# block 1

### Signal wires by layer, block 1

Two of the layers only.
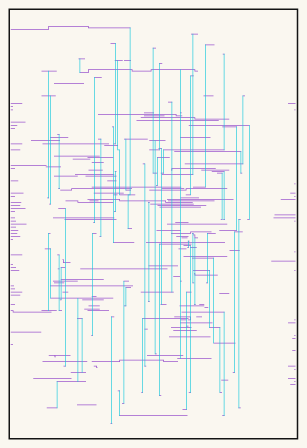

$ cat src/rtl/pipe_pkg.sv
// pipe_pkg: constants shared by the 5-stage MIPS pipeline and its GRF scoreboard.
//   NREG         number of architectural registers tracked (register 0 never is)
//   T_W          width of the Tnew / Tuse timing fields
//   MAX_INFLIGHT outstanding writes per register (one each in E, M, W)
//   CW           width of the per-register outstanding-write counter
//   TUSE_* / TNEW_* timing classes used by the decoder when building requests
package pipe_pkg;

    localparam int NREG         = 32;
    localparam int T_W          = 2;
    localparam int MAX_INFLIGHT = 3;
    localparam int CW           = $clog2(MAX_INFLIGHT + 1);

    localparam logic [CW-1:0] CNT_MAX = CW'(MAX_INFLIGHT);
    localparam logic [CW-1:0] CNT_ONE = CW'(1);

    // Cycles until a source operand is consumed.
    localparam logic [T_W-1:0] TUSE_BR  = T_W'(0);
    localparam logic [T_W-1:0] TUSE_ALU = T_W'(1);
    localparam logic [T_W-1:0] TUSE_ST  = T_W'(2);

    // Cycles until a result becomes forwardable.
    localparam logic [T_W-1:0] TNEW_ALU  = T_W'(1);
    localparam logic [T_W-1:0] TNEW_LD   = T_W'(2);
    localparam logic [T_W-1:0] TNEW_LINK = T_W'(0);

endpackage

$ cat src/rtl/sb_entry.sv
// sb_entry: outstanding-write counter and readiness countdown for one register.
//   clk, reset  clock and synchronous active-high reset
//   inc         an accepted instruction writes this register (also loads tnew)
//   wb_hit      GRF write port targets this register this cycle
//   tnew_in     Tnew of the accepting producer
//   cnt         outstanding writes
//   tnew        cycles until the youngest producer's result is forwardable
module sb_entry
    import pipe_pkg::*;
(
    input  logic           clk,
    input  logic           reset,
    input  logic           inc,
    input  logic           wb_hit,
    input  logic [T_W-1:0] tnew_in,
    output logic [CW-1:0]  cnt,
    output logic [T_W-1:0] tnew
);

    // A write-back with nothing outstanding is ignored so the counter never underflows.
    logic dec;
    assign dec = wb_hit && (cnt != '0);

    always_ff @(posedge clk) begin
        if (reset) begin
            cnt  <= '0;
            tnew <= '0;
        end else begin
            if (inc && !dec) begin
                cnt <= cnt + CNT_ONE;
            end else if (dec && !inc) begin
                cnt <= cnt - CNT_ONE;
            end
            // The youngest producer defines readiness, so a load overrides the countdown.
            if (inc) begin
                tnew <= tnew_in;
            end else if (tnew != '0) begin
                tnew <= tnew - T_W'(1);
            end
        end
    end

endmodule

$ cat src/rtl/grf_scoreboard.sv
// grf_scoreboard: issue-side hazard scoreboard for the 32x32 GRF.
//   clk, reset              clock and synchronous active-high reset
//   issue_valid             decode stage holds an instruction
//   rs_addr/rs_tuse         source 1 register and cycles until it is consumed
//   rt_addr/rt_tuse         source 2 register and cycles until it is consumed
//   dst_we/dst_addr/dst_tnew destination write and cycles until forwardable
//   wb_we/wb_addr           GRF write port this cycle (retires one write)
//   stall                   hold decode and insert a bubble
//   issue_fire              instruction accepted this cycle
//   busy_mask               bit r set while register r has an outstanding write
//   stall_cycles            count of stalled cycles (GRF_SB_PERF_EN builds only,
//                           otherwise tied to zero)
//
// Handshake: issue_valid acts as valid and !stall as ready; an instruction is
// accepted (issue_fire) exactly in a cycle where issue_valid=1 and stall=0. The
// decode stage must hold its request unchanged while stall=1.
module grf_scoreboard
    import pipe_pkg::*;
(
    input  logic            clk,
    input  logic            reset,
    input  logic            issue_valid,
    input  logic [4:0]      rs_addr,
    input  logic [4:0]      rt_addr,
    input  logic [T_W-1:0]  rs_tuse,
    input  logic [T_W-1:0]  rt_tuse,
    input  logic            dst_we,
    input  logic [4:0]      dst_addr,
    input  logic [T_W-1:0]  dst_tnew,
    input  logic            wb_we,
    input  logic [4:0]      wb_addr,
    output logic            stall,
    output logic            issue_fire,
    output logic [NREG-1:0] busy_mask,
    output logic [31:0]     stall_cycles
);

    logic [CW-1:0]  cnt_a  [NREG];
    logic [T_W-1:0] tnew_a [NREG];
    logic           load_dst;

    // Register 0 is hard-wired to zero and never tracked.
    assign cnt_a[0]  = '0;
    assign tnew_a[0] = '0;

    assign load_dst = issue_fire && dst_we && (dst_addr != 5'd0);

    for (genvar r = 1; r < NREG; r++) begin : g_entry
        sb_entry u_entry (
            .clk     (clk),
            .reset   (reset),
            .inc     (load_dst && (dst_addr == 5'(r))),
            .wb_hit  (wb_we && (wb_addr == 5'(r))),
            .tnew_in (dst_tnew),
            .cnt     (cnt_a[r]),
            .tnew    (tnew_a[r])
        );
    end

    for (genvar r = 0; r < NREG; r++) begin : g_busy
        assign busy_mask[r] = (cnt_a[r] != '0);
    end

    logic ret_rs, ret_rt, haz_rs, haz_rt, full;

    always_comb begin
        // A source whose last outstanding write lands on the GRF this cycle is
        // served by the GRF's read-during-write bypass, so it is ready.
        ret_rs = wb_we && (wb_addr == rs_addr) && (rs_addr != 5'd0) && (cnt_a[rs_addr] == CNT_ONE);
        ret_rt = wb_we && (wb_addr == rt_addr) && (rt_addr != 5'd0) && (cnt_a[rt_addr] == CNT_ONE);

        haz_rs = (rs_addr != 5'd0) && (cnt_a[rs_addr] != '0) && !ret_rs
                 && (tnew_a[rs_addr] > rs_tuse);
        haz_rt = (rt_addr != 5'd0) && (cnt_a[rt_addr] != '0) && !ret_rt
                 && (tnew_a[rt_addr] > rt_tuse);

        // A retire to the same register frees a slot in the same cycle.
        full = dst_we && (dst_addr != 5'd0) && (cnt_a[dst_addr] == CNT_MAX)
               && !(wb_we && (wb_addr == dst_addr));

        stall      = issue_valid && (haz_rs || haz_rt || full);
        issue_fire = issue_valid && !stall;
    end

`ifdef GRF_SB_PERF_EN
    logic [31:0] stall_cnt;

    always_ff @(posedge clk) begin
        if (reset) begin
            stall_cnt <= '0;
        end else if (stall) begin
            stall_cnt <= stall_cnt + 32'd1;
        end
    end

    assign stall_cycles = stall_cnt;
`else
    assign stall_cycles = 32'b0;
`endif

endmodule

$ cat config.mk
export PLATFORM = sky130hd
export DESIGN_NAME = grf_scoreboard
export DESIGN_NICKNAME = d
export VERILOG_FILES = /design/src/rtl/pipe_pkg.sv /design/src/rtl/sb_entry.sv /design/src/rtl/grf_scoreboard.sv
export SDC_FILE = /design/constraint.sdc
export NUM_CORES = 1
export LEC_CHECK = 0
export CELL_PAD_IN_SITES_DETAIL_PLACEMENT = 1
export CELL_PAD_IN_SITES_GLOBAL_PLACEMENT = 1
export CORE_ASPECT_RATIO = 1.5
export CORE_UTILIZATION = 46
export CTS_BUF_LIST = sky130_fd_sc_hd__clkbuf_2 sky130_fd_sc_hd__clkbuf_4 sky130_fd_sc_hd__clkbuf_8
export DETAILED_ROUTE_END_ITERATION = 12
export GPL_ROUTABILITY_DRIVEN = 0
export PLACE_DENSITY_LB_ADDON = 0.25
export SLEW_MARGIN = 20
export SYNTH_ARGS = -nofsm -noshare
export SYNTH_HDL_FRONTEND = slang
export SYNTH_SLANG_ARGS = --single-unit
$ cat constraint.sdc
create_clock -name clk -period 11.1 [get_ports clk]
set_clock_uncertainty 0.1 [all_clocks]
set_input_delay 3.33 -clock clk [delete_from_list [all_inputs] [get_ports clk]]
set_output_delay 3.33 -clock clk [all_outputs]
set_load 0.02 [all_outputs]
# block 2

### config.mk
export PLATFORM = sky130hd
export DESIGN_NAME = fu_writeback_arbiter
export DESIGN_NICKNAME = d
export VERILOG_FILES = /design/src/rtl/fu_writeback_arbiter.sv
export SDC_FILE = /design/constraint.sdc
export NUM_CORES = 1
export LEC_CHECK = 0
export CORE_ASPECT_RATIO = 0.6
export CORE_MARGIN = 2
export CORE_UTILIZATION = 50
export DETAILED_ROUTE_END_ITERATION = 7
export HOLD_SLACK_MARGIN = 0.08
export PLACE_DENSITY = 0.71
export SLEW_MARGIN = 20
export SYNTH_ARGS = -nofsm -noshare
export SYNTH_HDL_FRONTEND = slang
export SYNTH_SLANG_ARGS = --single-unit
### constraint.sdc
create_clock -name clk -period 12.9 [get_ports clk]
set_input_delay 2.58 -clock clk [delete_from_list [all_inputs] [get_ports clk]]
set_output_delay 2.58 -clock clk [all_outputs]
set_load 0.01 [all_outputs]
### src/rtl/fu_writeback_arbiter.sv
// rtl/fu_writeback_arbiter.sv - per-FU result FIFOs with round-robin single-result writeback broadcast
// Optional same-cycle bypass of an empty FIFO is enabled by defining WB_BYPASS_EN.

module fu_writeback_arbiter #(
  parameter int AR_SIZE    = 7,
  parameter int FU_ARRAY   = 3,
  parameter int FIFO_DEPTH = 2
) (
  input  logic                         clk,
  input  logic                         rstn,
  input  logic [FU_ARRAY-1:0]          result_valid_in,
  input  logic [FU_ARRAY*AR_SIZE-1:0]  result_tag_in,
  input  logic [FU_ARRAY*32-1:0]       result_value_in,
  output logic [FU_ARRAY-1:0]          fu_ready_out,
  output logic                         reg_valid_out,
  output logic [AR_SIZE-1:0]           reg_tag_out,
  output logic [31:0]                  reg_value_out,
  output logic                         overflow_err_out
);

  localparam int PW = $clog2(FIFO_DEPTH);
  localparam int CW = $clog2(FIFO_DEPTH + 1);
  localparam int RW = $clog2(FU_ARRAY);
  localparam int SW = RW + 1;
  localparam logic [CW-1:0] FULL_CNT = CW'(FIFO_DEPTH);

  logic [AR_SIZE-1:0] r_tag_mem [FU_ARRAY][FIFO_DEPTH];
  logic [31:0]        r_val_mem [FU_ARRAY][FIFO_DEPTH];
  logic [PW-1:0]      r_wptr    [FU_ARRAY];
  logic [PW-1:0]      r_rptr    [FU_ARRAY];
  logic [CW-1:0]      r_cnt     [FU_ARRAY];
  logic [RW-1:0]      r_rr_ptr;

  logic [AR_SIZE-1:0] w_in_tag   [FU_ARRAY];
  logic [31:0]        w_in_val   [FU_ARRAY];
  logic [AR_SIZE-1:0] w_head_tag [FU_ARRAY];
  logic [31:0]        w_head_val [FU_ARRAY];
  logic [FU_ARRAY-1:0] w_in_ok;
  logic [FU_ARRAY-1:0] w_empty;
  logic [FU_ARRAY-1:0] w_full;
  logic [FU_ARRAY-1:0] w_cand;
  logic [FU_ARRAY-1:0] w_sel;
  logic [FU_ARRAY-1:0] w_pop;
  logic [FU_ARRAY-1:0] w_byp;
  logic [FU_ARRAY-1:0] w_push;
  logic [FU_ARRAY-1:0] w_drop;

  logic               w_grant;
  logic [RW-1:0]      w_gidx;
  logic [RW-1:0]      w_rr_next;
  logic [SW-1:0]      w_sum;
  logic [RW-1:0]      w_probe;
  logic [AR_SIZE-1:0] w_bc_tag;
  logic [31:0]        w_bc_val;

  for (genvar g = 0; g < FU_ARRAY; g++) begin : g_fu
    assign w_in_tag[g]   = result_tag_in[g*AR_SIZE +: AR_SIZE];
    assign w_in_val[g]   = result_value_in[g*32 +: 32];
    // Tag 0 is the hardwired-zero register: such results are silently ignored.
    assign w_in_ok[g]    = result_valid_in[g] && (w_in_tag[g] != '0);
    assign w_empty[g]    = (r_cnt[g] == '0);
    assign w_full[g]     = (r_cnt[g] == FULL_CNT);
    assign w_head_tag[g] = r_tag_mem[g][r_rptr[g]];
    assign w_head_val[g] = r_val_mem[g][r_rptr[g]];
`ifdef WB_BYPASS_EN
    assign w_cand[g]     = !w_empty[g] || w_in_ok[g];
`else
    assign w_cand[g]     = !w_empty[g];
`endif
    assign w_sel[g]      = w_grant && (w_gidx == RW'(g));
    assign w_pop[g]      = w_sel[g] && !w_empty[g];
    assign w_byp[g]      = w_sel[g] && w_empty[g];
    assign w_push[g]     = w_in_ok[g] && !w_byp[g] && (!w_full[g] || w_pop[g]);
    assign w_drop[g]     = w_in_ok[g] && w_full[g] && !w_pop[g];
  end

  assign fu_ready_out = ~w_full;

  // Round-robin search starting at r_rr_ptr; first candidate found wins.
  always_comb begin
    w_grant = 1'b0;
    w_gidx  = '0;
    w_sum   = '0;
    w_probe = '0;
    for (int k = 0; k < FU_ARRAY; k++) begin
      w_sum = {1'b0, r_rr_ptr} + SW'(k);
      if (w_sum >= SW'(FU_ARRAY)) begin
        w_sum = w_sum - SW'(FU_ARRAY);
      end
      w_probe = w_sum[RW-1:0];
      if (!w_grant && w_cand[w_probe]) begin
        w_grant = 1'b1;
        w_gidx  = w_probe;
      end
    end
  end

  assign w_rr_next = (w_gidx == RW'(FU_ARRAY - 1)) ? '0 : w_gidx + RW'(1);

`ifdef WB_BYPASS_EN
  assign w_bc_tag = w_empty[w_gidx] ? w_in_tag[w_gidx] : w_head_tag[w_gidx];
  assign w_bc_val = w_empty[w_gidx] ? w_in_val[w_gidx] : w_head_val[w_gidx];
`else
  assign w_bc_tag = w_head_tag[w_gidx];
  assign w_bc_val = w_head_val[w_gidx];
`endif

  always_ff @(posedge clk or negedge rstn) begin
    if (!rstn) begin
      for (int i = 0; i < FU_ARRAY; i++) begin
        r_cnt[i]  <= '0;
        r_wptr[i] <= '0;
        r_rptr[i] <= '0;
      end
      r_rr_ptr         <= '0;
      reg_valid_out    <= 1'b0;
      reg_tag_out      <= '0;
      reg_value_out    <= '0;
      overflow_err_out <= 1'b0;
    end else begin
      for (int i = 0; i < FU_ARRAY; i++) begin
        if (w_push[i]) begin
          r_wptr[i] <= r_wptr[i] + PW'(1);
        end
        if (w_pop[i]) begin
          r_rptr[i] <= r_rptr[i] + PW'(1);
        end
        if (w_push[i] && !w_pop[i]) begin
          r_cnt[i] <= r_cnt[i] + CW'(1);
        end else if (w_pop[i] && !w_push[i]) begin
          r_cnt[i] <= r_cnt[i] - CW'(1);
        end
      end
      if (w_grant) begin
        r_rr_ptr      <= w_rr_next;
        reg_valid_out <= 1'b1;
        reg_tag_out   <= w_bc_tag;
        reg_value_out <= w_bc_val;
      end else begin
        reg_valid_out <= 1'b0;
        reg_tag_out   <= '0;
        reg_value_out <= '0;
      end
      if (|w_drop) begin
        overflow_err_out <= 1'b1;
      end
    end
  end

  // Payload storage carries no reset; validity is tracked by the counters.
  always_ff @(posedge clk) begin
    for (int i = 0; i < FU_ARRAY; i++) begin
      if (w_push[i]) begin
        r_tag_mem[i][r_wptr[i]] <= w_in_tag[i];
        r_val_mem[i][r_wptr[i]] <= w_in_val[i];
      end
    end
  end

endmodule

### Supply network, block 2

Pins as bars on the die edge.
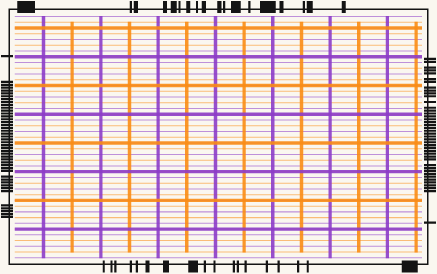
[VDD] orange
[VSS] purple
signal pins: 166
met4 straps: 14
met5 straps: 8
met1 rails: 43
rows: 42

==> ci_impl_report.md, block 2 <==
### Yosys + OpenROAD results

| Metric | Value |
|---|---|
| Hold path depth | 1 |
| Sequential portion of the cell area | between 50% and 60% |
| Highest routed layer | met5 |
| Setup TNS Final | 0 ps |
| Final cycle utilization of the critical path | a little over a third |
| Total congestion overflow | 0 |
| First-pass detailed-route iteration total | 5 |
| Core area | approximately 22,000 sq um |
| Syn nets | around 760 |
| Buffers excl. clock | between 150 and 200 |
| Final core utilization | 64.7% |
| Setup violations, final | 0 |
| Final hold vios | 0 |
| # DRC | 0 |
| Worst Reg-to-Reg Cells | 11 |
| Crit path from | result_tag_in[12] |
| Yosys warns | 0 |
| Worst reg2reg path startpoint | r_rr_ptr[0]$_DFFE_PN0P_ |
| Tool warnings | 28 |
| Gpl congestion | 0.826 |
| Met2 Track Usage GR | 34.9% |
| Leakage power | 5.10 nW |
| Clock-cell share | 6.70% |
| Worst R2R Setup Slack | 9510 ps |
| WHS | 550 ps |
| Result of the run | finished, final reports clean |
| Routed length on met3 | 2.01 mm |
| Slew margin rel. | 27.1% |
| Combinational gate area | 2680 sq um |
==> block 2: cells by family (layout without fill, tap and decap cells) <==
logic type	count (synthesis)	after routing	synth area share, %
AOI/OAI and AO/OA	110	110	7.70
buffers and inverters	46	234	1.91
and+or+nand+nor	47	47	2.84
muxes	117	117	10.9
adders and majority gates	6	6	0.669
xor gates and xnor gates	15	15	1.17
DFF	289	289	74.8
==> block 2: synthesized netlist by cell type, types with 2 or more instances <==
cell type	n
a211oi_1	2
a21oi_1	45
a221oi_1	29
a221oi_2	10
buf_2	9
buf_4	4
buf_6	2
clkbuf_1	21
dfrtp_1	55
edfxtp_1	234
ha_1	6
inv_1	10
mux2_2	39
mux2i_1	78
nand2_1	3
nand2b_1	3
nand3b_1	2
nor2_1	11
nor2b_1	2
nor3_1	3
nor3_2	3
nor3b_1	2
nor4_1	2
o21ai_0	5
o22a_1	2
o22ai_1	2
o22ai_2	2
o41ai_1	2
or2b_1	2
or4_1	3
xnor2_1	9
xor2_1	6
==> block 2: power by group <==
part / internal, mW / switching [mW] / total [mW]
Clock: 0.515 / 0.333 / 0.848
Sequential: 1.37 / 0.151 / 1.52
Combinational: 0.678 / 0.977 / 1.66
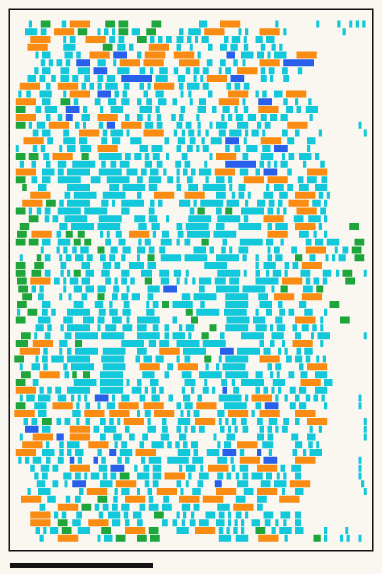
*Placement by cell class, block 1*
Scale bar: 50 microns.
[remaining logic cells] cyan | cells: 1,007 | share of their area: 68%
[registers] orange | cells: 124 | share of their area: 22%
[clock drivers and dummy loads] blue | cells: 32 | share of their area: 3.7%
[remaining buffers and delay cells] green | cells: 87 | share of their area: 7.0%

About 'Signal wires by layer' of block 1:
[M3] purple | wire length: 2,020 microns
[M4] cyan | wire length: 2,510 microns

==> ci_impl_report.md, block 1 <==
### Yosys + OpenROAD results

| Metric | Value |
|---|---|
| Comb_multi_in | 929 |
| CP Cell Sequence | clkdlybuf4s50_1, buf_4, mux4_2, mux4_2, mux2_2, ha_1, nor2b_1, o21ai_0, a31oi_1, o211ai_2, and3b_1, and3_1, clkdlybuf4s50_1 |
| Final worst slack | 185 ps |
| Worst Reg-to-Reg Cells | 14 |
| Vias in the first global route | 10,093 |
| Non-clk buf share | 6.78% |
| Detailed Route WL | ~36 mm |
| Result of the run | finished, final reports clean |
| CTS sink count | between 100 and 150 |
| Synth Flop Type | dfxtp_1 |
| First-pass GRT wire length | between 50 and 60 mm |
| Post-Syn Area | 10,700 sq um |
| Insertion delay at the late pin of the worst-skew pair | 480 ps |
| Total GRT Usage | 31.5% |
| Sequential portion of the cell area | 21.2% |
| Most common cell in the synthesized netlist | dfxtp_1 |
| Share of layout cells above drive strength 1 | 15.5% |
| Sequential Area | about 2500 sq um |
| Buffers excl. clock | 87 |
| Filler cells | 2,599 |
| Tap cells | approximately 280 |
| Cells in synth_stat.txt | 1,214 |
| Area growth syn-to-layout | 10.1% |
| Hold Buf Count CTS | 0 |
[block 1: cell families after synthesis]
| logic type | Yosys count | synth area share (%) |
|---|---|---|
| buffers and inverters | 193 | 8.56 |
| adder cells (fa/ha/maj) | 66 | 7.75 |
| flip-flops | 124 | 23.3 |
| AND-OR/OR-AND | 206 | 11.5 |
| other | 1 | 0.0352 |
| AND/OR/NAND/NOR | 395 | 20.0 |
| multiplexers | 121 | 19.9 |
| XOR/XNOR | 108 | 8.87 |
[block 1: state kept, by name (all words and copies together) (netlist names)]
name	flops
g_entry.u_entry.cnt	62
g_entry.u_entry.tnew	62
[block 1: through the flow]
stage	area (sq um)	std cells	hold slack [ps]	power (mW)	utilization, %
after floorplan	10800	1246	382	1.45	-
after global placement	11300	1494	414	1.65	50.2
after detailed placement	11300	1494	431	1.71	50.2
after CTS	11700	1526	443	2.15	52.0
after global routing	11700	1526	483	2.32	52.0
final	11700	1526	439	2.15	52.0
[block 1: per-layer routing]
layer	track usage, %	share of wire (%)
met5	0	0
met4	21.6	7.0
met3	5.74	5.6
met2	53.7	49
met1	35.6	38

# block 3

### Clock network drawn from the DEF, block 3

Scale bar: 20 microns.
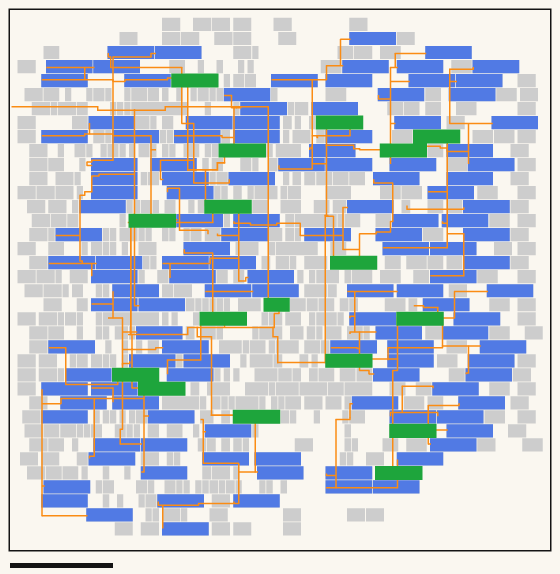

==> config.mk <==
export PLATFORM = sky130hd
export DESIGN_NAME = unsigned_32_bit_serial_subtractor
export DESIGN_NICKNAME = d
export VERILOG_FILES = /design/src/rtl/unsigned_32_bit_serial_subtractor.sv
export SDC_FILE = /design/constraint.sdc
export NUM_CORES = 1
export LEC_CHECK = 0
export CORE_UTILIZATION = 52
export DETAILED_ROUTE_END_ITERATION = 16
export PLACE_DENSITY = 0.83
export SETUP_SLACK_MARGIN = 0.5
export SYNTH_ARGS = -nofsm -noshare
export SYNTH_HDL_FRONTEND = slang
export SYNTH_SLANG_ARGS = --single-unit
==> constraint.sdc <==
create_clock -name clk -period 3.1 [get_ports clk]
set_clock_uncertainty 0.05 [all_clocks]
set_input_delay 0.62 -clock clk [delete_from_list [all_inputs] [get_ports clk]]
set_output_delay 0.62 -clock clk [all_outputs]
set_load 0.03 [all_outputs]
==> src/rtl/unsigned_32_bit_serial_subtractor.sv <==
// Multi-cycle unsigned subtractor: in1 - in2 - bin, CHUNK bits per clock with a
// rippled borrow between chunks, behind a start/done handshake.
module unsigned_32_bit_serial_subtractor #(
    parameter int WIDTH = 32,
    parameter int CHUNK = 8
) (
    input  logic             clk,
    input  logic             rst_n,
    input  logic             start,
    input  logic [WIDTH-1:0] in1,
    input  logic [WIDTH-1:0] in2,
    input  logic             bin,
    output logic             busy,
    output logic             done,
    output logic [WIDTH-1:0] dout,
    output logic             bout
);

    localparam int K     = WIDTH / CHUNK;
    localparam int CNT_W = (K > 1) ? $clog2(K) : 1;
    localparam logic [CNT_W-1:0] LAST = CNT_W'(K - 1);

    typedef enum logic [1:0] {
        IDLE,
        RUN,
        DONE
    } state_t;

    state_t           state;
    logic [WIDTH-1:0] op_a;
    logic [WIDTH-1:0] op_b;
    logic [WIDTH-1:0] acc;
    logic             borrow;
    logic [CNT_W-1:0] cnt;

    logic [CHUNK:0]         step;
    logic [WIDTH+CHUNK-1:0] acc_shift;
    logic [WIDTH-1:0]       acc_next;

    // The top bit of the (CHUNK+1)-bit difference is the borrow out of the chunk.
    function automatic logic [CHUNK:0] sub_chunk(
        input logic [CHUNK-1:0] a,
        input logic [CHUNK-1:0] b,
        input logic             br
    );
        return {1'b0, a} - {1'b0, b} - {{CHUNK{1'b0}}, br};
    endfunction

    // Operands shift right one chunk per cycle, so the active chunk is always
    // the low CHUNK bits; result chunks enter at the top and move down.
    always_comb begin
        step      = sub_chunk(op_a[CHUNK-1:0], op_b[CHUNK-1:0], borrow);
        acc_shift = {step[CHUNK-1:0], acc} >> CHUNK;
        acc_next  = acc_shift[WIDTH-1:0];
    end

    always_ff @(posedge clk or negedge rst_n) begin
        if (!rst_n) begin
            state  <= IDLE;
            op_a   <= '0;
            op_b   <= '0;
            acc    <= '0;
            borrow <= 1'b0;
            cnt    <= '0;
            busy   <= 1'b0;
            done   <= 1'b0;
            dout   <= '0;
            bout   <= 1'b0;
        end else begin
            done <= 1'b0;
            case (state)
                IDLE, DONE: begin
                    if (start) begin
                        op_a   <= in1;
                        op_b   <= in2;
                        borrow <= bin;
                        acc    <= '0;
                        cnt    <= '0;
                        busy   <= 1'b1;
                        state  <= RUN;
                    end else begin
                        state <= IDLE;
                    end
                end
                RUN: begin
                    op_a   <= op_a >> CHUNK;
                    op_b   <= op_b >> CHUNK;
                    borrow <= step[CHUNK];
                    acc    <= acc_next;
                    cnt    <= cnt + 1'b1;
                    if (cnt == LAST) begin
                        dout  <= acc_next;
                        bout  <= step[CHUNK];
                        done  <= 1'b1;
                        busy  <= 1'b0;
                        state <= DONE;
                    end
                end
                default: state <= IDLE;
            endcase
        end
    end

endmodule

# block 4

$ cat src/rtl/riscv_pkg.sv
// Shared RISC-V pipeline definitions: register-file geometry and the
// position of the destination-register field inside an instruction word.
package riscv_pkg;

   localparam int REG_ADDR_W = 5;
   localparam int NUM_REGS   = 32;
   localparam int RD_LSB     = 7;
   localparam int RD_MSB     = 11;

   // Extract the destination register index from a 32-bit instruction.
   function automatic logic [REG_ADDR_W-1:0] get_rd(input logic [31:0] instr);
      return instr[RD_MSB:RD_LSB];
   endfunction

endpackage

$ cat src/rtl/wb_read_mux.sv
// One register-file read port: selects between the stored register value
// and the write-back bypass, and forces zero for x0 and while in reset.
// The bypass hit is computed by the parent; with WB_BYPASS_EN undefined the
// parent ties it low, so this mux then only ever shows the stored value.
module wb_read_mux
   import riscv_pkg::*;
#(
   parameter int XLEN = 32
) (
   input  logic                  i_reset,
   input  logic [REG_ADDR_W-1:0] i_rs_addr,
   input  logic [XLEN-1:0]       i_stored,
   input  logic                  i_byp_hit,
   input  logic [XLEN-1:0]       i_byp_data,
   output logic [XLEN-1:0]       o_rs_data
);

   // Priority select: reset, then x0, then bypass, then stored value.
   always_comb begin
      o_rs_data = {XLEN{1'b0}};
      if (i_reset) begin
         o_rs_data = {XLEN{1'b0}};
      end else if (i_rs_addr == {REG_ADDR_W{1'b0}}) begin
         o_rs_data = {XLEN{1'b0}};
      end else if (i_byp_hit) begin
         o_rs_data = i_byp_data;
      end else begin
         o_rs_data = i_stored;
      end
   end

endmodule

$ cat src/rtl/wb_regfile.sv
// 32 x XLEN integer register file written from the MEM/WB stage, with two
// combinational read ports for decode and a committed-write counter.
// Optional macro WB_BYPASS_EN: when defined, a write in flight is visible
// on a matching read port in the same cycle (write-through bypass).
module wb_regfile
   import riscv_pkg::*;
#(
   parameter int XLEN = 32
) (
   input  logic                  clk,
   input  logic                  reset,
   input  logic [31:0]           wb_instr,
   input  logic [XLEN-1:0]       wb_data,
   input  logic                  wb_we,
   input  logic [REG_ADDR_W-1:0] rs1_addr,
   input  logic [REG_ADDR_W-1:0] rs2_addr,
   output logic [XLEN-1:0]       rs1_data,
   output logic [XLEN-1:0]       rs2_data,
   output logic [31:0]           wr_count
);

   logic [XLEN-1:0]       r_regs [NUM_REGS];
   logic [31:0]           r_wr_count;
   logic [REG_ADDR_W-1:0] w_rd;
   logic                  w_wr_en;
   logic                  w_rs1_hit;
   logic                  w_rs2_hit;
   logic                  w_unused_instr;

   // Only rd is taken from the instruction; the other fields are don't-care.
   assign w_rd           = get_rd(wb_instr);
   assign w_unused_instr = ^{wb_instr[31:RD_MSB+1], wb_instr[RD_LSB-1:0]};

   // A write commits only for a nonzero rd outside reset; x0 is never written.
   assign w_wr_en = wb_we & ~reset & (w_rd != {REG_ADDR_W{1'b0}});

`ifdef WB_BYPASS_EN
   assign w_rs1_hit = w_wr_en & (w_rd == rs1_addr);
   assign w_rs2_hit = w_wr_en & (w_rd == rs2_addr);
`else
   assign w_rs1_hit = 1'b0;
   assign w_rs2_hit = 1'b0;
`endif

   // Register storage: cleared asynchronously, written on the rising edge.
   always_ff @(posedge clk or posedge reset) begin
      if (reset) begin
         for (int i = 0; i < NUM_REGS; i++) begin
            r_regs[i] <= {XLEN{1'b0}};
         end
      end else if (w_wr_en) begin
         r_regs[w_rd] <= wb_data;
      end
   end

   // Committed-write counter; wraps naturally at 32 bits.
   always_ff @(posedge clk or posedge reset) begin
      if (reset) begin
         r_wr_count <= 32'd0;
      end else if (w_wr_en) begin
         r_wr_count <= r_wr_count + 32'd1;
      end
   end

   assign wr_count = r_wr_count;

   wb_read_mux #(.XLEN(XLEN)) u_rd_mux_rs1 (
      .i_reset    (reset),
      .i_rs_addr  (rs1_addr),
      .i_stored   (r_regs[rs1_addr]),
      .i_byp_hit  (w_rs1_hit),
      .i_byp_data (wb_data),
      .o_rs_data  (rs1_data)
   );

   wb_read_mux #(.XLEN(XLEN)) u_rd_mux_rs2 (
      .i_reset    (reset),
      .i_rs_addr  (rs2_addr),
      .i_stored   (r_regs[rs2_addr]),
      .i_byp_hit  (w_rs2_hit),
      .i_byp_data (wb_data),
      .o_rs_data  (rs2_data)
   );

endmodule

$ cat config.mk
export PLATFORM = sky130hd
export DESIGN_NAME = wb_regfile
export DESIGN_NICKNAME = d
export VERILOG_FILES = /design/src/rtl/riscv_pkg.sv /design/src/rtl/wb_read_mux.sv /design/src/rtl/wb_regfile.sv
export SDC_FILE = /design/constraint.sdc
export NUM_CORES = 2
export LEC_CHECK = 0
export CAP_MARGIN = 10
export CELL_PAD_IN_SITES_DETAIL_PLACEMENT = 1
export CELL_PAD_IN_SITES_GLOBAL_PLACEMENT = 1
export CORE_AREA = 8 8 332 334
export DETAILED_ROUTE_END_ITERATION = 10
export DIE_AREA = 0 0 340 342
export PLACE_DENSITY = 0.84
export SETUP_SLACK_MARGIN = 0.15
export SYNTH_ARGS = -nofsm -noshare
export SYNTH_HDL_FRONTEND = slang
export SYNTH_SLANG_ARGS = --single-unit
$ cat constraint.sdc
create_clock -name clk -period 48 [get_ports clk]
set_clock_uncertainty 0.1 [all_clocks]
set_input_delay 14.4 -clock clk [delete_from_list [all_inputs] [get_ports clk]]
set_output_delay 14.4 -clock clk [all_outputs]
set_load 0.01 [all_outputs]
# block 5

File: src/rtl/rv_pkg.sv
// rtl/rv_pkg.sv - shared types for the rv SPI slave
package rv_pkg;

  typedef logic [7:0] spi_byte_t;

  typedef enum logic {
    SPI_IDLE   = 1'b0,
    SPI_ACTIVE = 1'b1
  } spi_slv_state_t;

  localparam int SPI_BITS = 8;

endpackage

File: src/rtl/rv_sync.sv
// rtl/rv_sync.sv - N-flop synchronizer with selectable reset value
module rv_sync #(
  parameter int   N       = 2,
  parameter logic RST_VAL = 1'b0
) (
  input  logic clk,
  input  logic arstn_i,
  input  logic d,
  output logic q
);

  logic [N-1:0] ff;

  always_ff @(posedge clk or negedge arstn_i) begin
    if (!arstn_i) begin
      ff <= {N{RST_VAL}};
    end else begin
      ff[0] <= d;
      for (int i = 1; i < N; i++) begin
        ff[i] <= ff[i-1];
      end
    end
  end

  assign q = ff[N-1];

endmodule

File: src/rtl/rv_spi_slave.sv
// rtl/rv_spi_slave.sv - SPI mode-0 byte slave with one-deep TX holding register
module rv_spi_slave
  import rv_pkg::*;
#(
  parameter int        SYNC_STAGES = 2,
  parameter spi_byte_t IDLE_BYTE   = 8'hFF
) (
  input  logic       clk,
  input  logic       arstn_i,
  input  logic       spi_sck_i,
  input  logic       spi_cs_n_i,
  input  logic       spi_mosi_i,
  output logic       spi_miso_o,
  output logic       spi_miso_oe_o,
  input  logic [7:0] tx_data_i,
  input  logic       tx_valid_i,
  output logic       tx_ready_o,
  output logic [7:0] rx_data_o,
  output logic       rx_valid_o,
  input  logic       rx_ready_i,
  output logic       rx_overrun_o,
  output logic       tx_underrun_o,
  output logic       busy_o
);

  localparam int FLUSH_CYC = SYNC_STAGES + 1;
  localparam int FLUSH_W   = $clog2(FLUSH_CYC + 1);

  logic sck_s, cs_n_s, mosi_s;
  logic sck_d, cs_n_d;
  logic sck_rise, sck_fall, cs_fall, cs_rise;

  logic [FLUSH_W-1:0] flush_cnt;
  logic               cs_armed;

  spi_slv_state_t state, state_nxt;

  logic       active, load, rx_shift, tx_shift, abort, byte_done;
  logic [2:0] bit_cnt;
  spi_byte_t  rx_sh, tx_sh, hold_data, rx_byte;
  logic       hold_full;

  rv_sync #(.N(SYNC_STAGES), .RST_VAL(1'b0)) u_sync_sck (
    .clk(clk), .arstn_i(arstn_i), .d(spi_sck_i), .q(sck_s)
  );
  rv_sync #(.N(SYNC_STAGES), .RST_VAL(1'b1)) u_sync_cs (
    .clk(clk), .arstn_i(arstn_i), .d(spi_cs_n_i), .q(cs_n_s)
  );
  rv_sync #(.N(SYNC_STAGES), .RST_VAL(1'b0)) u_sync_mosi (
    .clk(clk), .arstn_i(arstn_i), .d(spi_mosi_i), .q(mosi_s)
  );

  always_ff @(posedge clk or negedge arstn_i) begin
    if (!arstn_i) begin
      sck_d  <= 1'b0;
      cs_n_d <= 1'b1;
    end else begin
      sck_d  <= sck_s;
      cs_n_d <= cs_n_s;
    end
  end

  // A CS already low when reset releases looks like a falling edge once the
  // synchronizer flushes; only edges after CS has been seen high start a frame.
  always_ff @(posedge clk or negedge arstn_i) begin
    if (!arstn_i) begin
      flush_cnt <= '0;
      cs_armed  <= 1'b0;
    end else if (flush_cnt != FLUSH_W'(FLUSH_CYC)) begin
      flush_cnt <= flush_cnt + FLUSH_W'(1);
    end else if (cs_n_s) begin
      cs_armed <= 1'b1;
    end
  end

  assign sck_rise = sck_s & ~sck_d;
  assign sck_fall = ~sck_s & sck_d;
  assign cs_fall  = cs_armed & cs_n_d & ~cs_n_s;
  assign cs_rise  = ~cs_n_d & cs_n_s;

  always_ff @(posedge clk or negedge arstn_i) begin
    if (!arstn_i) state <= SPI_IDLE;
    else          state <= state_nxt;
  end

  always_comb begin
    state_nxt = state;
    case (state)
      SPI_IDLE:   if (cs_fall) state_nxt = SPI_ACTIVE;
      SPI_ACTIVE: if (cs_rise) state_nxt = SPI_IDLE;
      default:    state_nxt = SPI_IDLE;
    endcase
  end

  // CS deassertion takes priority over any sck edge seen in the same cycle.
  always_comb begin
    active    = (state == SPI_ACTIVE);
    abort     = active & cs_rise;
    rx_shift  = active & ~cs_rise & sck_rise;
    tx_shift  = active & ~cs_rise & sck_fall & (bit_cnt != 3'd0);
    load      = ((state == SPI_IDLE) & cs_fall) |
                (active & ~cs_rise & sck_fall & (bit_cnt == 3'd0));
    byte_done = rx_shift & (bit_cnt == 3'd7);
    rx_byte   = {rx_sh[6:0], mosi_s};
  end

  always_ff @(posedge clk or negedge arstn_i) begin
    if (!arstn_i) begin
      bit_cnt <= 3'd0;
      rx_sh   <= '0;
    end else if (rx_shift) begin
      bit_cnt <= bit_cnt + 3'd1;
      rx_sh   <= rx_byte;
    end else if (abort || ((state == SPI_IDLE) && cs_fall)) begin
      bit_cnt <= 3'd0;
      rx_sh   <= '0;
    end
  end

  always_ff @(posedge clk or negedge arstn_i) begin
    if (!arstn_i) begin
      tx_sh         <= '0;
      tx_underrun_o <= 1'b0;
    end else begin
      tx_underrun_o <= load & ~hold_full;
      if (load)          tx_sh <= hold_full ? hold_data : IDLE_BYTE;
      else if (tx_shift) tx_sh <= {tx_sh[6:0], 1'b0};
      else if (abort)    tx_sh <= '0;
    end
  end

  // A write into an empty register wins over a same-cycle load of IDLE_BYTE.
  always_ff @(posedge clk or negedge arstn_i) begin
    if (!arstn_i) begin
      hold_full <= 1'b0;
      hold_data <= '0;
    end else if (tx_valid_i && !hold_full) begin
      hold_full <= 1'b1;
      hold_data <= tx_data_i;
    end else if (load) begin
      hold_full <= 1'b0;
    end
  end

  always_ff @(posedge clk or negedge arstn_i) begin
    if (!arstn_i) begin
      rx_data_o    <= '0;
      rx_valid_o   <= 1'b0;
      rx_overrun_o <= 1'b0;
    end else begin
      rx_overrun_o <= 1'b0;
      if (byte_done) begin
        if (!rx_valid_o || rx_ready_i) begin
          rx_data_o  <= rx_byte;
          rx_valid_o <= 1'b1;
        end else begin
          rx_overrun_o <= 1'b1;
        end
      end else if (rx_valid_o && rx_ready_i) begin
        rx_valid_o <= 1'b0;
      end
    end
  end

  assign spi_miso_o    = tx_sh[7];
  assign spi_miso_oe_o = active;
  assign busy_o        = active;
  assign tx_ready_o    = ~hold_full;

endmodule

File: config.mk
export PLATFORM = sky130hd
export DESIGN_NAME = rv_spi_slave
export DESIGN_NICKNAME = d
export VERILOG_FILES = /design/src/rtl/rv_pkg.sv /design/src/rtl/rv_sync.sv /design/src/rtl/rv_spi_slave.sv
export SDC_FILE = /design/constraint.sdc
export NUM_CORES = 1
export LEC_CHECK = 0
export CAP_MARGIN = 20
export CORE_UTILIZATION = 30
export CTS_CLUSTER_DIAMETER = 200
export DETAILED_ROUTE_END_ITERATION = 8
export HOLD_SLACK_MARGIN = 0.02
export SLEW_MARGIN = 20
export SYNTH_ARGS = -nofsm -noshare
export SYNTH_HDL_FRONTEND = slang
export SYNTH_SLANG_ARGS = --single-unit
File: constraint.sdc
create_clock -name clk -period 3.3 [get_ports clk]
set_input_delay 0.99 -clock clk [delete_from_list [all_inputs] [get_ports clk]]
set_output_delay 0.99 -clock clk [all_outputs]
set_load 0.01 [all_outputs]
# block 6

**config.mk**
```make
export PLATFORM = sky130hd
export DESIGN_NAME = uart_tx_fifo
export DESIGN_NICKNAME = d
export VERILOG_FILES = /design/src/rtl/uart_tx_fifo.sv
export SDC_FILE = /design/constraint.sdc
export NUM_CORES = 1
export LEC_CHECK = 0
export ABC_CLOCK_PERIOD_IN_PS = 6020
export CAP_MARGIN = 20
export CORE_MARGIN = 3
export CORE_UTILIZATION = 50
export CTS_BUF_LIST = sky130_fd_sc_hd__clkbuf_16
export DETAILED_ROUTE_END_ITERATION = 6
export PLACE_DENSITY = 0.71
export SLEW_MARGIN = 15
export SYNTH_ARGS = -nofsm -noshare
export SYNTH_HDL_FRONTEND = slang
export SYNTH_SLANG_ARGS = --single-unit
export TNS_END_PERCENT = 1
```
**constraint.sdc**
```tcl
create_clock -name clk -period 6.02 [get_ports clk]
set_input_delay 1.204 -clock clk [delete_from_list [all_inputs] [get_ports clk]]
set_output_delay 1.204 -clock clk [all_outputs]
set_load 0.005 [all_outputs]
```
**src/rtl/uart_tx_fifo.sv**
```systemverilog
// -----------------------------------------------------------------------------
// uart_tx_fifo
//
// Byte queue and launch controller sitting directly in front of a UART
// transmitter. Producers push bytes at clock rate. The controller pops one
// byte at a time and presents it to the transmitter through a
// tx_data / tx_start / tx_busy handshake. Write order is preserved and every
// accepted byte is launched exactly once.
//
// Ports
//   clk       in   system clock; everything runs on its rising edge
//   rst       in   synchronous active-high reset (also resets the transmitter)
//   wr_data   in   byte to enqueue
//   wr_en     in   enqueue strobe, sampled every edge
//   full      out  count == DEPTH
//   empty     out  count == 0
//   count     out  bytes queued, excluding the byte handed to the transmitter
//   overflow  out  sticky; set when a write is dropped, cleared only by rst
//   tx_data   out  byte presented to the transmitter
//   tx_start  out  launch request to the transmitter
//   tx_busy   in   transmitter busy indication
// -----------------------------------------------------------------------------
module uart_tx_fifo #(
   parameter int DEPTH = 16,
   parameter int AW    = $clog2(DEPTH)
) (
   input  logic          clk,
   input  logic          rst,
   input  logic [7:0]    wr_data,
   input  logic          wr_en,
   output logic          full,
   output logic          empty,
   output logic [AW:0]   count,
   output logic          overflow,
   output logic [7:0]    tx_data,
   output logic          tx_start,
   input  logic          tx_busy
);

   typedef enum logic [1:0] {
      IDLE = 2'd0,
      REQ  = 2'd1,
      SEND = 2'd2
   } state_t;

   localparam logic [AW:0] FULL_CNT = (AW+1)'(DEPTH);

   logic [7:0]    mem_r [DEPTH];
   logic [AW-1:0] wr_ptr_r;
   logic [AW-1:0] rd_ptr_r;
   logic [AW:0]   count_r;
   logic          overflow_r;
   logic [7:0]    tx_data_r;
   state_t        state_r;
   state_t        state_s;

   logic          full_s;
   logic          empty_s;
   logic          push_s;
   logic          pop_s;

   // Flags come from the pre-edge count, so a write while full is dropped
   // even if a pop frees a slot on the same edge.
   assign full_s  = (count_r == FULL_CNT);
   assign empty_s = (count_r == {(AW+1){1'b0}});
   assign push_s  = wr_en & ~full_s;

   // Controller next-state logic; the pop happens on the IDLE -> REQ edge.
   always_comb begin
      state_s = state_r;
      pop_s   = 1'b0;
      case (state_r)
         IDLE: begin
            if (!empty_s) begin
               state_s = REQ;
               pop_s   = 1'b1;
            end else begin
               state_s = IDLE;
            end
         end
         REQ: begin
            // A busy seen here is the transmitter accepting the request.
            if (tx_busy) begin
               state_s = SEND;
            end else begin
               state_s = REQ;
            end
         end
         SEND: begin
            if (!tx_busy) begin
               state_s = IDLE;
            end else begin
               state_s = SEND;
            end
         end
         default: begin
            state_s = IDLE;
         end
      endcase
   end

   // Controller state register.
   always_ff @(posedge clk) begin
      if (rst) begin
         state_r <= IDLE;
      end else begin
         state_r <= state_s;
      end
   end

   // Storage array; reset wins over a simultaneous write.
   always_ff @(posedge clk) begin
      if (!rst && push_s) begin
         mem_r[wr_ptr_r] <= wr_data;
      end
   end

   // Pointers, occupancy, overflow flag and the launched byte.
   always_ff @(posedge clk) begin
      if (rst) begin
         wr_ptr_r   <= {AW{1'b0}};
         rd_ptr_r   <= {AW{1'b0}};
         count_r    <= {(AW+1){1'b0}};
         overflow_r <= 1'b0;
         tx_data_r  <= 8'h00;
      end else begin
         if (push_s) begin
            wr_ptr_r <= wr_ptr_r + {{(AW-1){1'b0}}, 1'b1};
         end
         if (pop_s) begin
            rd_ptr_r  <= rd_ptr_r + {{(AW-1){1'b0}}, 1'b1};
            // tx_data only changes here, so it stays stable through REQ/SEND.
            tx_data_r <= mem_r[rd_ptr_r];
         end
         if (wr_en && full_s) begin
            overflow_r <= 1'b1;
         end
         case ({push_s, pop_s})
            2'b10:   count_r <= count_r + {{AW{1'b0}}, 1'b1};
            2'b01:   count_r <= count_r - {{AW{1'b0}}, 1'b1};
            default: count_r <= count_r;
         endcase
      end
   end

   // All outputs are registers or decodes of registers.
   assign full     = full_s;
   assign empty    = empty_s;
   assign count    = count_r;
   assign overflow = overflow_r;
   assign tx_data  = tx_data_r;
   assign tx_start = (state_r == REQ);

endmodule

```
# block 7

<file path="config.mk">
export PLATFORM = sky130hd
export DESIGN_NAME = motor_ramp_sequencer
export DESIGN_NICKNAME = d
export VERILOG_FILES = /design/src/rtl/motor_ramp_sequencer.sv
export SDC_FILE = /design/constraint.sdc
export NUM_CORES = 1
export LEC_CHECK = 0
export ABC_AREA = 1
export CAP_MARGIN = 20
export CORE_ASPECT_RATIO = 1.75
export CORE_MARGIN = 5
export CORE_UTILIZATION = 55
export DETAILED_ROUTE_END_ITERATION = 8
export GPL_TIMING_DRIVEN = 0
export HOLD_SLACK_MARGIN = 0.08
export PLACE_DENSITY = 0.78
export SETUP_SLACK_MARGIN = 0.1
export SLEW_MARGIN = 30
export SYNTH_ARGS = -nofsm -noshare
export SYNTH_HDL_FRONTEND = slang
export SYNTH_SLANG_ARGS = --single-unit
</file>
<file path="constraint.sdc">
create_clock -name Clock500K -period 3.7 [get_ports Clock500K]
set_clock_uncertainty 0.05 [all_clocks]
set_input_delay 0.555 -clock Clock500K [delete_from_list [all_inputs] [get_ports Clock500K]]
set_output_delay 0.555 -clock Clock500K [all_outputs]
set_load 0.02 [all_outputs]
</file>
<file path="src/rtl/motor_ramp_sequencer.sv">
// Duty-cycle ramp sequencer for a PWM motor drive: soft start/stop, dead time
// before direction reversal and an emergency-stop fault state.
module motor_ramp_sequencer #(
    parameter int unsigned RAMP_DIV   = 500,
    parameter int unsigned STEP       = 1,
    parameter int unsigned DEAD_TICKS = 1000
) (
    input  logic       Clock500K,
    input  logic       Reset_n,
    input  logic       enable,
    input  logic       estop,
    input  logic [7:0] target_duty,
    input  logic       target_dir,
    output logic [7:0] duty_cycle,
    output logic       motor_en,
    output logic       dir,
    output logic       at_target,
    output logic [2:0] state
);

    typedef enum logic [2:0] {
        ST_IDLE    = 3'd0,
        ST_RUN     = 3'd1,
        ST_RAMP_DN = 3'd2,
        ST_DEAD    = 3'd3,
        ST_FAULT   = 3'd4
    } state_t;

    localparam logic [15:0] DIV_LAST  = 16'(RAMP_DIV - 1);
    localparam logic [15:0] DEAD_LAST = 16'(DEAD_TICKS - 1);
    localparam logic [8:0]  STEP_W    = 9'(STEP);
    localparam logic [7:0]  STEP_B    = 8'(STEP);

    state_t      state_r, state_nxt_s;
    logic [7:0]  duty_r, duty_nxt_s;
    logic        dir_r, dir_nxt_s;
    logic        motor_en_r, motor_en_nxt_s;
    logic        at_target_r, at_target_nxt_s;
    logic [15:0] presc_r, presc_nxt_s;
    logic [15:0] dead_cnt_r, dead_cnt_nxt_s;
    logic        tick_s;

    // One STEP toward the target, clamped so the target is never overshot.
    function automatic logic [7:0] step_toward(input logic [7:0] cur, input logic [7:0] tgt);
        logic [8:0] sum_v;
        logic [7:0] res_v;
        sum_v = {1'b0, cur} + STEP_W;
        if (cur < tgt) begin
            res_v = (sum_v >= {1'b0, tgt}) ? tgt : sum_v[7:0];
        end else if (cur > tgt) begin
            res_v = ({1'b0, cur} >= ({1'b0, tgt} + STEP_W)) ? (cur - STEP_B) : tgt;
        end else begin
            res_v = cur;
        end
        return res_v;
    endfunction

    function automatic logic [7:0] step_down(input logic [7:0] cur);
        logic [7:0] res_v;
        if ({1'b0, cur} > STEP_W) begin
            res_v = cur - STEP_B;
        end else begin
            res_v = 8'd0;
        end
        return res_v;
    endfunction

    assign tick_s = (presc_r == DIV_LAST);

    // Next-state, duty and direction selection; estop overrides everything.
    always_comb begin
        state_nxt_s    = state_r;
        duty_nxt_s     = duty_r;
        dir_nxt_s      = dir_r;
        dead_cnt_nxt_s = 16'd0;
        if (estop) begin
            state_nxt_s = ST_FAULT;
            duty_nxt_s  = 8'd0;
        end else begin
            case (state_r)
                ST_IDLE: begin
                    duty_nxt_s = 8'd0;
                    if (enable) begin
                        state_nxt_s = ST_RUN;
                        dir_nxt_s   = target_dir;
                    end else begin
                        state_nxt_s = ST_IDLE;
                    end
                end
                ST_RUN: begin
                    // A tick coinciding with a stop or reversal request is dropped.
                    if (!enable || (target_dir != dir_r)) begin
                        state_nxt_s = ST_RAMP_DN;
                    end else if (tick_s) begin
                        duty_nxt_s = step_toward(duty_r, target_duty);
                    end else begin
                        duty_nxt_s = duty_r;
                    end
                end
                ST_RAMP_DN: begin
                    if (duty_r == 8'd0) begin
                        state_nxt_s = enable ? ST_DEAD : ST_IDLE;
                    end else if (tick_s) begin
                        duty_nxt_s = step_down(duty_r);
                    end else begin
                        duty_nxt_s = duty_r;
                    end
                end
                ST_DEAD: begin
                    duty_nxt_s = 8'd0;
                    if (dead_cnt_r == DEAD_LAST) begin
                        if (enable) begin
                            state_nxt_s = ST_RUN;
                            dir_nxt_s   = target_dir;
                        end else begin
                            state_nxt_s = ST_IDLE;
                        end
                    end else begin
                        dead_cnt_nxt_s = dead_cnt_r + 16'd1;
                    end
                end
                ST_FAULT: begin
                    duty_nxt_s = 8'd0;
                    if (!enable) begin
                        state_nxt_s = ST_IDLE;
                    end else begin
                        state_nxt_s = ST_FAULT;
                    end
                end
                default: begin
                    state_nxt_s = ST_FAULT;
                    duty_nxt_s  = 8'd0;
                end
            endcase
        end
    end

    // Prescaler and registered-output precomputation from the next state.
    always_comb begin
        presc_nxt_s = 16'd0;
        if ((state_nxt_s != state_r) || tick_s) begin
            presc_nxt_s = 16'd0;
        end else begin
            presc_nxt_s = presc_r + 16'd1;
        end
        motor_en_nxt_s  = (state_nxt_s == ST_RUN) || (state_nxt_s == ST_RAMP_DN);
        at_target_nxt_s = (state_nxt_s == ST_RUN) && (duty_nxt_s == target_duty)
                          && (dir_nxt_s == target_dir);
    end

    // State and output registers.
    always_ff @(posedge Clock500K or negedge Reset_n) begin
        if (!Reset_n) begin
            state_r     <= ST_IDLE;
            duty_r      <= 8'd0;
            dir_r       <= 1'b0;
            motor_en_r  <= 1'b0;
            at_target_r <= 1'b0;
            presc_r     <= 16'd0;
            dead_cnt_r  <= 16'd0;
        end else begin
            state_r     <= state_nxt_s;
            duty_r      <= duty_nxt_s;
            dir_r       <= dir_nxt_s;
            motor_en_r  <= motor_en_nxt_s;
            at_target_r <= at_target_nxt_s;
            presc_r     <= presc_nxt_s;
            dead_cnt_r  <= dead_cnt_nxt_s;
        end
    end

    assign duty_cycle = duty_r;
    assign motor_en   = motor_en_r;
    assign dir        = dir_r;
    assign at_target  = at_target_r;
    assign state      = state_r;

endmodule

</file>
### The clock network, block 3

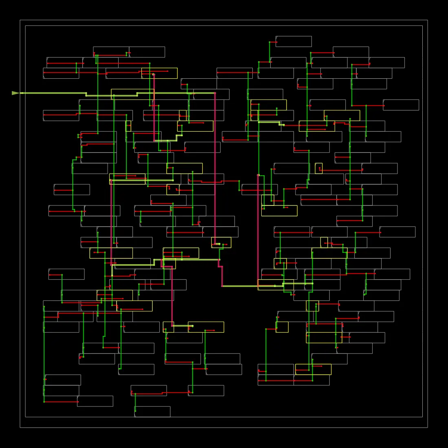
Clk. pwr: 1.87 mW
Num CTS Buffers: 17
Flops: 128

Notes on 'Clock network drawn from the DEF' of block 3 above:
[flip-flops] blue | count: 128
[clock wires] orange | length: 1,510 microns
[clock-net drivers] green | count: 17
flops lie: spread over the die

==> ci_impl_report.md, block 3 <==
### Yosys + OpenROAD results

| Metric | Value |
|---|---|
| Met1 Use GR | 29.3% |
| Setup crit end kind | register |
| Signal inverters | 23 |
| Area post-placement | 6650 sq um |
| PD cells | around 1300 nW/um^2 |
| Crit-path max FO | 3 |
| CP Depth | 7 |
| Logic power comb | 4.47 mW |
| HPWL after DPL | 8.02 mm |
| Initial drt markers | 168 |
| Chip Width | roughly 100 microns |
| Clock-cell share | ~7.7% |
| Final number of max-transition violations | 0 |
| Result of the run | finished, final reports clean |
| Gpl congestion | 0.785 |
| Worst setup SP type | register |
| Tightest Hold Check Type | primary input to asynchronous set/reset pin |
| # rows | 37 |
| Most used cell, CP | fa_2 |
| Initial antenna violation count | 0 |
| Combinational gate area | 2100 sq um |
| Nets | 698 |
| Max VDD drop | just under 0.6 mV |
| Buffers excl. clock | 110 |
| Sequential Area | 3200 sq um |
block 3: final timing paths:
kind                                       from              endpoint  slack, ps
setup / recovery            op_a[0]$_DFFE_PN0P_      bout$_DFFE_PN0P_        610
hold / removal                            rst_n   acc[14]$_DFFE_PN0P_         50
setup reg to reg            op_a[0]$_DFFE_PN0P_      bout$_DFFE_PN0P_        610
hold reg to reg            dout[29]$_DFFE_PN0P_  dout[29]$_DFFE_PN0P_        430
max in group asynchronous                 rst_n  dout[31]$_DFFE_PN0P_       2210
min in group clk           dout[29]$_DFFE_PN0P_  dout[29]$_DFFE_PN0P_        430
block 3: cell usage after synthesis, types with 2 or more instances:
cell      instances
fa_1              2
xor2_1            4
buf_1             9
a21oi_1          13
ha_1             15
a31oi_1          40
o21ai_0          16
nor2_1           53
xnor2_1           3
buf_2             6
nand2_1         102
nand2b_1          2
mux2_2           28
clkbuf_1         19
nor2b_1           3
dfrtp_1         128
inv_1            22
a22o_1           40
block 3: what timing repair did:
action,CTS,global route
endpoints found under the setup margin,0,4
hold buffers,0,0
resized,0,3
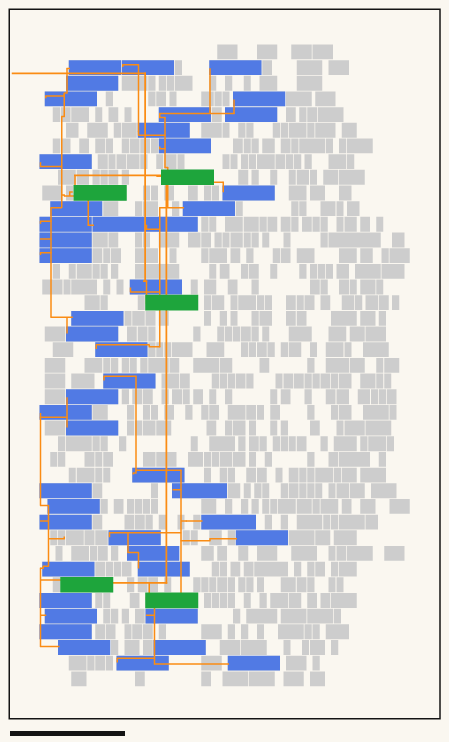
*Clock network drawn from the DEF, block 7*
Scale bar: 20 microns.
[clock-net drivers] green | count: 5
[flip-flops] blue | count: 46
[clock wires] orange | length: 587 microns
routed clock nets: 6

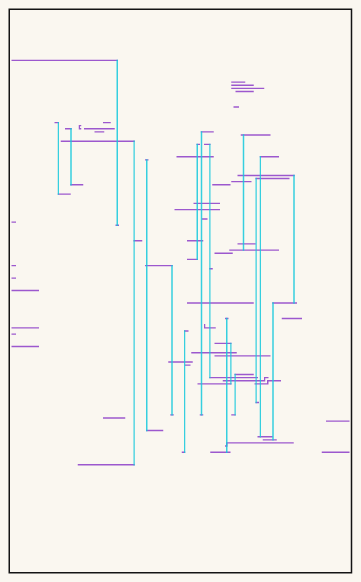
*Signal wires by layer, block 7*
Two of the layers only.
[M3] purple | wire length: 345 microns
[M4] cyan | wire length: 631 microns

==> ci_impl_report.md, block 7 <==
### Yosys + OpenROAD results

| Metric | Value |
|---|---|
| Comb_multi_in | 440 |
| Switching pwr | 0.290 mW |
| Final worst slack | 294 ps |
| Chip Width | 74.5 microns |
| Synth area leader | dfrtp_1 |
| Clock-cell share | 2.85% |
| First-pass detailed-route iteration total | 5 |
| Gpl congestion | 0.909 |
| Post-synth regs | between 40 and 50 |
| Basic Gates by Area | 35.8% |
| Cells in synth_stat.txt | 589 |
| Clk. pwr | about 0.42 mW |
| Result of the run | finished, final reports clean |
| Max VDD drop | 0.347 mV |
| Initial antenna violation count | 0 |
| # DRC | 0 |
| Seq/Total Area, Yosys | 28.7% |
| Most used cell, CP | nand2_1 |
| Slew margin rel. | 59.4% |
| Worst reg2reg path startpoint | duty_cycle[0]$_DFF_PN0_ |
| Buffers excl. clock | 40 |
| Setup TNS Final | 0 ps |
| Die height | 123 microns |
==> block 7: cell families after synthesis <==
family | after synthesis
xor+xnor | 24
simple gates | 314
fa+ha+maj | 30
flops | 46
compound gates | 70
mux | 1
buf+inv | 104
==> block 7: timing repair <==
| item | 4_1_cts | 5_1_grt |
|---|---|---|
| endpoints found under the setup margin | 8 | 1 |
| cloned | 0 | 1 |
| gates resized | 14 | 19 |
| setup buffers | 0 | 9 |
| pin swaps | 1 | 6 |
==> block 7: registers in the layout, summed over array words and instances (netlist names) <==
signal,count
presc_r,16
dead_cnt_r,16
at_target,1
duty_cycle,8
motor_en,1
state,3
dir,1
==> block 7: layer usage <==
metal / part of all wire (%) / vias to the layer above / GRT usage (%)
met3: 3.2 / 38 / 2.87
met4: 5.8 / 0 / 14.9
met5: 0 / - / 0
met2: 54 / 115 / 44.9
li1: - / 1988 / -
met1: 37 / 1889 / 25.1
==> block 7: worst register-to-register path: cells and delay by family (launching register included) <==
kind            cells  cell delay (ps)
compound gates      1              200
buf+inv             2              230
fa+ha+maj           2              550
xor+xnor            1              160
flops               1              460
simple gates       19             1650
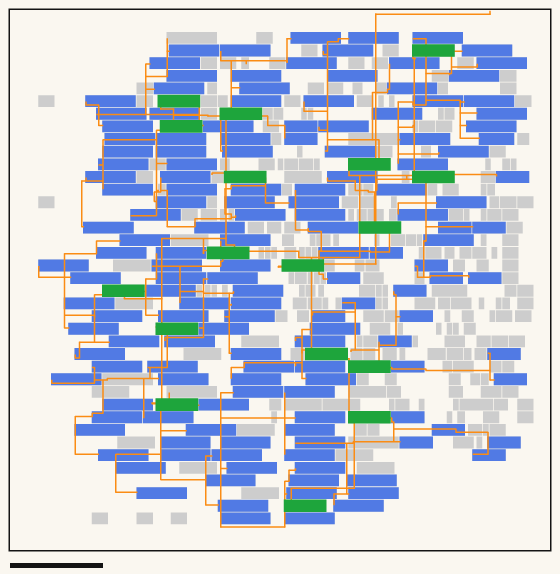
*Clock network drawn from the DEF, block 6*
Scale bar: 20 microns.
[clock wires] orange | length: 1,640 microns
[clock-net drivers] green | count: 17
[flip-flops] blue | count: 152
flops lie: spread over the die
routed clock nets: 18

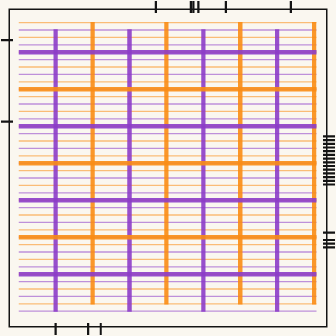
*Supply network, block 6*
Pins as bars on the die edge.
[VDD] orange
[VSS] purple
signal pins: 29
met1 rails: 40
rows: 39

==> ci_impl_report.md, block 6 <==
### Yosys + OpenROAD results

| Metric | Value |
|---|---|
| Post-route cell area | approximately 7000 sq um |
| Result of the run | finished, final reports clean |
| Vias | 3,293 |
| Final cycle utilization of the critical path | between 60 and 70% |
| Critical Path AT | 4030 ps |
| Max Buffers Root-to-Sink | 2 |
| Flops | 152 |
| Combinational gate area | 1620 sq um |
| Post-CTS setup buffers | 0 |
| Worst reg2reg path startpoint | count[0]$_SDFFE_PP0P_ |
| Clock period minus worst slack | around 3700 ps |
| Tool warnings | 29 |
| Signal inverters | 5 |
| Hold Buf Count CTS | 0 |
| F_max | 268 MHz |
| Sequential Area | 4330 sq um |
## block 6: critical path, stage by stage
cell and delay (ps):
clkdlybuf4s50_1 570, a21boi_1 520, inv_1 100, ha_1 310
fa_1 430, a21o_1 180, a21oi_1 160, mux2i_1 200
mux2_2 350
## block 6: placed cells by master (no fill, tap or decap), drive strengths merged, types with 6 or more instances in the layout
cell / instances
edfxtp: 128
nor2: 53
mux2i: 36
clkdlybuf4s50: 28
dfxtp: 24
clkbuf: 17
mux4: 16
o22ai: 16
ha: 9
a22oi: 8
a311oi: 8
inv: 8
xor2: 6
## block 6: cells by family after synthesis
kind of cell | share of synthesized area [%]
buffers and inverters | 2.06
AND-OR/OR-AND | 5.57
flip-flops | 71.3
AND/OR/NAND/NOR | 5.40
multiplexers | 12.1
XOR/XNOR | 1.44
adder cells (fa/ha/maj) | 2.19
## block 6: routing by layer
metal	global-route usage, %	part of all wire (%)
met1	26.8	45
met3	3.37	5.3
met5	0	0
met4	9.05	2.7
met2	28.5	47
## block 6: where the power goes
part           internal, mW  switching [mW]
sequential             1.20          0.0515
clock                 0.730           0.402
combinational         0.276           0.319
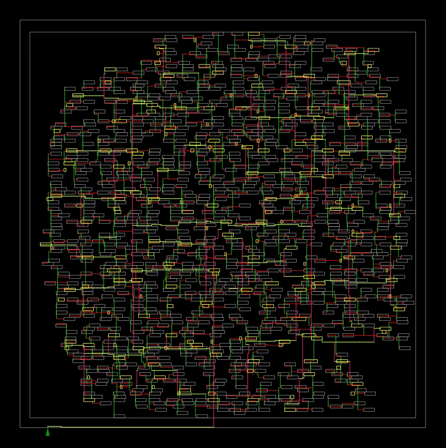
*The clock network, block 4*
insertion delay at the late pin of the worst-skew pair: 700 ps
Num CTS Buffers: 113
clock buffer count: 174
Flops: 1,055

==> ci_impl_report.md, block 4 <==
### Yosys + OpenROAD results

| Metric | Value |
|---|---|
| # DRC | 0 |
| F_max | between 30 and 40 MHz |
| Critical Path AT | 18,700 ps |
| Crit-path max FO | 95 |
| Final number of max-transition violations | 0 |
| Post-synthesis cell type count | around 57 |
| Grt met3 use | roughly 5.5% |
| Hold path depth | 0 |
| Total congestion overflow | 0 |
| Clock-pin slew on the worst setup and hold paths | approximately 60 ps |
| First-pass GRT wire length | 271 mm |
| Area post-placement | approximately 57,000 sq um |
| Worst R2R Setup Slack | 45,960 ps |
| Yosys warns | 0 |
| Initial drt markers | between 3,000 and 4,000 |
| Max VDD drop | 0.0294 mV |
| I/O pin count | 173 |
| Syn nets | 3,884 |
| Post-Synth AOI/OAI Area | 5.11% |
| Result of the run | finished, final reports clean |
| Wire length per cell | 34.2 microns |
| TritonCTS clock tree | built |
| Yosys xor share | 0.493% |
block 4: layout make-up:
type                       instances  area [sq um]  share of cell area [%]
multi-input combinational       2323         26800                    44.1
sequential                      1055         26400                    43.3
clock buffer                     174          3380                    5.55
timing repair buffer             227          2130                    3.50
tap                             1391          1740                    2.86
clock inverter                    34           368                   0.604
inverter                           9          41.3                  0.0678
antenna                            2          5.00                 0.00822
block 4: worst max-delay path, cell delays in order:
cell,delay [ps]
buf_8,430
buf_12,590
buf_4,770
nor2b_4,340
buf_4,380
a221oi_1,360
o32ai_1,160
or3_1,410
clkdlybuf4s50_1,510
block 4: layout by cell type, fill, tap and decap left out, types with 36 or more instances in the layout:
cell	instances
dfrtp_1	1055
mux2_2	981
mux4_2	346
mux2i_1	254
a22oi_1	156
clkdlybuf4s50_1	140
o22ai_1	126
clkbuf_16	116
buf_4	78
mux2_1	46
nor2_1	45
nand3_1	43
nand4_1	40
nor2b_1	36
block 4: power groups by stage:
stage	combinational [mW]	sequential (mW)	clock, mW
2_1_floorplan	0.276	1.08	0
3_3_place_gp	0.347	1.09	0
3_5_place_dp	0.364	1.11	0
4_1_cts	0.372	1.10	0.901
5_1_grt	0.395	1.11	0.931
6_report	0.371	1.10	0.889
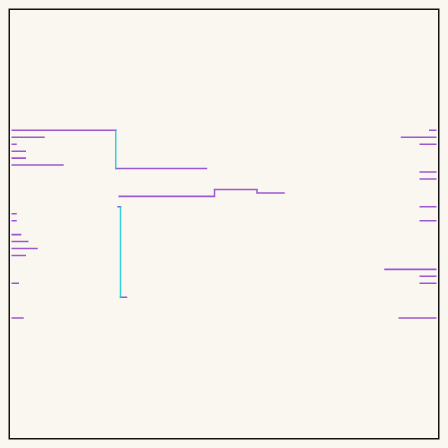
*Signal wires by layer, block 5*
Two of the layers only.
[M4] cyan | wire length: 25.2 microns
[M3] purple | wire length: 158 microns

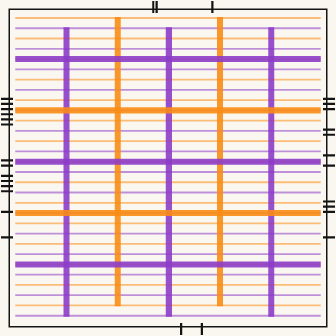
*Supply network, block 5*
Pins as bars on the die edge.
[VDD] orange
[VSS] purple
signal pins: 30
rows: 29

==> ci_impl_report.md, block 5 <==
### Yosys + OpenROAD results

| Metric | Value |
|---|---|
| Result of the run | finished, final reports clean |
| Placed insts | 240 |
| Mux share | 14.1% |
| Max VDD drop | about 0.28 mV |
| Core area | 6390 sq um |
| TritonCTS clock tree | built |
| Logic power comb | ~0.27 mW |
| Most common cell in the synthesized netlist | dfrtp_1 |
| Grt met3 use | between 3 and 4% |
| Syn Area/Cell | 14.4 sq um |
| Vias per inst | 4.64 |
| Post-synth regs | 50 |
| Total congestion overflow | 0 |
| Worst path max stage delay | 550 ps |
| Quantity of gates resized following cts | 0 |
| Num CTS Buffers | 5 |
| Total GRT Usage | under 10% |
| Maxcap violations | 0 |
| Crit-path max FO | 9 |
| PD cells | 596 nW/um^2 |
| Initial antenna violation count | 0 |
block 5: placed cells by master, fill, tap and decap left out, drive strengths merged, types with 3 or more instances in the layout:
cell type / n
clkbuf: 6
dfrtp: 47
nand2b: 10
nor2b: 4
mux2: 25
buf: 3
ha: 4
inv: 4
dfstp: 3
clkdlybuf4s50: 28
nand2: 4
o21ai: 4
a22o: 16
block 5: layer usage:
layer / vias to the layer above / wire length, microns
met1: 562 / 1610
met3: 4 / 157
met2: 30 / 1290
li1: 555 / -
met4: 0 / 25
met5: - / 0
block 5: path summary, 6_finish.rpt:
path,cells after the start,endpoint
setup / recovery,2,tx_ready_o
hold / removal,0,u_sync_sck.ff[1]$_DFF_PN0_
setup reg to reg,4,rx_data_o[6]$_DFFE_PN0P_
hold reg to reg,0,u_sync_sck.ff[1]$_DFF_PN0_
max in group asynchronous,2,u_sync_cs.ff[1]$_DFF_PN1_
min in group asynchronous,1,rx_sh[0]$_DFFE_PN0P_
block 5: layout make-up:
cell class              instances  area [sq um]
repair buffers                 31           300
fillers                       633          3920
clock buffers                   6          72.6
clock inverters                 2          37.5
multi-input cells              78           693
inverters                       4          15.0
flip-flops and latches         50          1250
well taps                      77          96.3

==> notes/layouts.md <==
Pictures saved along the way, in no particular order.

Placement by cell class.
image #1
Scale bar: 20 microns.
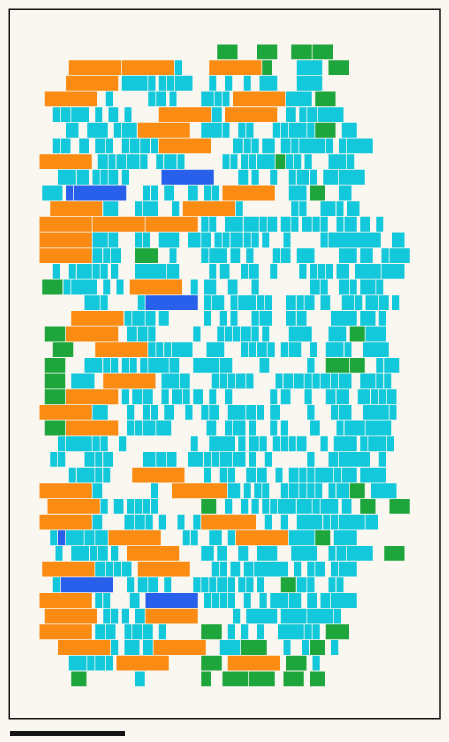
image #2
Scale bar: 20 microns.
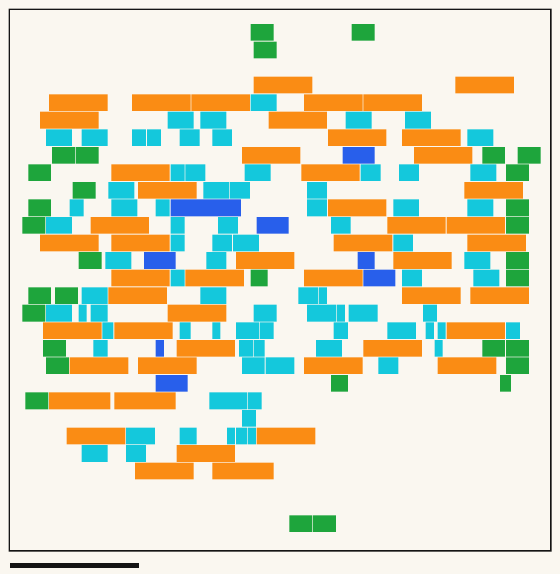
image #3
Scale bar: 20 microns.
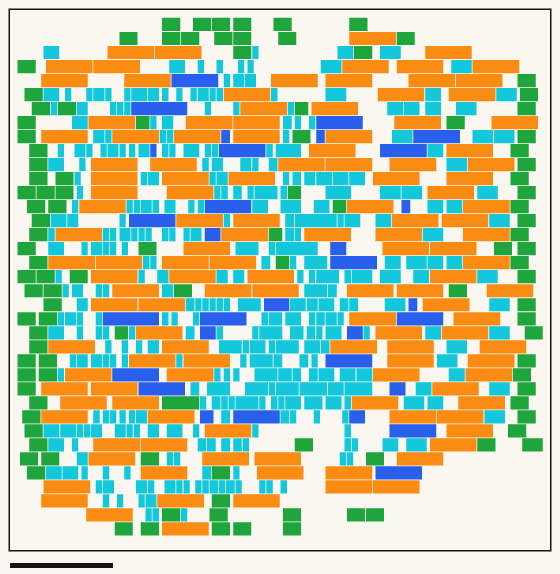
image #4
Scale bar: 20 microns.
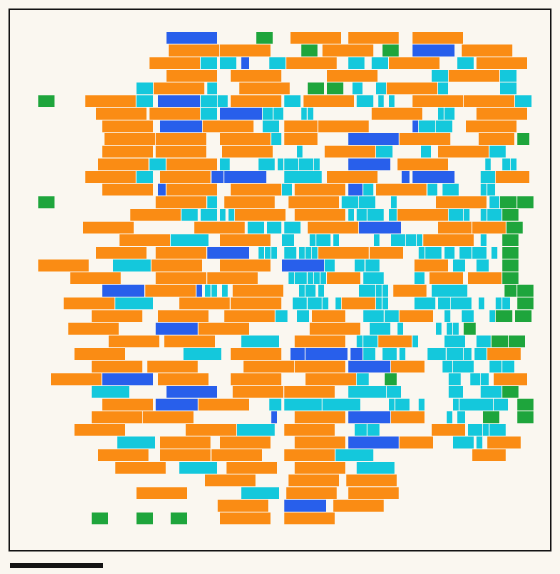
image #5
Scale bar: 100 microns.
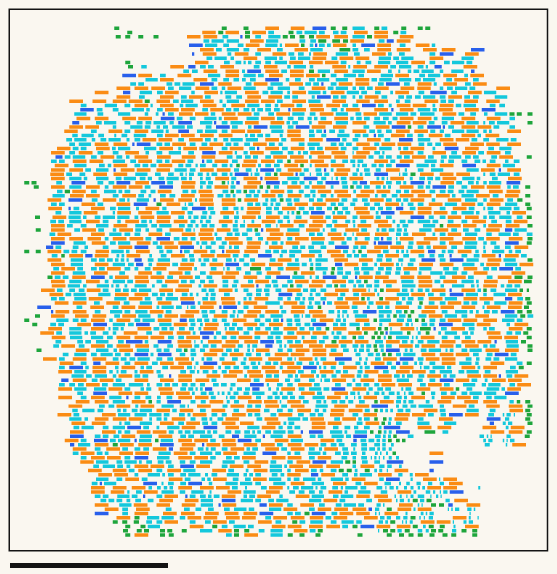
- lowest utilization: image #2
- largest die: image #5
image #4: block 6
image #1: block 7
image #2: block 5
image #3: block 3
image #5: block 4


# block 8

`src/rtl/io_port_pkg.sv`:
```
// Shared definitions for the port-side I/O controller: interrupt FSM encoding,
// error flag bit positions and default widths.
package io_port_pkg;

   localparam int DEFAULT_DW    = 8;
   localparam int DEFAULT_DEPTH = 4;

   localparam int ERR_RX_UNDERFLOW = 0;
   localparam int ERR_TX_OVERFLOW  = 1;

   typedef enum logic [1:0] {
      ST_IDLE,
      ST_ASSERT,
      ST_WAIT_RD
   } int_state_t;

endpackage

```
`src/rtl/io_port_ctrl_sync_fifo.sv`:
```
// Show-ahead synchronous FIFO with a separate occupancy counter so full and
// empty never alias; a push into a full FIFO is accepted only alongside a pop.
module sync_fifo
   import io_port_pkg::*;
#(
   parameter int DW    = DEFAULT_DW,
   parameter int DEPTH = DEFAULT_DEPTH,
   localparam int AW   = $clog2(DEPTH)
) (
   input  logic          clk,
   input  logic          rst,
   input  logic          push,
   input  logic          pop,
   input  logic [DW-1:0] din,
   output logic [DW-1:0] dout,
   output logic          full,
   output logic          empty,
   output logic [AW:0]   count
);

   logic [DW-1:0] mem [DEPTH];
   logic [AW-1:0] wr_ptr;
   logic [AW-1:0] rd_ptr;
   logic          do_push;
   logic          do_pop;

   assign empty   = (count == '0);
   assign full    = (count == (AW+1)'(DEPTH));
   assign do_pop  = pop && !empty;
   assign do_push = push && (!full || do_pop);
   assign dout    = empty ? '0 : mem[rd_ptr];

   // Pointers are AW bits wide, so they wrap modulo DEPTH on their own.
   always_ff @(posedge clk) begin
      if (rst) begin
         wr_ptr <= '0;
         rd_ptr <= '0;
         count  <= '0;
      end else begin
         if (do_push) wr_ptr <= wr_ptr + 1'b1;
         if (do_pop)  rd_ptr <= rd_ptr + 1'b1;
         if (do_push && !do_pop)      count <= count + 1'b1;
         else if (do_pop && !do_push) count <= count - 1'b1;
      end
   end

   always_ff @(posedge clk) begin
      if (do_push) mem[wr_ptr] <= din;
   end

endmodule

```
`src/rtl/io_port_ctrl.sv`:
```
// Port-side I/O controller: RX FIFO feeding the core's In_port with an
// interrupt request per byte, and TX FIFO draining Out_port writes to a sink.
module io_port_ctrl
   import io_port_pkg::*;
#(
   parameter int DW        = DEFAULT_DW,
   parameter int DEPTH     = DEFAULT_DEPTH,
   parameter int INT_PULSE = 2,
   localparam int CW       = $clog2(DEPTH) + 1
) (
   input  logic          clk,
   input  logic          rst,
   input  logic [DW-1:0] ext_in_data,
   input  logic          ext_in_valid,
   output logic          ext_in_ready,
   output logic [DW-1:0] in_port,
   input  logic          in_rd,
   output logic          cpu_int,
   input  logic          int_en,
   input  logic [DW-1:0] out_port,
   input  logic          out_wr,
   output logic [DW-1:0] ext_out_data,
   output logic          ext_out_valid,
   input  logic          ext_out_ready,
   output logic [CW-1:0] rx_count,
   output logic [CW-1:0] tx_count,
   output logic [1:0]    err_flags
);

   localparam int PW = $clog2(INT_PULSE + 1);

   logic          rx_full;
   logic          rx_empty;
   logic          tx_full;
   logic          tx_empty;
   logic          rx_rd_ok;
   int_state_t    state;
   logic [PW-1:0] pulse_cnt;

   assign ext_in_ready  = !rst && !rx_full;
   assign ext_out_valid = !tx_empty;
   assign rx_rd_ok      = in_rd && !rx_empty;

   sync_fifo #(.DW(DW), .DEPTH(DEPTH)) u_rx_fifo (
      .clk   (clk),
      .rst   (rst),
      .push  (ext_in_valid && ext_in_ready),
      .pop   (in_rd),
      .din   (ext_in_data),
      .dout  (in_port),
      .full  (rx_full),
      .empty (rx_empty),
      .count (rx_count)
   );

   sync_fifo #(.DW(DW), .DEPTH(DEPTH)) u_tx_fifo (
      .clk   (clk),
      .rst   (rst),
      .push  (out_wr),
      .pop   (ext_out_valid && ext_out_ready),
      .din   (out_port),
      .dout  (ext_out_data),
      .full  (tx_full),
      .empty (tx_empty),
      .count (tx_count)
   );

   // A full TX FIFO with the sink ready is popping this cycle, so only the
   // not-ready case actually drops the byte.
   always_ff @(posedge clk) begin
      if (rst) begin
         err_flags <= '0;
      end else begin
         if (in_rd && rx_empty)
            err_flags[ERR_RX_UNDERFLOW] <= 1'b1;
         if (out_wr && tx_full && !ext_out_ready)
            err_flags[ERR_TX_OVERFLOW] <= 1'b1;
      end
   end

   // One request per serviced byte: a fixed-length pulse, then hold off until
   // the core performs a valid read.
   always_ff @(posedge clk) begin
      if (rst) begin
         state     <= ST_IDLE;
         pulse_cnt <= '0;
         cpu_int   <= 1'b0;
      end else begin
         case (state)
            ST_IDLE: begin
               if (!rx_empty && int_en) begin
                  state     <= ST_ASSERT;
                  pulse_cnt <= PW'(INT_PULSE);
                  cpu_int   <= 1'b1;
               end
            end
            ST_ASSERT: begin
               if (pulse_cnt == PW'(1)) begin
                  state   <= ST_WAIT_RD;
                  cpu_int <= 1'b0;
               end else begin
                  pulse_cnt <= pulse_cnt - 1'b1;
               end
            end
            ST_WAIT_RD: begin
               if (rx_rd_ok) state <= ST_IDLE;
            end
            default: begin
               state   <= ST_IDLE;
               cpu_int <= 1'b0;
            end
         endcase
      end
   end

endmodule

```
`config.mk`:
```
export PLATFORM = sky130hd
export DESIGN_NAME = io_port_ctrl
export DESIGN_NICKNAME = d
export VERILOG_FILES = /design/src/rtl/io_port_pkg.sv /design/src/rtl/io_port_ctrl_sync_fifo.sv /design/src/rtl/io_port_ctrl.sv
export SDC_FILE = /design/constraint.sdc
export NUM_CORES = 1
export LEC_CHECK = 0
export CORE_ASPECT_RATIO = 1.5
export CORE_MARGIN = 8
export CORE_UTILIZATION = 58
export DETAILED_ROUTE_END_ITERATION = 8
export HOLD_SLACK_MARGIN = 0.12
export PLACE_DENSITY_LB_ADDON = 0.15
export RECOVER_POWER = 50
export SLEW_MARGIN = 20
export SYNTH_ARGS = -nofsm -noshare
export SYNTH_HDL_FRONTEND = slang
export SYNTH_SLANG_ARGS = --single-unit
```
`constraint.sdc`:
```
create_clock -name clk -period 4.4 [get_ports clk]
set_input_delay 0.88 -clock clk [delete_from_list [all_inputs] [get_ports clk]]
set_output_delay 0.88 -clock clk [all_outputs]
set_load 0.01 [all_outputs]
```
# block 9

**src/rtl/volume_ctrl_if.sv**
```systemverilog
// Button inputs and pulse/status outputs of the volume attenuator front-end.
// The controller connects through the master modport, the driving side through slave.
interface volume_ctrl_if #(
  parameter int level_width_p = 3
) ();

  logic                     up_btn_i;
  logic                     down_btn_i;
  logic                     mute_btn_i;
  logic                     up_o;
  logic                     down_o;
  logic [level_width_p-1:0] level_o;
  logic                     muted_o;
  logic                     busy_o;

  modport master (
    input  up_btn_i,
    input  down_btn_i,
    input  mute_btn_i,
    output up_o,
    output down_o,
    output level_o,
    output muted_o,
    output busy_o
  );

  modport slave (
    output up_btn_i,
    output down_btn_i,
    output mute_btn_i,
    input  up_o,
    input  down_o,
    input  level_o,
    input  muted_o,
    input  busy_o
  );

endinterface

```
**src/rtl/volume_ctrl.sv**
```systemverilog
// Conditions raw up/down/mute buttons and sequences rate-limited up/down pulses
// into the volume attenuator, with stepped mute/unmute ramps and a shadow level.
module volume_ctrl #(
  parameter int debounce_cycles_p = 4,
  parameter int step_gap_p        = 8,
  parameter int min_level_p       = 1,
  parameter int max_level_p       = 7,
  parameter int level_width_p     = 3
) (
  input logic           clk_i,
  input logic           reset_i,
  volume_ctrl_if.master bus
);

  localparam int DB_W  = $clog2(debounce_cycles_p) + 1;
  localparam int GAP_W = $clog2(step_gap_p) + 1;

  localparam logic [DB_W-1:0]          DB_LAST  = DB_W'(debounce_cycles_p - 1);
  localparam logic [GAP_W-1:0]         GAP_LAST = GAP_W'(step_gap_p - 1);
  localparam logic [level_width_p-1:0] MAX_L    = level_width_p'(max_level_p);
  localparam logic [level_width_p-1:0] MIN_L    = level_width_p'(min_level_p);

  localparam logic [2:0] S_IDLE        = 3'd0;
  localparam logic [2:0] S_GAP         = 3'd1;
  localparam logic [2:0] S_MUTE_RAMP   = 3'd2;
  localparam logic [2:0] S_MUTED       = 3'd3;
  localparam logic [2:0] S_UNMUTE_RAMP = 3'd4;

  // Button vectors are ordered {mute, down, up}.
  logic [2:0]            w_raw;
  logic [2:0]            r_sync1;
  logic [2:0]            r_sync2;
  logic [2:0]            r_db_level;
  logic [2:0]            r_db_prev;
  logic [2:0][DB_W-1:0]  r_db_cnt;
  logic [2:0]            w_ev;
  logic                  w_ev_up;
  logic                  w_ev_down;
  logic                  w_ev_mute;

  logic [2:0]               r_state;
  logic [2:0]               r_ret;
  logic [GAP_W-1:0]         r_gap_cnt;
  logic [level_width_p-1:0] r_level;
  logic [level_width_p-1:0] r_saved;
  logic [level_width_p-1:0] w_unmute_floor;
  logic                     r_up;
  logic                     r_down;

  assign w_raw = {bus.mute_btn_i, bus.down_btn_i, bus.up_btn_i};

  always_ff @(posedge clk_i or negedge reset_i) begin
    if (!reset_i) begin
      r_sync1 <= '0;
      r_sync2 <= '0;
    end else begin
      r_sync1 <= w_raw;
      r_sync2 <= r_sync1;
    end
  end

  // A level is accepted once the synchronized input has disagreed with it
  // for debounce_cycles_p samples in a row; any agreeing sample restarts the count.
  always_ff @(posedge clk_i or negedge reset_i) begin
    if (!reset_i) begin
      r_db_level <= '0;
      r_db_prev  <= '0;
      r_db_cnt   <= '0;
    end else begin
      r_db_prev <= r_db_level;
      for (int unsigned i = 0; i < 3; i++) begin
        if (r_sync2[i] == r_db_level[i]) begin
          r_db_cnt[i] <= '0;
        end else if (r_db_cnt[i] == DB_LAST) begin
          r_db_level[i] <= r_sync2[i];
          r_db_cnt[i]   <= '0;
        end else begin
          r_db_cnt[i] <= r_db_cnt[i] + 1'b1;
        end
      end
    end
  end

  assign w_ev      = r_db_level & ~r_db_prev;
  assign w_ev_up   = w_ev[0];
  assign w_ev_down = w_ev[1];
  assign w_ev_mute = w_ev[2];

  assign w_unmute_floor = (r_saved > MIN_L) ? r_saved : MIN_L;

  always_ff @(posedge clk_i or negedge reset_i) begin
    if (!reset_i) begin
      r_state   <= S_IDLE;
      r_ret     <= S_IDLE;
      r_gap_cnt <= '0;
      r_level   <= '0;
      r_saved   <= '0;
      r_up      <= 1'b0;
      r_down    <= 1'b0;
    end else begin
      r_up   <= 1'b0;
      r_down <= 1'b0;
      case (r_state)
        S_IDLE: begin
          if (w_ev_mute) begin
            r_saved <= r_level;
            r_state <= S_MUTE_RAMP;
          end else if (w_ev_up && !w_ev_down && (r_level < MAX_L)) begin
            r_up      <= 1'b1;
            r_level   <= r_level + 1'b1;
            r_ret     <= S_IDLE;
            r_gap_cnt <= '0;
            r_state   <= S_GAP;
          end else if (w_ev_down && !w_ev_up && (r_level > MIN_L)) begin
            r_down    <= 1'b1;
            r_level   <= r_level - 1'b1;
            r_ret     <= S_IDLE;
            r_gap_cnt <= '0;
            r_state   <= S_GAP;
          end
        end
        // Events seen here are intentionally lost, not queued.
        S_GAP: begin
          if (r_gap_cnt == GAP_LAST) begin
            r_state <= r_ret;
          end else begin
            r_gap_cnt <= r_gap_cnt + 1'b1;
          end
        end
        S_MUTE_RAMP: begin
          if (r_level < MAX_L) begin
            r_up      <= 1'b1;
            r_level   <= r_level + 1'b1;
            r_ret     <= S_MUTE_RAMP;
            r_gap_cnt <= '0;
            r_state   <= S_GAP;
          end else begin
            r_state <= S_MUTED;
          end
        end
        S_MUTED: begin
          if (w_ev_mute) begin
            r_state <= S_UNMUTE_RAMP;
          end
        end
        S_UNMUTE_RAMP: begin
          if (r_level > w_unmute_floor) begin
            r_down    <= 1'b1;
            r_level   <= r_level - 1'b1;
            r_ret     <= S_UNMUTE_RAMP;
            r_gap_cnt <= '0;
            r_state   <= S_GAP;
          end else begin
            r_state <= S_IDLE;
          end
        end
        default: r_state <= S_IDLE;
      endcase
    end
  end

  assign bus.up_o    = r_up;
  assign bus.down_o  = r_down;
  assign bus.level_o = r_level;
  assign bus.muted_o = (r_state == S_MUTED);
  assign bus.busy_o  = (r_state != S_IDLE) && (r_state != S_MUTED);

  a_pulse_exclusive: assert property (@(posedge clk_i) disable iff (!reset_i)
    !(r_up && r_down));

  a_pulse_spacing: assert property (@(posedge clk_i) disable iff (!reset_i)
    (r_up || r_down) |=> !(r_up || r_down));

  a_level_range: assert property (@(posedge clk_i) disable iff (!reset_i)
    r_level <= MAX_L);

endmodule
```
**src/flat_wrapper.sv**
```systemverilog
// flat-port wrapper written by rule: the top's interface ports become plain ports
module volume_ctrl_flat 
#(
  parameter int debounce_cycles_p = 4,
  parameter int step_gap_p        = 8,
  parameter int min_level_p       = 1,
  parameter int max_level_p       = 7,
  parameter int level_width_p     = 3
)
  (clk_i, reset_i, bus_up_btn_i, bus_down_btn_i, bus_mute_btn_i, bus_up_o, bus_down_o, bus_level_o, bus_muted_o, bus_busy_o);
  volume_ctrl_if #(.level_width_p(level_width_p)) bus_i ();
  input logic clk_i;
  input logic reset_i;
  input wire logic [$bits(bus_i.up_btn_i)-1:0] bus_up_btn_i;
  input wire logic [$bits(bus_i.down_btn_i)-1:0] bus_down_btn_i;
  input wire logic [$bits(bus_i.mute_btn_i)-1:0] bus_mute_btn_i;
  output wire logic [$bits(bus_i.up_o)-1:0] bus_up_o;
  output wire logic [$bits(bus_i.down_o)-1:0] bus_down_o;
  output wire logic [$bits(bus_i.level_o)-1:0] bus_level_o;
  output wire logic [$bits(bus_i.muted_o)-1:0] bus_muted_o;
  output wire logic [$bits(bus_i.busy_o)-1:0] bus_busy_o;
  assign bus_i.up_btn_i = bus_up_btn_i;
  assign bus_i.down_btn_i = bus_down_btn_i;
  assign bus_i.mute_btn_i = bus_mute_btn_i;
  assign bus_up_o = bus_i.up_o;
  assign bus_down_o = bus_i.down_o;
  assign bus_level_o = bus_i.level_o;
  assign bus_muted_o = bus_i.muted_o;
  assign bus_busy_o = bus_i.busy_o;
  volume_ctrl #(.debounce_cycles_p(debounce_cycles_p), .step_gap_p(step_gap_p), .min_level_p(min_level_p), .max_level_p(max_level_p), .level_width_p(level_width_p)) u_core (.clk_i(clk_i), .reset_i(reset_i), .bus(bus_i));
endmodule
```
**config.mk**
```make
export PLATFORM = sky130hd
export DESIGN_NAME = volume_ctrl_flat
export DESIGN_NICKNAME = d
export VERILOG_FILES = /design/src/rtl/volume_ctrl_if.sv /design/src/rtl/volume_ctrl.sv /design/src/flat_wrapper.sv
export SDC_FILE = /design/constraint.sdc
export NUM_CORES = 1
export LEC_CHECK = 0
export ABC_AREA = 1
export CORE_ASPECT_RATIO = 2
export CORE_MARGIN = 2
export CORE_UTILIZATION = 25
export DETAILED_ROUTE_END_ITERATION = 6
export SYNTH_ARGS = -nofsm -noshare
export SYNTH_HDL_FRONTEND = slang
export SYNTH_SLANG_ARGS = --single-unit
```
**constraint.sdc**
```tcl
create_clock -name clk_i -period 4.27 [get_ports clk_i]
set_input_delay 0.6405 -clock clk_i [delete_from_list [all_inputs] [get_ports clk_i]]
set_output_delay 0.6405 -clock clk_i [all_outputs]
set_load 0.02 [all_outputs]
```
# block 10

<file path="src/rtl/ps2_key_fifo.sv">
// PS/2 keyboard receiver (sync, glitch filter, frame FSM) feeding a show-ahead scan-code FIFO.
// Byte is pushed on the edge that processes the stop bit; a push while full is dropped and flagged.
module ps2_key_fifo #(
  parameter int DEPTH       = 8,
  parameter int SYNC_STAGES = 2,
  parameter int FILTER_LEN  = 4,
  parameter int TIMEOUT_CYC = 20000
) (
  input  logic                     CLK,
  input  logic                     reset,
  input  logic                     keyboard_clock,
  input  logic                     keyboard_data,
  input  logic                     rd_en,
  input  logic                     clear,
  input  logic                     err_clr,
  output logic [7:0]               key_data,
  output logic                     key_valid,
  output logic [$clog2(DEPTH):0]   count,
  output logic                     overflow,
  output logic                     parity_err,
  output logic                     frame_err
);

  localparam int AW = $clog2(DEPTH);
  localparam int FW = $clog2(FILTER_LEN) + 1;
  localparam int TW = $clog2(TIMEOUT_CYC + 1);

  typedef enum logic [1:0] {IDLE, DATA, PARITY, STOP} state_t;

  logic [SYNC_STAGES-1:0] clk_sync, dat_sync;
  logic                   clk_s, dat_s;
  logic                   clk_filt, clk_filt_q, sample;
  logic [FW-1:0]          filt_cnt;

  always_ff @(posedge CLK or negedge reset) begin
    if (!reset) begin
      clk_sync <= '1;
      dat_sync <= '1;
    end else begin
      clk_sync <= {clk_sync[SYNC_STAGES-2:0], keyboard_clock};
      dat_sync <= {dat_sync[SYNC_STAGES-2:0], keyboard_data};
    end
  end

  assign clk_s = clk_sync[SYNC_STAGES-1];
  assign dat_s = dat_sync[SYNC_STAGES-1];

  // Filtered clock flips only on the FILTER_LEN-th consecutive differing sample.
  always_ff @(posedge CLK or negedge reset) begin
    if (!reset) begin
      clk_filt   <= 1'b1;
      clk_filt_q <= 1'b1;
      filt_cnt   <= '0;
    end else begin
      clk_filt_q <= clk_filt;
      if (clk_s == clk_filt) begin
        filt_cnt <= '0;
      end else if (filt_cnt == FW'(FILTER_LEN - 1)) begin
        clk_filt <= clk_s;
        filt_cnt <= '0;
      end else begin
        filt_cnt <= filt_cnt + 1'b1;
      end
    end
  end

  assign sample = clk_filt_q & ~clk_filt;

  state_t        state, state_nxt;
  logic [2:0]    bit_cnt, bit_cnt_nxt;
  logic [7:0]    shift_q, shift_nxt;
  logic          par_ok, par_ok_nxt;
  logic [TW-1:0] to_cnt, to_cnt_nxt;
  logic          push, frame_evt, parity_evt;

  always_ff @(posedge CLK or negedge reset) begin
    if (!reset) begin
      state   <= IDLE;
      bit_cnt <= '0;
      shift_q <= '0;
      par_ok  <= 1'b0;
      to_cnt  <= '0;
    end else begin
      state   <= state_nxt;
      bit_cnt <= bit_cnt_nxt;
      shift_q <= shift_nxt;
      par_ok  <= par_ok_nxt;
      to_cnt  <= to_cnt_nxt;
    end
  end

  always_comb begin
    state_nxt   = state;
    bit_cnt_nxt = bit_cnt;
    shift_nxt   = shift_q;
    par_ok_nxt  = par_ok;
    to_cnt_nxt  = '0;
    push        = 1'b0;
    frame_evt   = 1'b0;
    parity_evt  = 1'b0;
    if (sample) begin
      case (state)
        IDLE: begin
          if (!dat_s) begin
            state_nxt   = DATA;
            bit_cnt_nxt = '0;
          end
        end
        DATA: begin
          shift_nxt   = {dat_s, shift_q[7:1]};
          bit_cnt_nxt = bit_cnt + 1'b1;
          if (bit_cnt == 3'd7) state_nxt = PARITY;
        end
        PARITY: begin
          par_ok_nxt = ^{shift_q, dat_s};
          state_nxt  = STOP;
        end
        STOP: begin
          if (!dat_s)       frame_evt  = 1'b1;
          else if (!par_ok) parity_evt = 1'b1;
          else              push       = 1'b1;
          state_nxt = IDLE;
        end
        default: state_nxt = IDLE;
      endcase
    end else if (state != IDLE) begin
      // A stalled frame is abandoned once the inter-sample gap reaches TIMEOUT_CYC.
      if (to_cnt == TW'(TIMEOUT_CYC - 1)) begin
        state_nxt = IDLE;
        frame_evt = 1'b1;
      end else begin
        to_cnt_nxt = to_cnt + 1'b1;
      end
    end
  end

  logic [7:0]    mem [DEPTH];
  logic [AW-1:0] wr_ptr, rd_ptr;
  logic [AW:0]   cnt;
  logic          full, empty, pop, wr, ovf_evt;

  assign full    = (cnt == (AW+1)'(DEPTH));
  assign empty   = (cnt == '0);
  assign pop     = rd_en & ~empty;
  assign wr      = push & (~full | pop);
  assign ovf_evt = push & full & ~pop & ~clear;

  always_ff @(posedge CLK or negedge reset) begin
    if (!reset) begin
      wr_ptr <= '0;
      rd_ptr <= '0;
      cnt    <= '0;
    end else if (clear) begin
      wr_ptr <= '0;
      rd_ptr <= '0;
      cnt    <= '0;
    end else begin
      if (wr)  wr_ptr <= wr_ptr + 1'b1;
      if (pop) rd_ptr <= rd_ptr + 1'b1;
      case ({wr, pop})
        2'b10:   cnt <= cnt + 1'b1;
        2'b01:   cnt <= cnt - 1'b1;
        default: cnt <= cnt;
      endcase
    end
  end

  always_ff @(posedge CLK) begin
    if (wr && !clear) mem[wr_ptr] <= shift_q;
  end

  // An error event in the same cycle as err_clr leaves the flag set.
  always_ff @(posedge CLK or negedge reset) begin
    if (!reset) begin
      overflow   <= 1'b0;
      parity_err <= 1'b0;
      frame_err  <= 1'b0;
    end else begin
      overflow   <= (overflow   & ~err_clr) | ovf_evt;
      parity_err <= (parity_err & ~err_clr) | parity_evt;
      frame_err  <= (frame_err  & ~err_clr) | frame_evt;
    end
  end

  assign count     = cnt;
  assign key_valid = ~empty;
  assign key_data  = empty ? 8'h00 : mem[rd_ptr];

endmodule

</file>
<file path="config.mk">
export PLATFORM = sky130hd
export DESIGN_NAME = ps2_key_fifo
export DESIGN_NICKNAME = d
export VERILOG_FILES = /design/src/rtl/ps2_key_fifo.sv
export SDC_FILE = /design/constraint.sdc
export NUM_CORES = 1
export LEC_CHECK = 0
export CAP_MARGIN = 20
export CORE_MARGIN = 5
export CORE_UTILIZATION = 35
export CTS_CLUSTER_DIAMETER = 120
export DETAILED_ROUTE_END_ITERATION = 6
export HOLD_SLACK_MARGIN = 0.15
export PLACE_DENSITY = 0.63
export SYNTH_ARGS = -nofsm -noshare
export SYNTH_HDL_FRONTEND = slang
export SYNTH_SLANG_ARGS = --single-unit
</file>
<file path="constraint.sdc">
create_clock -name CLK -period 2.7 [get_ports CLK]
set_input_delay 0.54 -clock CLK [delete_from_list [all_inputs] [get_ports CLK]]
set_output_delay 0.54 -clock CLK [all_outputs]
set_load 0.005 [all_outputs]
</file>

==> notes/layouts.md <==
Pictures saved along the way, in no particular order.

Placement by cell class.
shot_01.png
Scale bar: 50 microns.
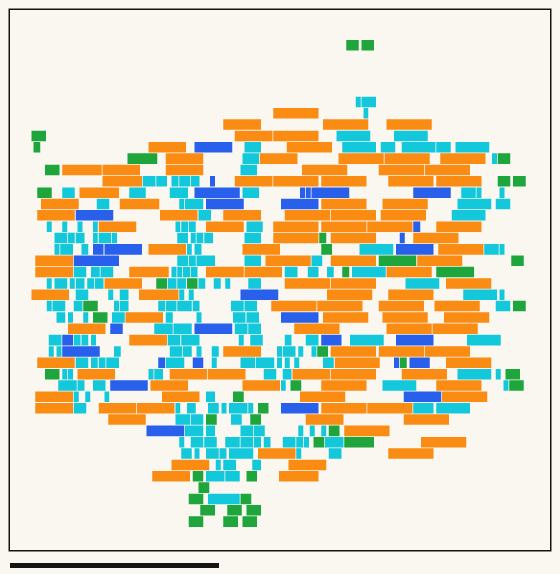
shot_02.png
Scale bar: 20 microns.
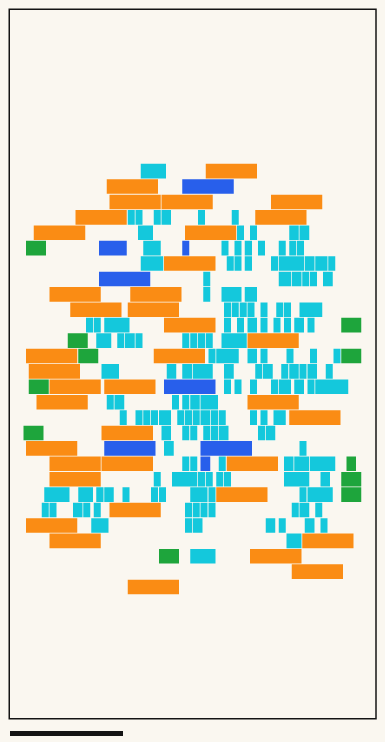
shot_03.png
Scale bar: 20 microns.
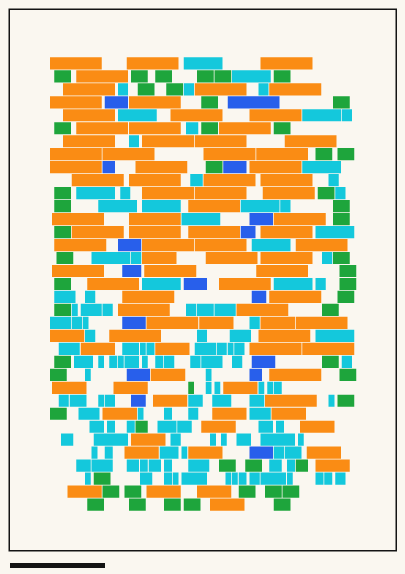
block 8 -> shot_03.png
block 10 -> shot_01.png
block 9 -> shot_02.png
The one with the fewest sequential cells is shot_02.png.
The one with the most sequential cells is shot_01.png.

### Supply network, block 10

Pins as bars on the die edge.
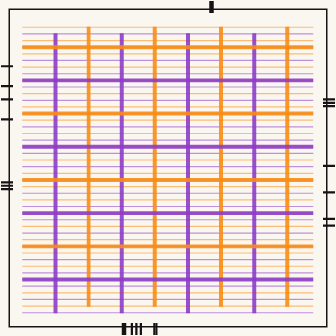
[VSS] purple
[VDD] orange
met5 straps: 8
met1 rails: 44
signal pins: 23

==> ci_impl_report.md, block 10 <==
### Yosys + OpenROAD results

| Metric | Value |
|---|---|
| Slowest CP cell | mux4_2 |
| Post-Synth AOI/OAI Area | 4.26% |
| First-pass GRT wire length | between 15 and 20 mm |
| Initial antenna violation count | 0 |
| Top cells by area | edfxtp_1, dfrtp_1, mux4_2 |
| Placed insts | between 500 and 600 |
| Sw Share | 26.1% |
| Leakage power | between 2 and 2.5 nW |
| Result of the run | finished, final reports clean |
| HPWL after DPL | 6.35 mm |
| Worst R2R Setup Slack | roughly 250 ps |
| Signal inverters | 10 |
| Clock buffer count | 23 |
| Worst reg2reg path startpoint | state[0]$_DFFE_PN0P_ |
| M1 WL | 4.21 mm |
| I/O Buffers | 22 |
| Insertion delay at the late pin of the worst-skew pair | 410 ps |
## block 10: state kept, by name, indices dropped and copies added (netlist names)
| name | count |
|---|---|
| bit_cnt | 3 |
| clk_filt | 1 |
| clk_filt_q | 1 |
| clk_sync | 2 |
| count | 4 |
| dat_sync | 2 |
| filt_cnt | 3 |
| frame_err | 1 |
| mem | 64 |
| overflow | 1 |
| par_ok | 1 |
| parity_err | 1 |
| rd_ptr | 3 |
| shift_q | 8 |
| state | 2 |
| to_cnt | 15 |
| wr_ptr | 3 |
## block 10: worst min-delay path by stage
stage,from,end
detailed placement,clk_sync[0]$_DFF_PN1_,clk_sync[1]$_DFF_PN1_
global placement,clk_sync[0]$_DFF_PN1_,clk_sync[1]$_DFF_PN1_
floorplan,reset,bit_cnt[0]$_DFFE_PN0P_
CTS,clk_sync[0]$_DFF_PN1_,clk_sync[1]$_DFF_PN1_
global route,clk_sync[0]$_DFF_PN1_,clk_sync[1]$_DFF_PN1_
finish,clk_sync[0]$_DFF_PN1_,clk_sync[1]$_DFF_PN1_
## block 10: metal layers
metal	vias to the layer above	global-route usage [%]
met3	9	3.92
met4	0	5.87
li1	1371	-
met5	-	0
met2	48	21.3
met1	1445	15.4
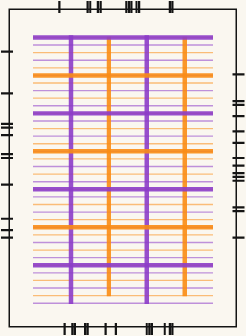
*Supply network, block 8*
Pins as bars on the die edge.
[VDD] orange
[VSS] purple
signal pins: 50
rows: 35
met1 rails: 36

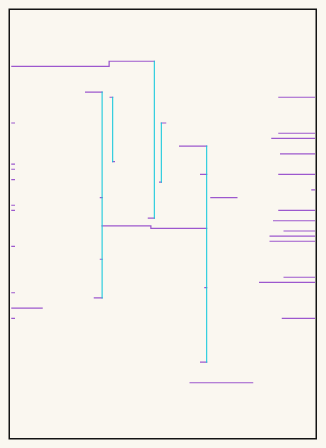
*Signal wires by layer, block 8*
Two of the layers only.
[M4] cyan | wire length: 186 microns
[M3] purple | wire length: 259 microns

==> ci_impl_report.md, block 8 <==
### Yosys + OpenROAD results

| Metric | Value |
|---|---|
| Result of the run | finished, final reports clean |
| Total congestion overflow | 0 |
| Synth area leader | edfxtp_1 |
| End of the critical path | u_rx_fifo.count[2]$_SDFFE_PP0P_ |
| CP top delay family | simple AND/OR/NAND/NOR gates |
| CTS Root Cell | clkbuf_8 |
| Met1 Use GR | 15.5% |
| Init Core Util | 59.6% |
| Syn Area/Cell | 16.0 sq um |
| Setup crit end kind | register |
| HPWL after DPL | 4.63 mm |
| Diode count | 0 |
| Asr flop ratio synth | 0% |
| WHS | 455 ps |
| Clock-cell share | 4.70% |
| Area post-placement | 4210 sq um |
| Initial antenna violation count | 0 |
| Final cycle utilization of the critical path | 76.2% |
| Max VDD drop | 0.337 mV |
| Hold Buf Count CTS | 0 |
| Synth Flop Type | edfxtp_1 |
| Clock period minus worst slack | 3350 ps |
==> block 8: cell families (layout without fill, tap and decap cells) <==
group                    after synthesis  after routing  synth area share (%)
AND-OR/OR-AND                         19             19                  3.22
adder cells (fa/ha/maj)               13             13                  4.86
flip-flops                            89             89                  66.3
buffers and inverters                 18             76                  2.16
AND/OR/NAND/NOR                       61             61                  10.3
XOR/XNOR                               6              6                  1.44
multiplexers                          22             22                  11.7
==> block 8: power groups by stage <==
stage	registers [mW]	logic [mW]	clock network (mW)
2_1_floorplan	1.11	0.524	0
3_3_place_gp	1.16	0.827	0
3_5_place_dp	1.17	0.850	0
4_1_cts	1.15	0.855	0.581
5_1_grt	1.17	0.901	0.612
6_report	1.14	0.823	0.568
==> block 8: sequential cells by signal, indices dropped and copies added (netlist names), 3 cells and up, named ones only <==
| signal | count |
|---|---|
| u_tx_fifo.count | 3 |
| u_tx_fifo.mem | 32 |
| u_rx_fifo.mem | 32 |
| u_rx_fifo.count | 3 |
==> block 8: stage by stage <==
step                      std cells  total power, mW
after floorplan                 228             1.63
after global placement          344             1.99
after detailed placement        344             2.02
after CTS                       360             2.59
after global routing            360             2.68
final                           360             2.53
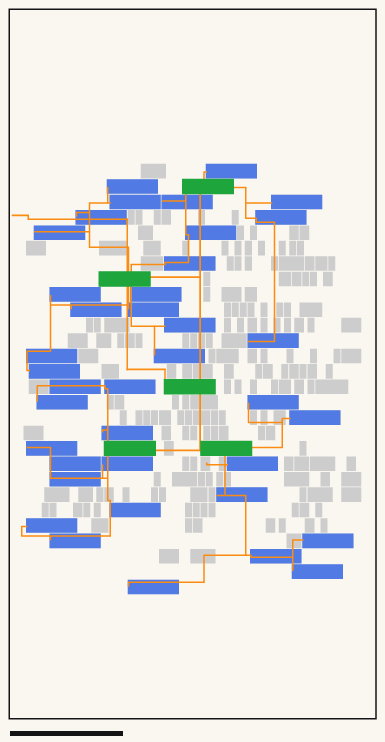
*Clock network drawn from the DEF, block 9*
Scale bar: 20 microns.
[clock wires] orange | length: 510 microns
[clock-net drivers] green | count: 5
[flip-flops] blue | count: 38
routed clock nets: 6

==> ci_impl_report.md, block 9 <==
### Yosys + OpenROAD results

| Metric | Value |
|---|---|
| Dominant logic cell type in the layout | nand2_1 |
| Comb_multi_in | 139 |
| Detailed Route WL | 3.22 mm |
| I/O pin count | 12 |
| Top cells by area | dfrtp_1, nand2_1, ha_1 |
| Flops | 38 |
| Post-Syn Area | 1830 sq um |
| Max-area cell share | 51.9% |
| Diode count | 0 |
| Initial antenna violation count | 0 |
| Worst setup SP type | register |
| CTS Root Cell | clkbuf_16 |
| Combinational fraction of design power | 43.8% |
| Crit path DRT | approximately 3600 ps |
| Clk network pwr share | 22.1% |
| H-tree depth | 2 |
| Final worst slack | 1960 ps |
| Critical Path AT | 1670 ps |
| Slew margin rel. | ~44% |
| Final number of max-transition violations | 0 |
| Gpl congestion | 0.838 |
| Result of the run | finished, final reports clean |
==> block 9: cells by family after synthesis <==
logic type	count (synthesis)	share of synthesized area [%]
XOR/XNOR	5	2.39
flip-flops	38	51.9
AND-OR/OR-AND	16	4.51
multiplexers	1	0.615
buffers and inverters	31	6.77
AND/OR/NAND/NOR	108	27.6
adder cells (fa/ha/maj)	9	6.15
==> block 9: final timing paths <==
path,start,endpoint,slack [ps],depth (start not counted)
worst min-delay path,u_core.r_sync1[2]$_DFF_PN0_,u_core.r_sync2[2]$_DFF_PN0_,340,0
max in group asynchronous,reset_i,u_core.r_db_prev[1]$_DFF_PN0_,3280,1
worst max register to register,u_core.bus.level_o[2]$_DFFE_PN0P_,u_core.bus.level_o[0]$_DFFE_PN0P_,2530,9
worst min register to register,u_core.r_sync1[2]$_DFF_PN0_,u_core.r_sync2[2]$_DFF_PN0_,340,0
min in group asynchronous,reset_i,u_core.r_saved[0]$_DFFE_PN0P_,460,1
worst max-delay path,u_core.r_state[1]$_DFFE_PN0P_,bus_busy_o,1960,5
==> block 9: worst max-delay path, cell delays in order, from the launching register on <==
cell and delay (ps):
dfrtp_1 450, nor2_2 210, nand2_2 110, nand2_1 70, inv_1 30, clkdlybuf4s50_1 520

# block 11

### Clock network drawn from the DEF, block 11

Scale bar: 20 microns.
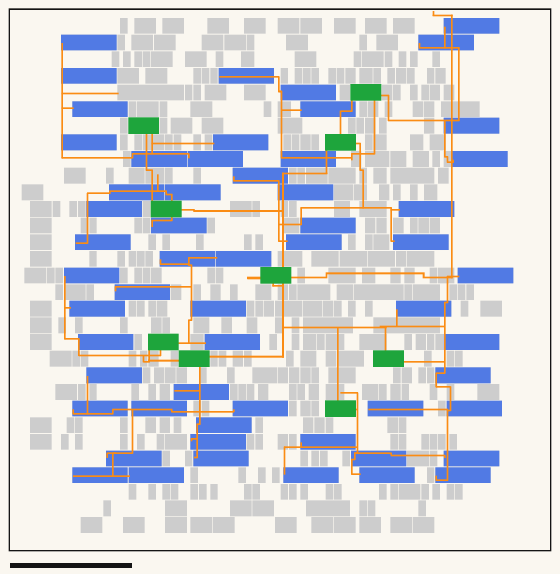

$ cat src/rtl/glyph_serializer_pkg.sv
// Shared geometry, ASCII bounds and FSM encoding for the glyph serializer
// and its scan counter.
package glyph_serializer_pkg;

  localparam int GLYPH_COLS = 5;
  localparam int GLYPH_ROWS = 7;
  localparam int GLYPH_BITS = GLYPH_COLS * GLYPH_ROWS;
  localparam int ASCII_MIN  = 32;
  localparam int ASCII_MAX  = 126;

  typedef enum logic [1:0] {
    IDLE  = 2'd0,
    LOAD  = 2'd1,
    SHIFT = 2'd2
  } state_t;

endpackage

$ cat src/rtl/glyph_serializer_scan_counter.sv
// Row/column scan counter for one glyph: logical LED index, bitmap source
// position (with optional serpentine column flip) and last-pixel flag.
module glyph_scan_counter
  import glyph_serializer_pkg::*;
#(
  parameter int COLS       = GLYPH_COLS,
  parameter int ROWS       = GLYPH_ROWS,
  parameter int SERPENTINE = 0
) (
  input  logic       clk,
  input  logic       reset,
  input  logic       clear,
  input  logic       advance,
  output logic [5:0] index,
  output logic [5:0] src_pos,
  output logic       last
);

  logic [2:0] row;
  logic [2:0] col;
  logic [2:0] src_col;

  always_ff @(posedge clk or posedge reset) begin
    if (reset) begin
      row   <= '0;
      col   <= '0;
      index <= '0;
    end else if (clear) begin
      row   <= '0;
      col   <= '0;
      index <= '0;
    end else if (advance) begin
      // Wrap to zero after the final pixel so an idle block shows index 0.
      if (last) begin
        row   <= '0;
        col   <= '0;
        index <= '0;
      end else begin
        index <= index + 6'd1;
        if (col == 3'(COLS - 1)) begin
          col <= '0;
          row <= row + 3'd1;
        end else begin
          col <= col + 3'd1;
        end
      end
    end
  end

  assign last    = (row == 3'(ROWS - 1)) && (col == 3'(COLS - 1));
  assign src_col = ((SERPENTINE != 0) && row[0]) ? (3'(COLS - 1) - col) : col;
  assign src_pos = 6'(row) * 6'(COLS) + 6'(src_col);

endmodule

$ cat src/rtl/glyph_serializer.sv
// Accepts one ASCII code, fetches its 5x7 bitmap from the character ROM and
// streams it out one pixel per accepted beat in LED wiring order.
module glyph_serializer
  import glyph_serializer_pkg::*;
#(
  parameter int COLS       = GLYPH_COLS,
  parameter int ROWS       = GLYPH_ROWS,
  parameter int DATA_WIDTH = GLYPH_BITS,
  parameter int SERPENTINE = 0
) (
  input  logic                  clk,
  input  logic                  reset,
  input  logic [7:0]            char_in,
  input  logic                  char_valid,
  output logic                  char_ready,
  output logic [7:0]            rom_addr,
  input  logic [DATA_WIDTH-1:0] rom_data,
  output logic                  pix_out,
  output logic [5:0]            pix_index,
  output logic                  pix_last,
  output logic                  pix_valid,
  input  logic                  pix_ready,
  output logic                  busy
);

  state_t                state;
  logic [DATA_WIDTH-1:0] bitmap;
  logic [5:0]            scan_index;
  logic [5:0]            src_pos;
  logic [5:0]            bit_sel;
  logic                  scan_last;
  logic                  beat;

  assign beat = (state == SHIFT) && pix_ready;

  glyph_scan_counter #(
    .COLS       (COLS),
    .ROWS       (ROWS),
    .SERPENTINE (SERPENTINE)
  ) u_scan (
    .clk     (clk),
    .reset   (reset),
    .clear   (state == LOAD),
    .advance (beat),
    .index   (scan_index),
    .src_pos (src_pos),
    .last    (scan_last)
  );

  always_ff @(posedge clk or posedge reset) begin
    if (reset) begin
      state    <= IDLE;
      rom_addr <= '0;
      bitmap   <= '0;
    end else begin
      case (state)
        IDLE: begin
          if (char_valid) begin
            rom_addr <= char_in;
            state    <= LOAD;
          end
        end
        // rom_addr settled last edge, so the ROM output is valid here.
        LOAD: begin
          bitmap <= rom_data;
          state  <= SHIFT;
        end
        SHIFT: begin
          if (pix_ready && scan_last) state <= IDLE;
        end
        default: state <= IDLE;
      endcase
    end
  end

  // Bitmap is stored MSB-first: bit DATA_WIDTH-1 is the top-left pixel.
  assign bit_sel    = 6'(DATA_WIDTH - 1) - src_pos;
  assign char_ready = (state == IDLE);
  assign busy       = (state != IDLE);
  assign pix_valid  = (state == SHIFT);
  assign pix_out    = pix_valid & bitmap[bit_sel];
  assign pix_index  = pix_valid ? scan_index : 6'd0;
  assign pix_last   = pix_valid & scan_last;

endmodule

$ cat config.mk
export PLATFORM = sky130hd
export DESIGN_NAME = glyph_serializer
export DESIGN_NICKNAME = d
export VERILOG_FILES = /design/src/rtl/glyph_serializer_pkg.sv /design/src/rtl/glyph_serializer_scan_counter.sv /design/src/rtl/glyph_serializer.sv
export SDC_FILE = /design/constraint.sdc
export NUM_CORES = 1
export LEC_CHECK = 0
export ABC_AREA = 1
export CORE_UTILIZATION = 40
export CTS_BUF_LIST = sky130_fd_sc_hd__clkbuf_8
export CTS_CLUSTER_SIZE = 8
export DETAILED_ROUTE_END_ITERATION = 12
export PLACE_DENSITY = 0.66
export SYNTH_ARGS = -nofsm -noshare
export SYNTH_HDL_FRONTEND = slang
export SYNTH_SLANG_ARGS = --single-unit
$ cat constraint.sdc
create_clock -name clk -period 3.2 [get_ports clk]
set_input_delay 0.48 -clock clk [delete_from_list [all_inputs] [get_ports clk]]
set_output_delay 0.48 -clock clk [all_outputs]
set_load 0.05 [all_outputs]
# block 12

==> config.mk <==
export PLATFORM = sky130hd
export DESIGN_NAME = full_adder
export DESIGN_NICKNAME = d
export VERILOG_FILES = /design/src/rtl/full_adder.sv
export SDC_FILE = /design/constraint.sdc
export NUM_CORES = 1
export LEC_CHECK = 0
export ABC_AREA = 1
export CORE_AREA = 2 2 39 41
export DETAILED_ROUTE_END_ITERATION = 6
export DIE_AREA = 0 0 41 43
export GPL_TIMING_DRIVEN = 1
export SKIP_LAST_GASP = 1
export SYNTH_ARGS = -nofsm -noshare
export SYNTH_HDL_FRONTEND = slang
export SYNTH_SLANG_ARGS = --single-unit
==> constraint.sdc <==
create_clock -name clk -period 3.07 [get_ports clk]
set_input_delay 0.614 -clock clk [delete_from_list [all_inputs] [get_ports clk]]
set_output_delay 0.614 -clock clk [all_outputs]
set_load 0.1 [all_outputs]
==> src/rtl/full_adder.sv <==
// -----------------------------------------------------------------------------
// full_adder
//
// Purpose:
//   Registered ripple-carry binary adder computing in_1 + in_2 + carry_in.
//   WIDTH=1 is the classic 1-bit full adder; wider instances act as datapath
//   adders. All outputs come straight from flops (one-cycle latency), so
//   instances can be chained through carry_out -> carry_in without building a
//   combinational carry path across stages.
//
// Ports:
//   clk        in   1      rising-edge clock
//   rst        in   1      synchronous, active-high reset (wins over in_valid)
//   in_1       in   WIDTH  operand A (unsigned; MSB also read as sign)
//   in_2       in   WIDTH  operand B
//   carry_in   in   1      carry into bit 0
//   in_valid   in   1      capture operands on this edge
//   sum        out  WIDTH  registered low WIDTH bits of the total
//   carry_out  out  1      registered carry out of bit WIDTH-1
//   overflow   out  1      registered two's-complement overflow
//   out_valid  out  1      sum/carry_out/overflow hold a fresh result
//
// Valid semantics: there is no ready/backpressure. A result is produced for
// every edge where in_valid=1 and rst=0, and out_valid is high for exactly the
// following cycle. On edges with in_valid=0 the data outputs keep their last
// value and only out_valid drops.
// -----------------------------------------------------------------------------
module full_adder #(
    parameter int WIDTH = 1
) (
    input  logic             clk,
    input  logic             rst,
    input  logic [WIDTH-1:0] in_1,
    input  logic [WIDTH-1:0] in_2,
    input  logic             carry_in,
    input  logic             in_valid,
    output logic [WIDTH-1:0] sum,
    output logic             carry_out,
    output logic             overflow,
    output logic             out_valid
);

    // Next-state values for the result registers.
    logic [WIDTH-1:0] sum_d;
    logic             carry_d;
    logic             ovf_d;
    logic             valid_d;

    // Result registers.
    logic [WIDTH-1:0] sum_q;
    logic             carry_q;
    logic             ovf_q;
    logic             valid_q;

    // Ripple-carry adder: one full-adder cell per bit, carry walking upward.
    always_comb begin : ripple
        logic [WIDTH:0] chain;
        chain    = '0;
        sum_d    = '0;
        chain[0] = carry_in;
        for (int i = 0; i < WIDTH; i++) begin
            sum_d[i]     = in_1[i] ^ in_2[i] ^ chain[i];
            chain[i + 1] = (in_1[i] & in_2[i]) | (chain[i] & (in_1[i] ^ in_2[i]));
        end
        carry_d = chain[WIDTH];
        // Signed overflow: both operands share a sign the result does not.
        ovf_d   = (in_1[WIDTH-1] == in_2[WIDTH-1]) && (sum_d[WIDTH-1] != in_1[WIDTH-1]);
        valid_d = in_valid;
    end

    always_ff @(posedge clk) begin
        if (rst) begin
            sum_q   <= '0;
            carry_q <= 1'b0;
            ovf_q   <= 1'b0;
            valid_q <= 1'b0;
        end else begin
            valid_q <= valid_d;
            // Data registers only load on a valid beat so idle cycles hold
            // the last result for anyone still sampling it.
            if (in_valid) begin
                sum_q   <= sum_d;
                carry_q <= carry_d;
                ovf_q   <= ovf_d;
            end
        end
    end

    assign sum       = sum_q;
    assign carry_out = carry_q;
    assign overflow  = ovf_q;
    assign out_valid = valid_q;

endmodule


==> notes/layouts.md <==
Pictures saved along the way, in no particular order.

Supply network.
Pins as bars on the die edge.
(a)
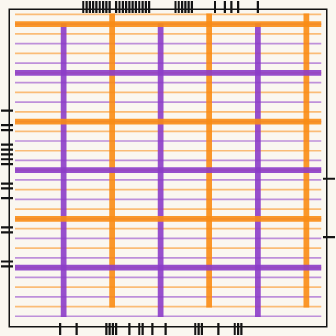
(b)
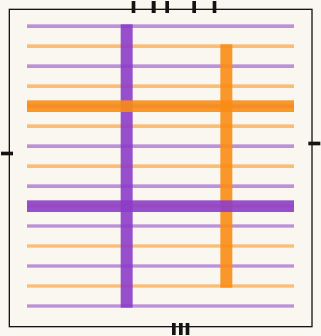
The one with the largest die is (a).
The one with the most pins is (a).
- block 12 = (b)
- block 11 = (a)

Key to (a):
[VDD] orange
[VSS] purple
met5 straps: 6
met1 rails: 32
signal pins: 66

### Signal wires by layer, block 11

Two of the layers only.
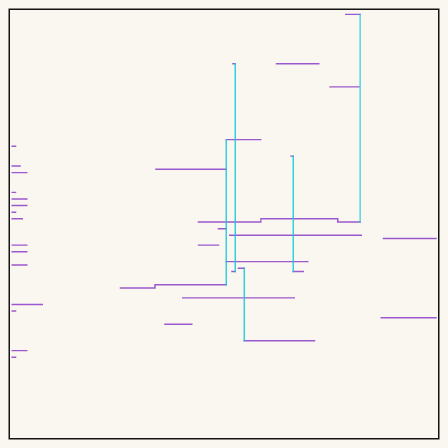
[M4] cyan | wire length: 154 microns
[M3] purple | wire length: 250 microns

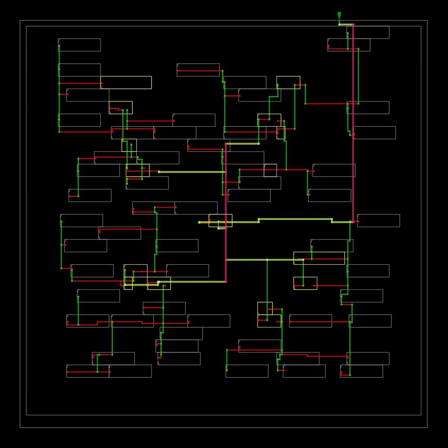
*The clock network, block 11*
insertion delay at the late pin of the worst-skew pair: 340 ps
Flops: 57
Fin Clk Skew: 9.69 ps
CTS sink count: 57

## Picture notes: 'Clock network drawn from the DEF' of block 11
[flip-flops] blue | count: 57
[clock wires] orange | length: 803 microns
[clock-net drivers] green | count: 9
flops lie: spread over the die
routed clock nets: 10

==> ci_impl_report.md, block 11 <==
### Yosys + OpenROAD results

| Metric | Value |
|---|---|
| Result of the run | finished, violations left |
| Failing checks | negative setup slack |
| Filler cells | 703 |
| Maxcap violations | 0 |
| Signal inverters | 34 |
| Initial antenna violation count | 0 |
| Setup violations, final | 1 |
| I/O pin count | 66 |
| CP Depth | 13 |
| Final worst slack | -64.1 ps |
| Final number of max-transition violations | 0 |
| Reg-to-Reg End | u_scan.row[1]$_DFFE_PP0P_ |
| Combinational gate area | approximately 1400 sq um |
| Gr busiest metal | met2 |
block 11: logic make-up after synthesis:
kind of cell	count (synthesis)	share of synthesized area, %
AND-OR/OR-AND	25	4.41
AND/OR/NAND/NOR	236	32.7
flip-flops	57	47.9
buffers and inverters	46	7.31
adder cells (fa/ha/maj)	15	6.81
XOR/XNOR	3	0.883
block 11: worst min-delay path by stage:
| stage | start | end | cells past startpoint |
|---|---|---|---|
| 3_3_place_gp | bitmap[10]$_DFFE_PP0P_ | bitmap[10]$_DFFE_PP0P_ | 2 |
| 2_1_floorplan | bitmap[11]$_DFFE_PP0P_ | bitmap[11]$_DFFE_PP0P_ | 2 |
| 4_1_cts | reset | bitmap[7]$_DFFE_PP0P_ | 2 |
| 3_5_place_dp | bitmap[0]$_DFFE_PP0P_ | bitmap[0]$_DFFE_PP0P_ | 2 |
| 6_report | reset | bitmap[7]$_DFFE_PP0P_ | 2 |
| 5_1_grt | reset | bitmap[7]$_DFFE_PP0P_ | 2 |
block 11: state kept, by name (all words and copies together) (netlist names):
signal,flops
u_scan.row,3
u_scan.col,3
rom_addr,8
bitmap,35
u_scan.index,6
state,2
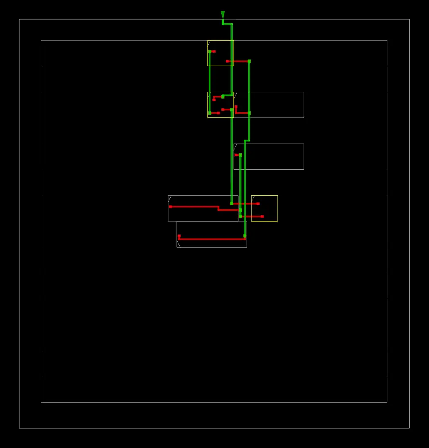
*The clock network, block 12*
Num CTS Buffers: 3
clock buffer count: 3
Fin Clk Skew: 0 ps

==> ci_impl_report.md, block 12 <==
### Yosys + OpenROAD results

| Metric | Value |
|---|---|
| Result of the run | finished, final reports clean |
| M1 WL | 138 microns |
| Basic Gates by Area | 13.2% |
| Combinational gate area | slightly above 80 sq um |
| Initial drt markers | 2 |
| Chip Width | 41 microns |
| Die height | 43 microns |
| WHS | 514 ps |
| Worst slew pin tran | 279 ps |
| Worst path max stage delay | 570 ps |
| First-pass detailed-route iteration total | 4 |
| Syn Area/Cell | between 8 and 9 sq um |
| Comb_multi_in | 13 |
| Clock-pin slew on the worst setup and hold paths | 40 ps |
| Die area | 1760 sq um |
| Flops | 4 |
| DR WL met2 | 248 microns |
| Crit-path max FO | 4 |
| Synth area leader | dfxtp_1 |
| Met2 Track Usage GR | 10.3% |
| Seq/Total Area, Yosys | ~44% |
| Clock period minus worst slack | 1780 ps |
| Nets | 44 |
| I/O Buffers | 9 |
| Post-Synth AOI/OAI Area | 13.9% |
==> block 12: final timing paths <==
path | from | endpoint | slack [ps] | depth (start not counted)
max | in_1 | overflow$_SDFFE_PP0P_ | 1290 | 6
min | sum$_SDFFE_PP0P_ | sum$_SDFFE_PP0P_ | 510 | 2
max reg2reg | carry_out$_SDFFE_PP0P_ | carry_out$_SDFFE_PP0P_ | 2450 | 2
min reg2reg | sum$_SDFFE_PP0P_ | sum$_SDFFE_PP0P_ | 510 | 2
==> block 12: Yosys cell counts <==
| master | instances |
|---|---|
| o21ai_0 | 2 |
| nand3_1 | 1 |
| nand2_1 | 2 |
| nor2_1 | 3 |
| fa_1 | 1 |
| ha_1 | 1 |
| inv_1 | 5 |
| a21oi_1 | 2 |
| dfxtp_1 | 4 |
| o21ai_1 | 1 |


==> gallery <==
Clock network drawn from the DEF.
Plate I
Scale bar: 20 microns.
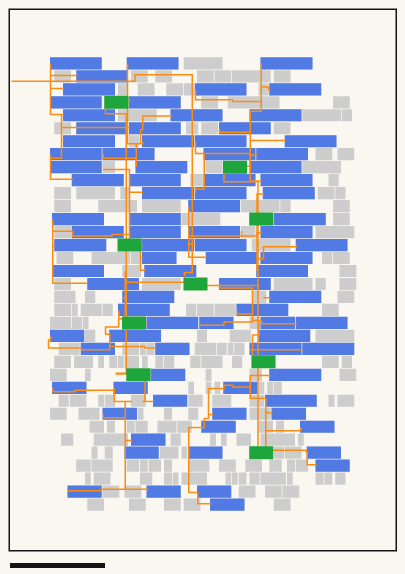
Plate II
Scale bar: 50 microns.
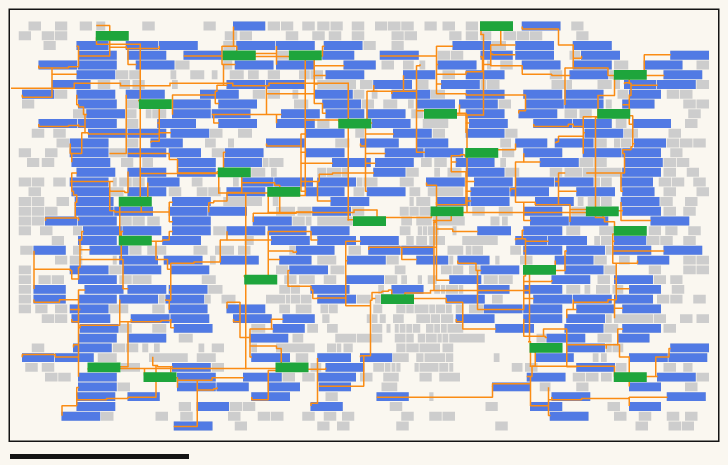
Plate III
Scale bar: 10 microns.
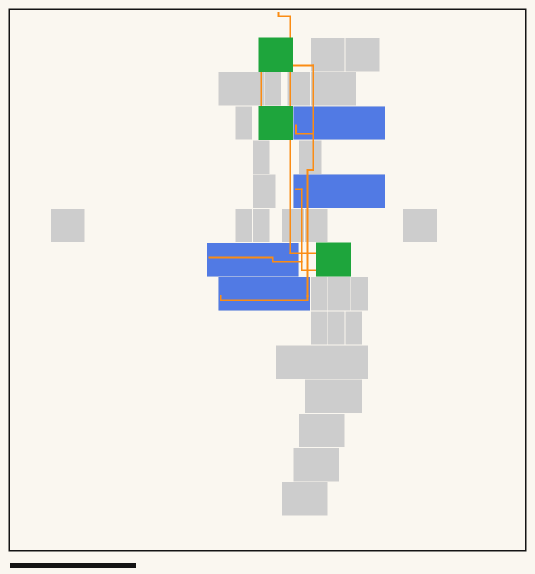
Plate IV
Scale bar: 20 microns.
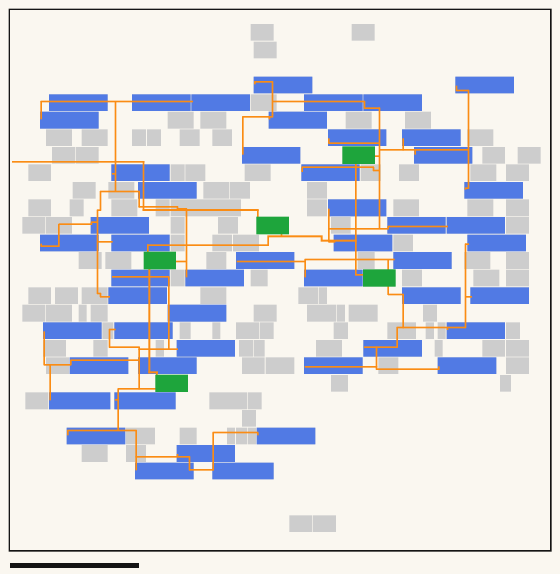
Plate V
Scale bar: 50 microns.
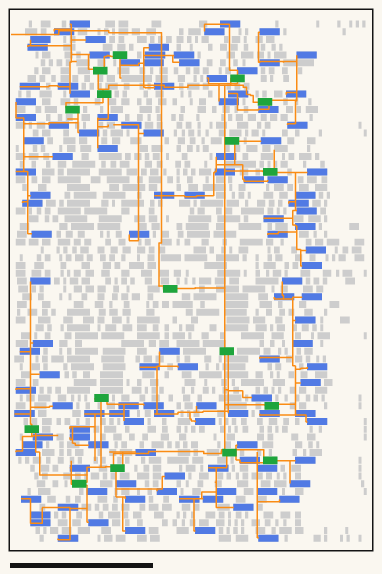
Plate VI
Scale bar: 100 microns.
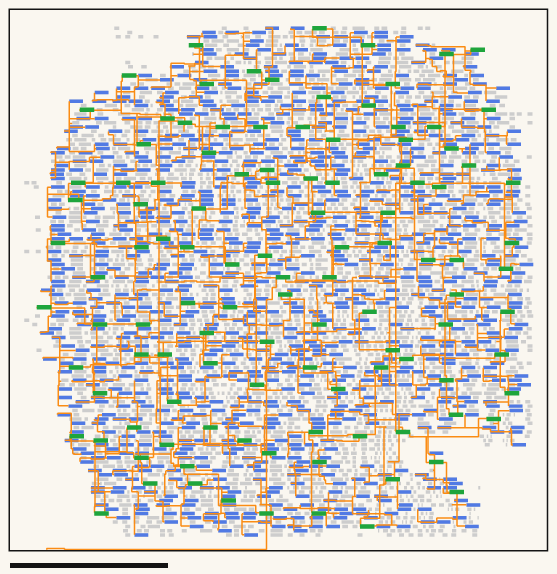
- largest die: Plate VI
- most sequential cells: Plate VI
Block 4 is Plate VI.
Block 2 is Plate II.
Block 1 is Plate V.
Block 5 is Plate IV.
Block 12 is Plate III.
Block 8 is Plate I.

Key to Plate I:
[clock-net drivers] green | count: 9
[flip-flops] blue | count: 89
[clock wires] orange | length: 867 microns
routed clock nets: 10


==> screenshots <==
The clock network.
picture 1
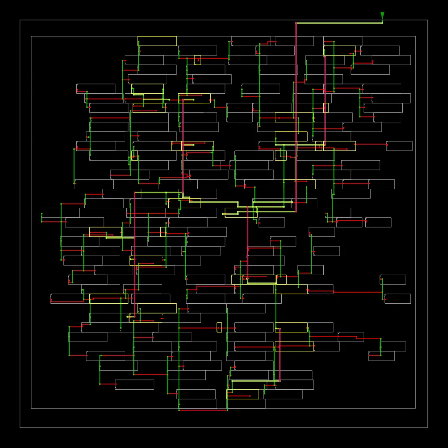
picture 2
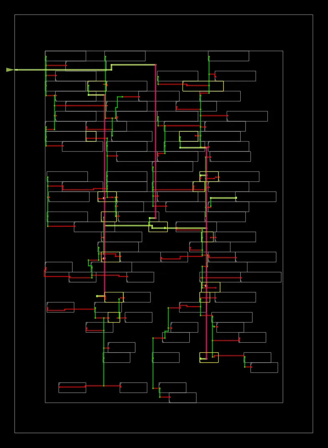
picture 3
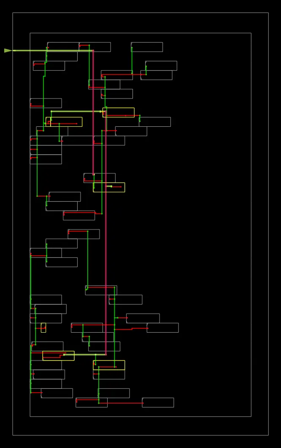
picture 4
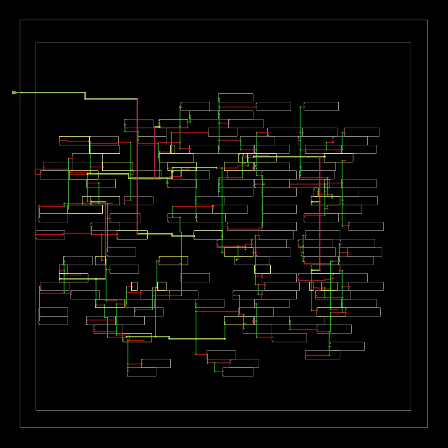
picture 5
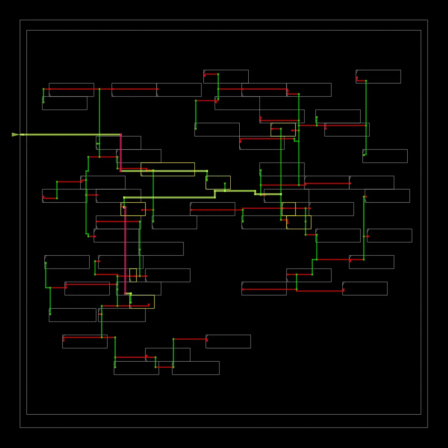
picture 6
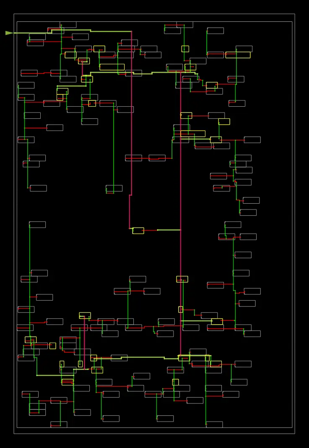
Block 5 is picture 5.
Block 8 is picture 2.
Block 10 is picture 4.
Block 1 is picture 6.
Block 7 is picture 3.
Block 6 is picture 1.

Power and IR drop assume default switching activity.
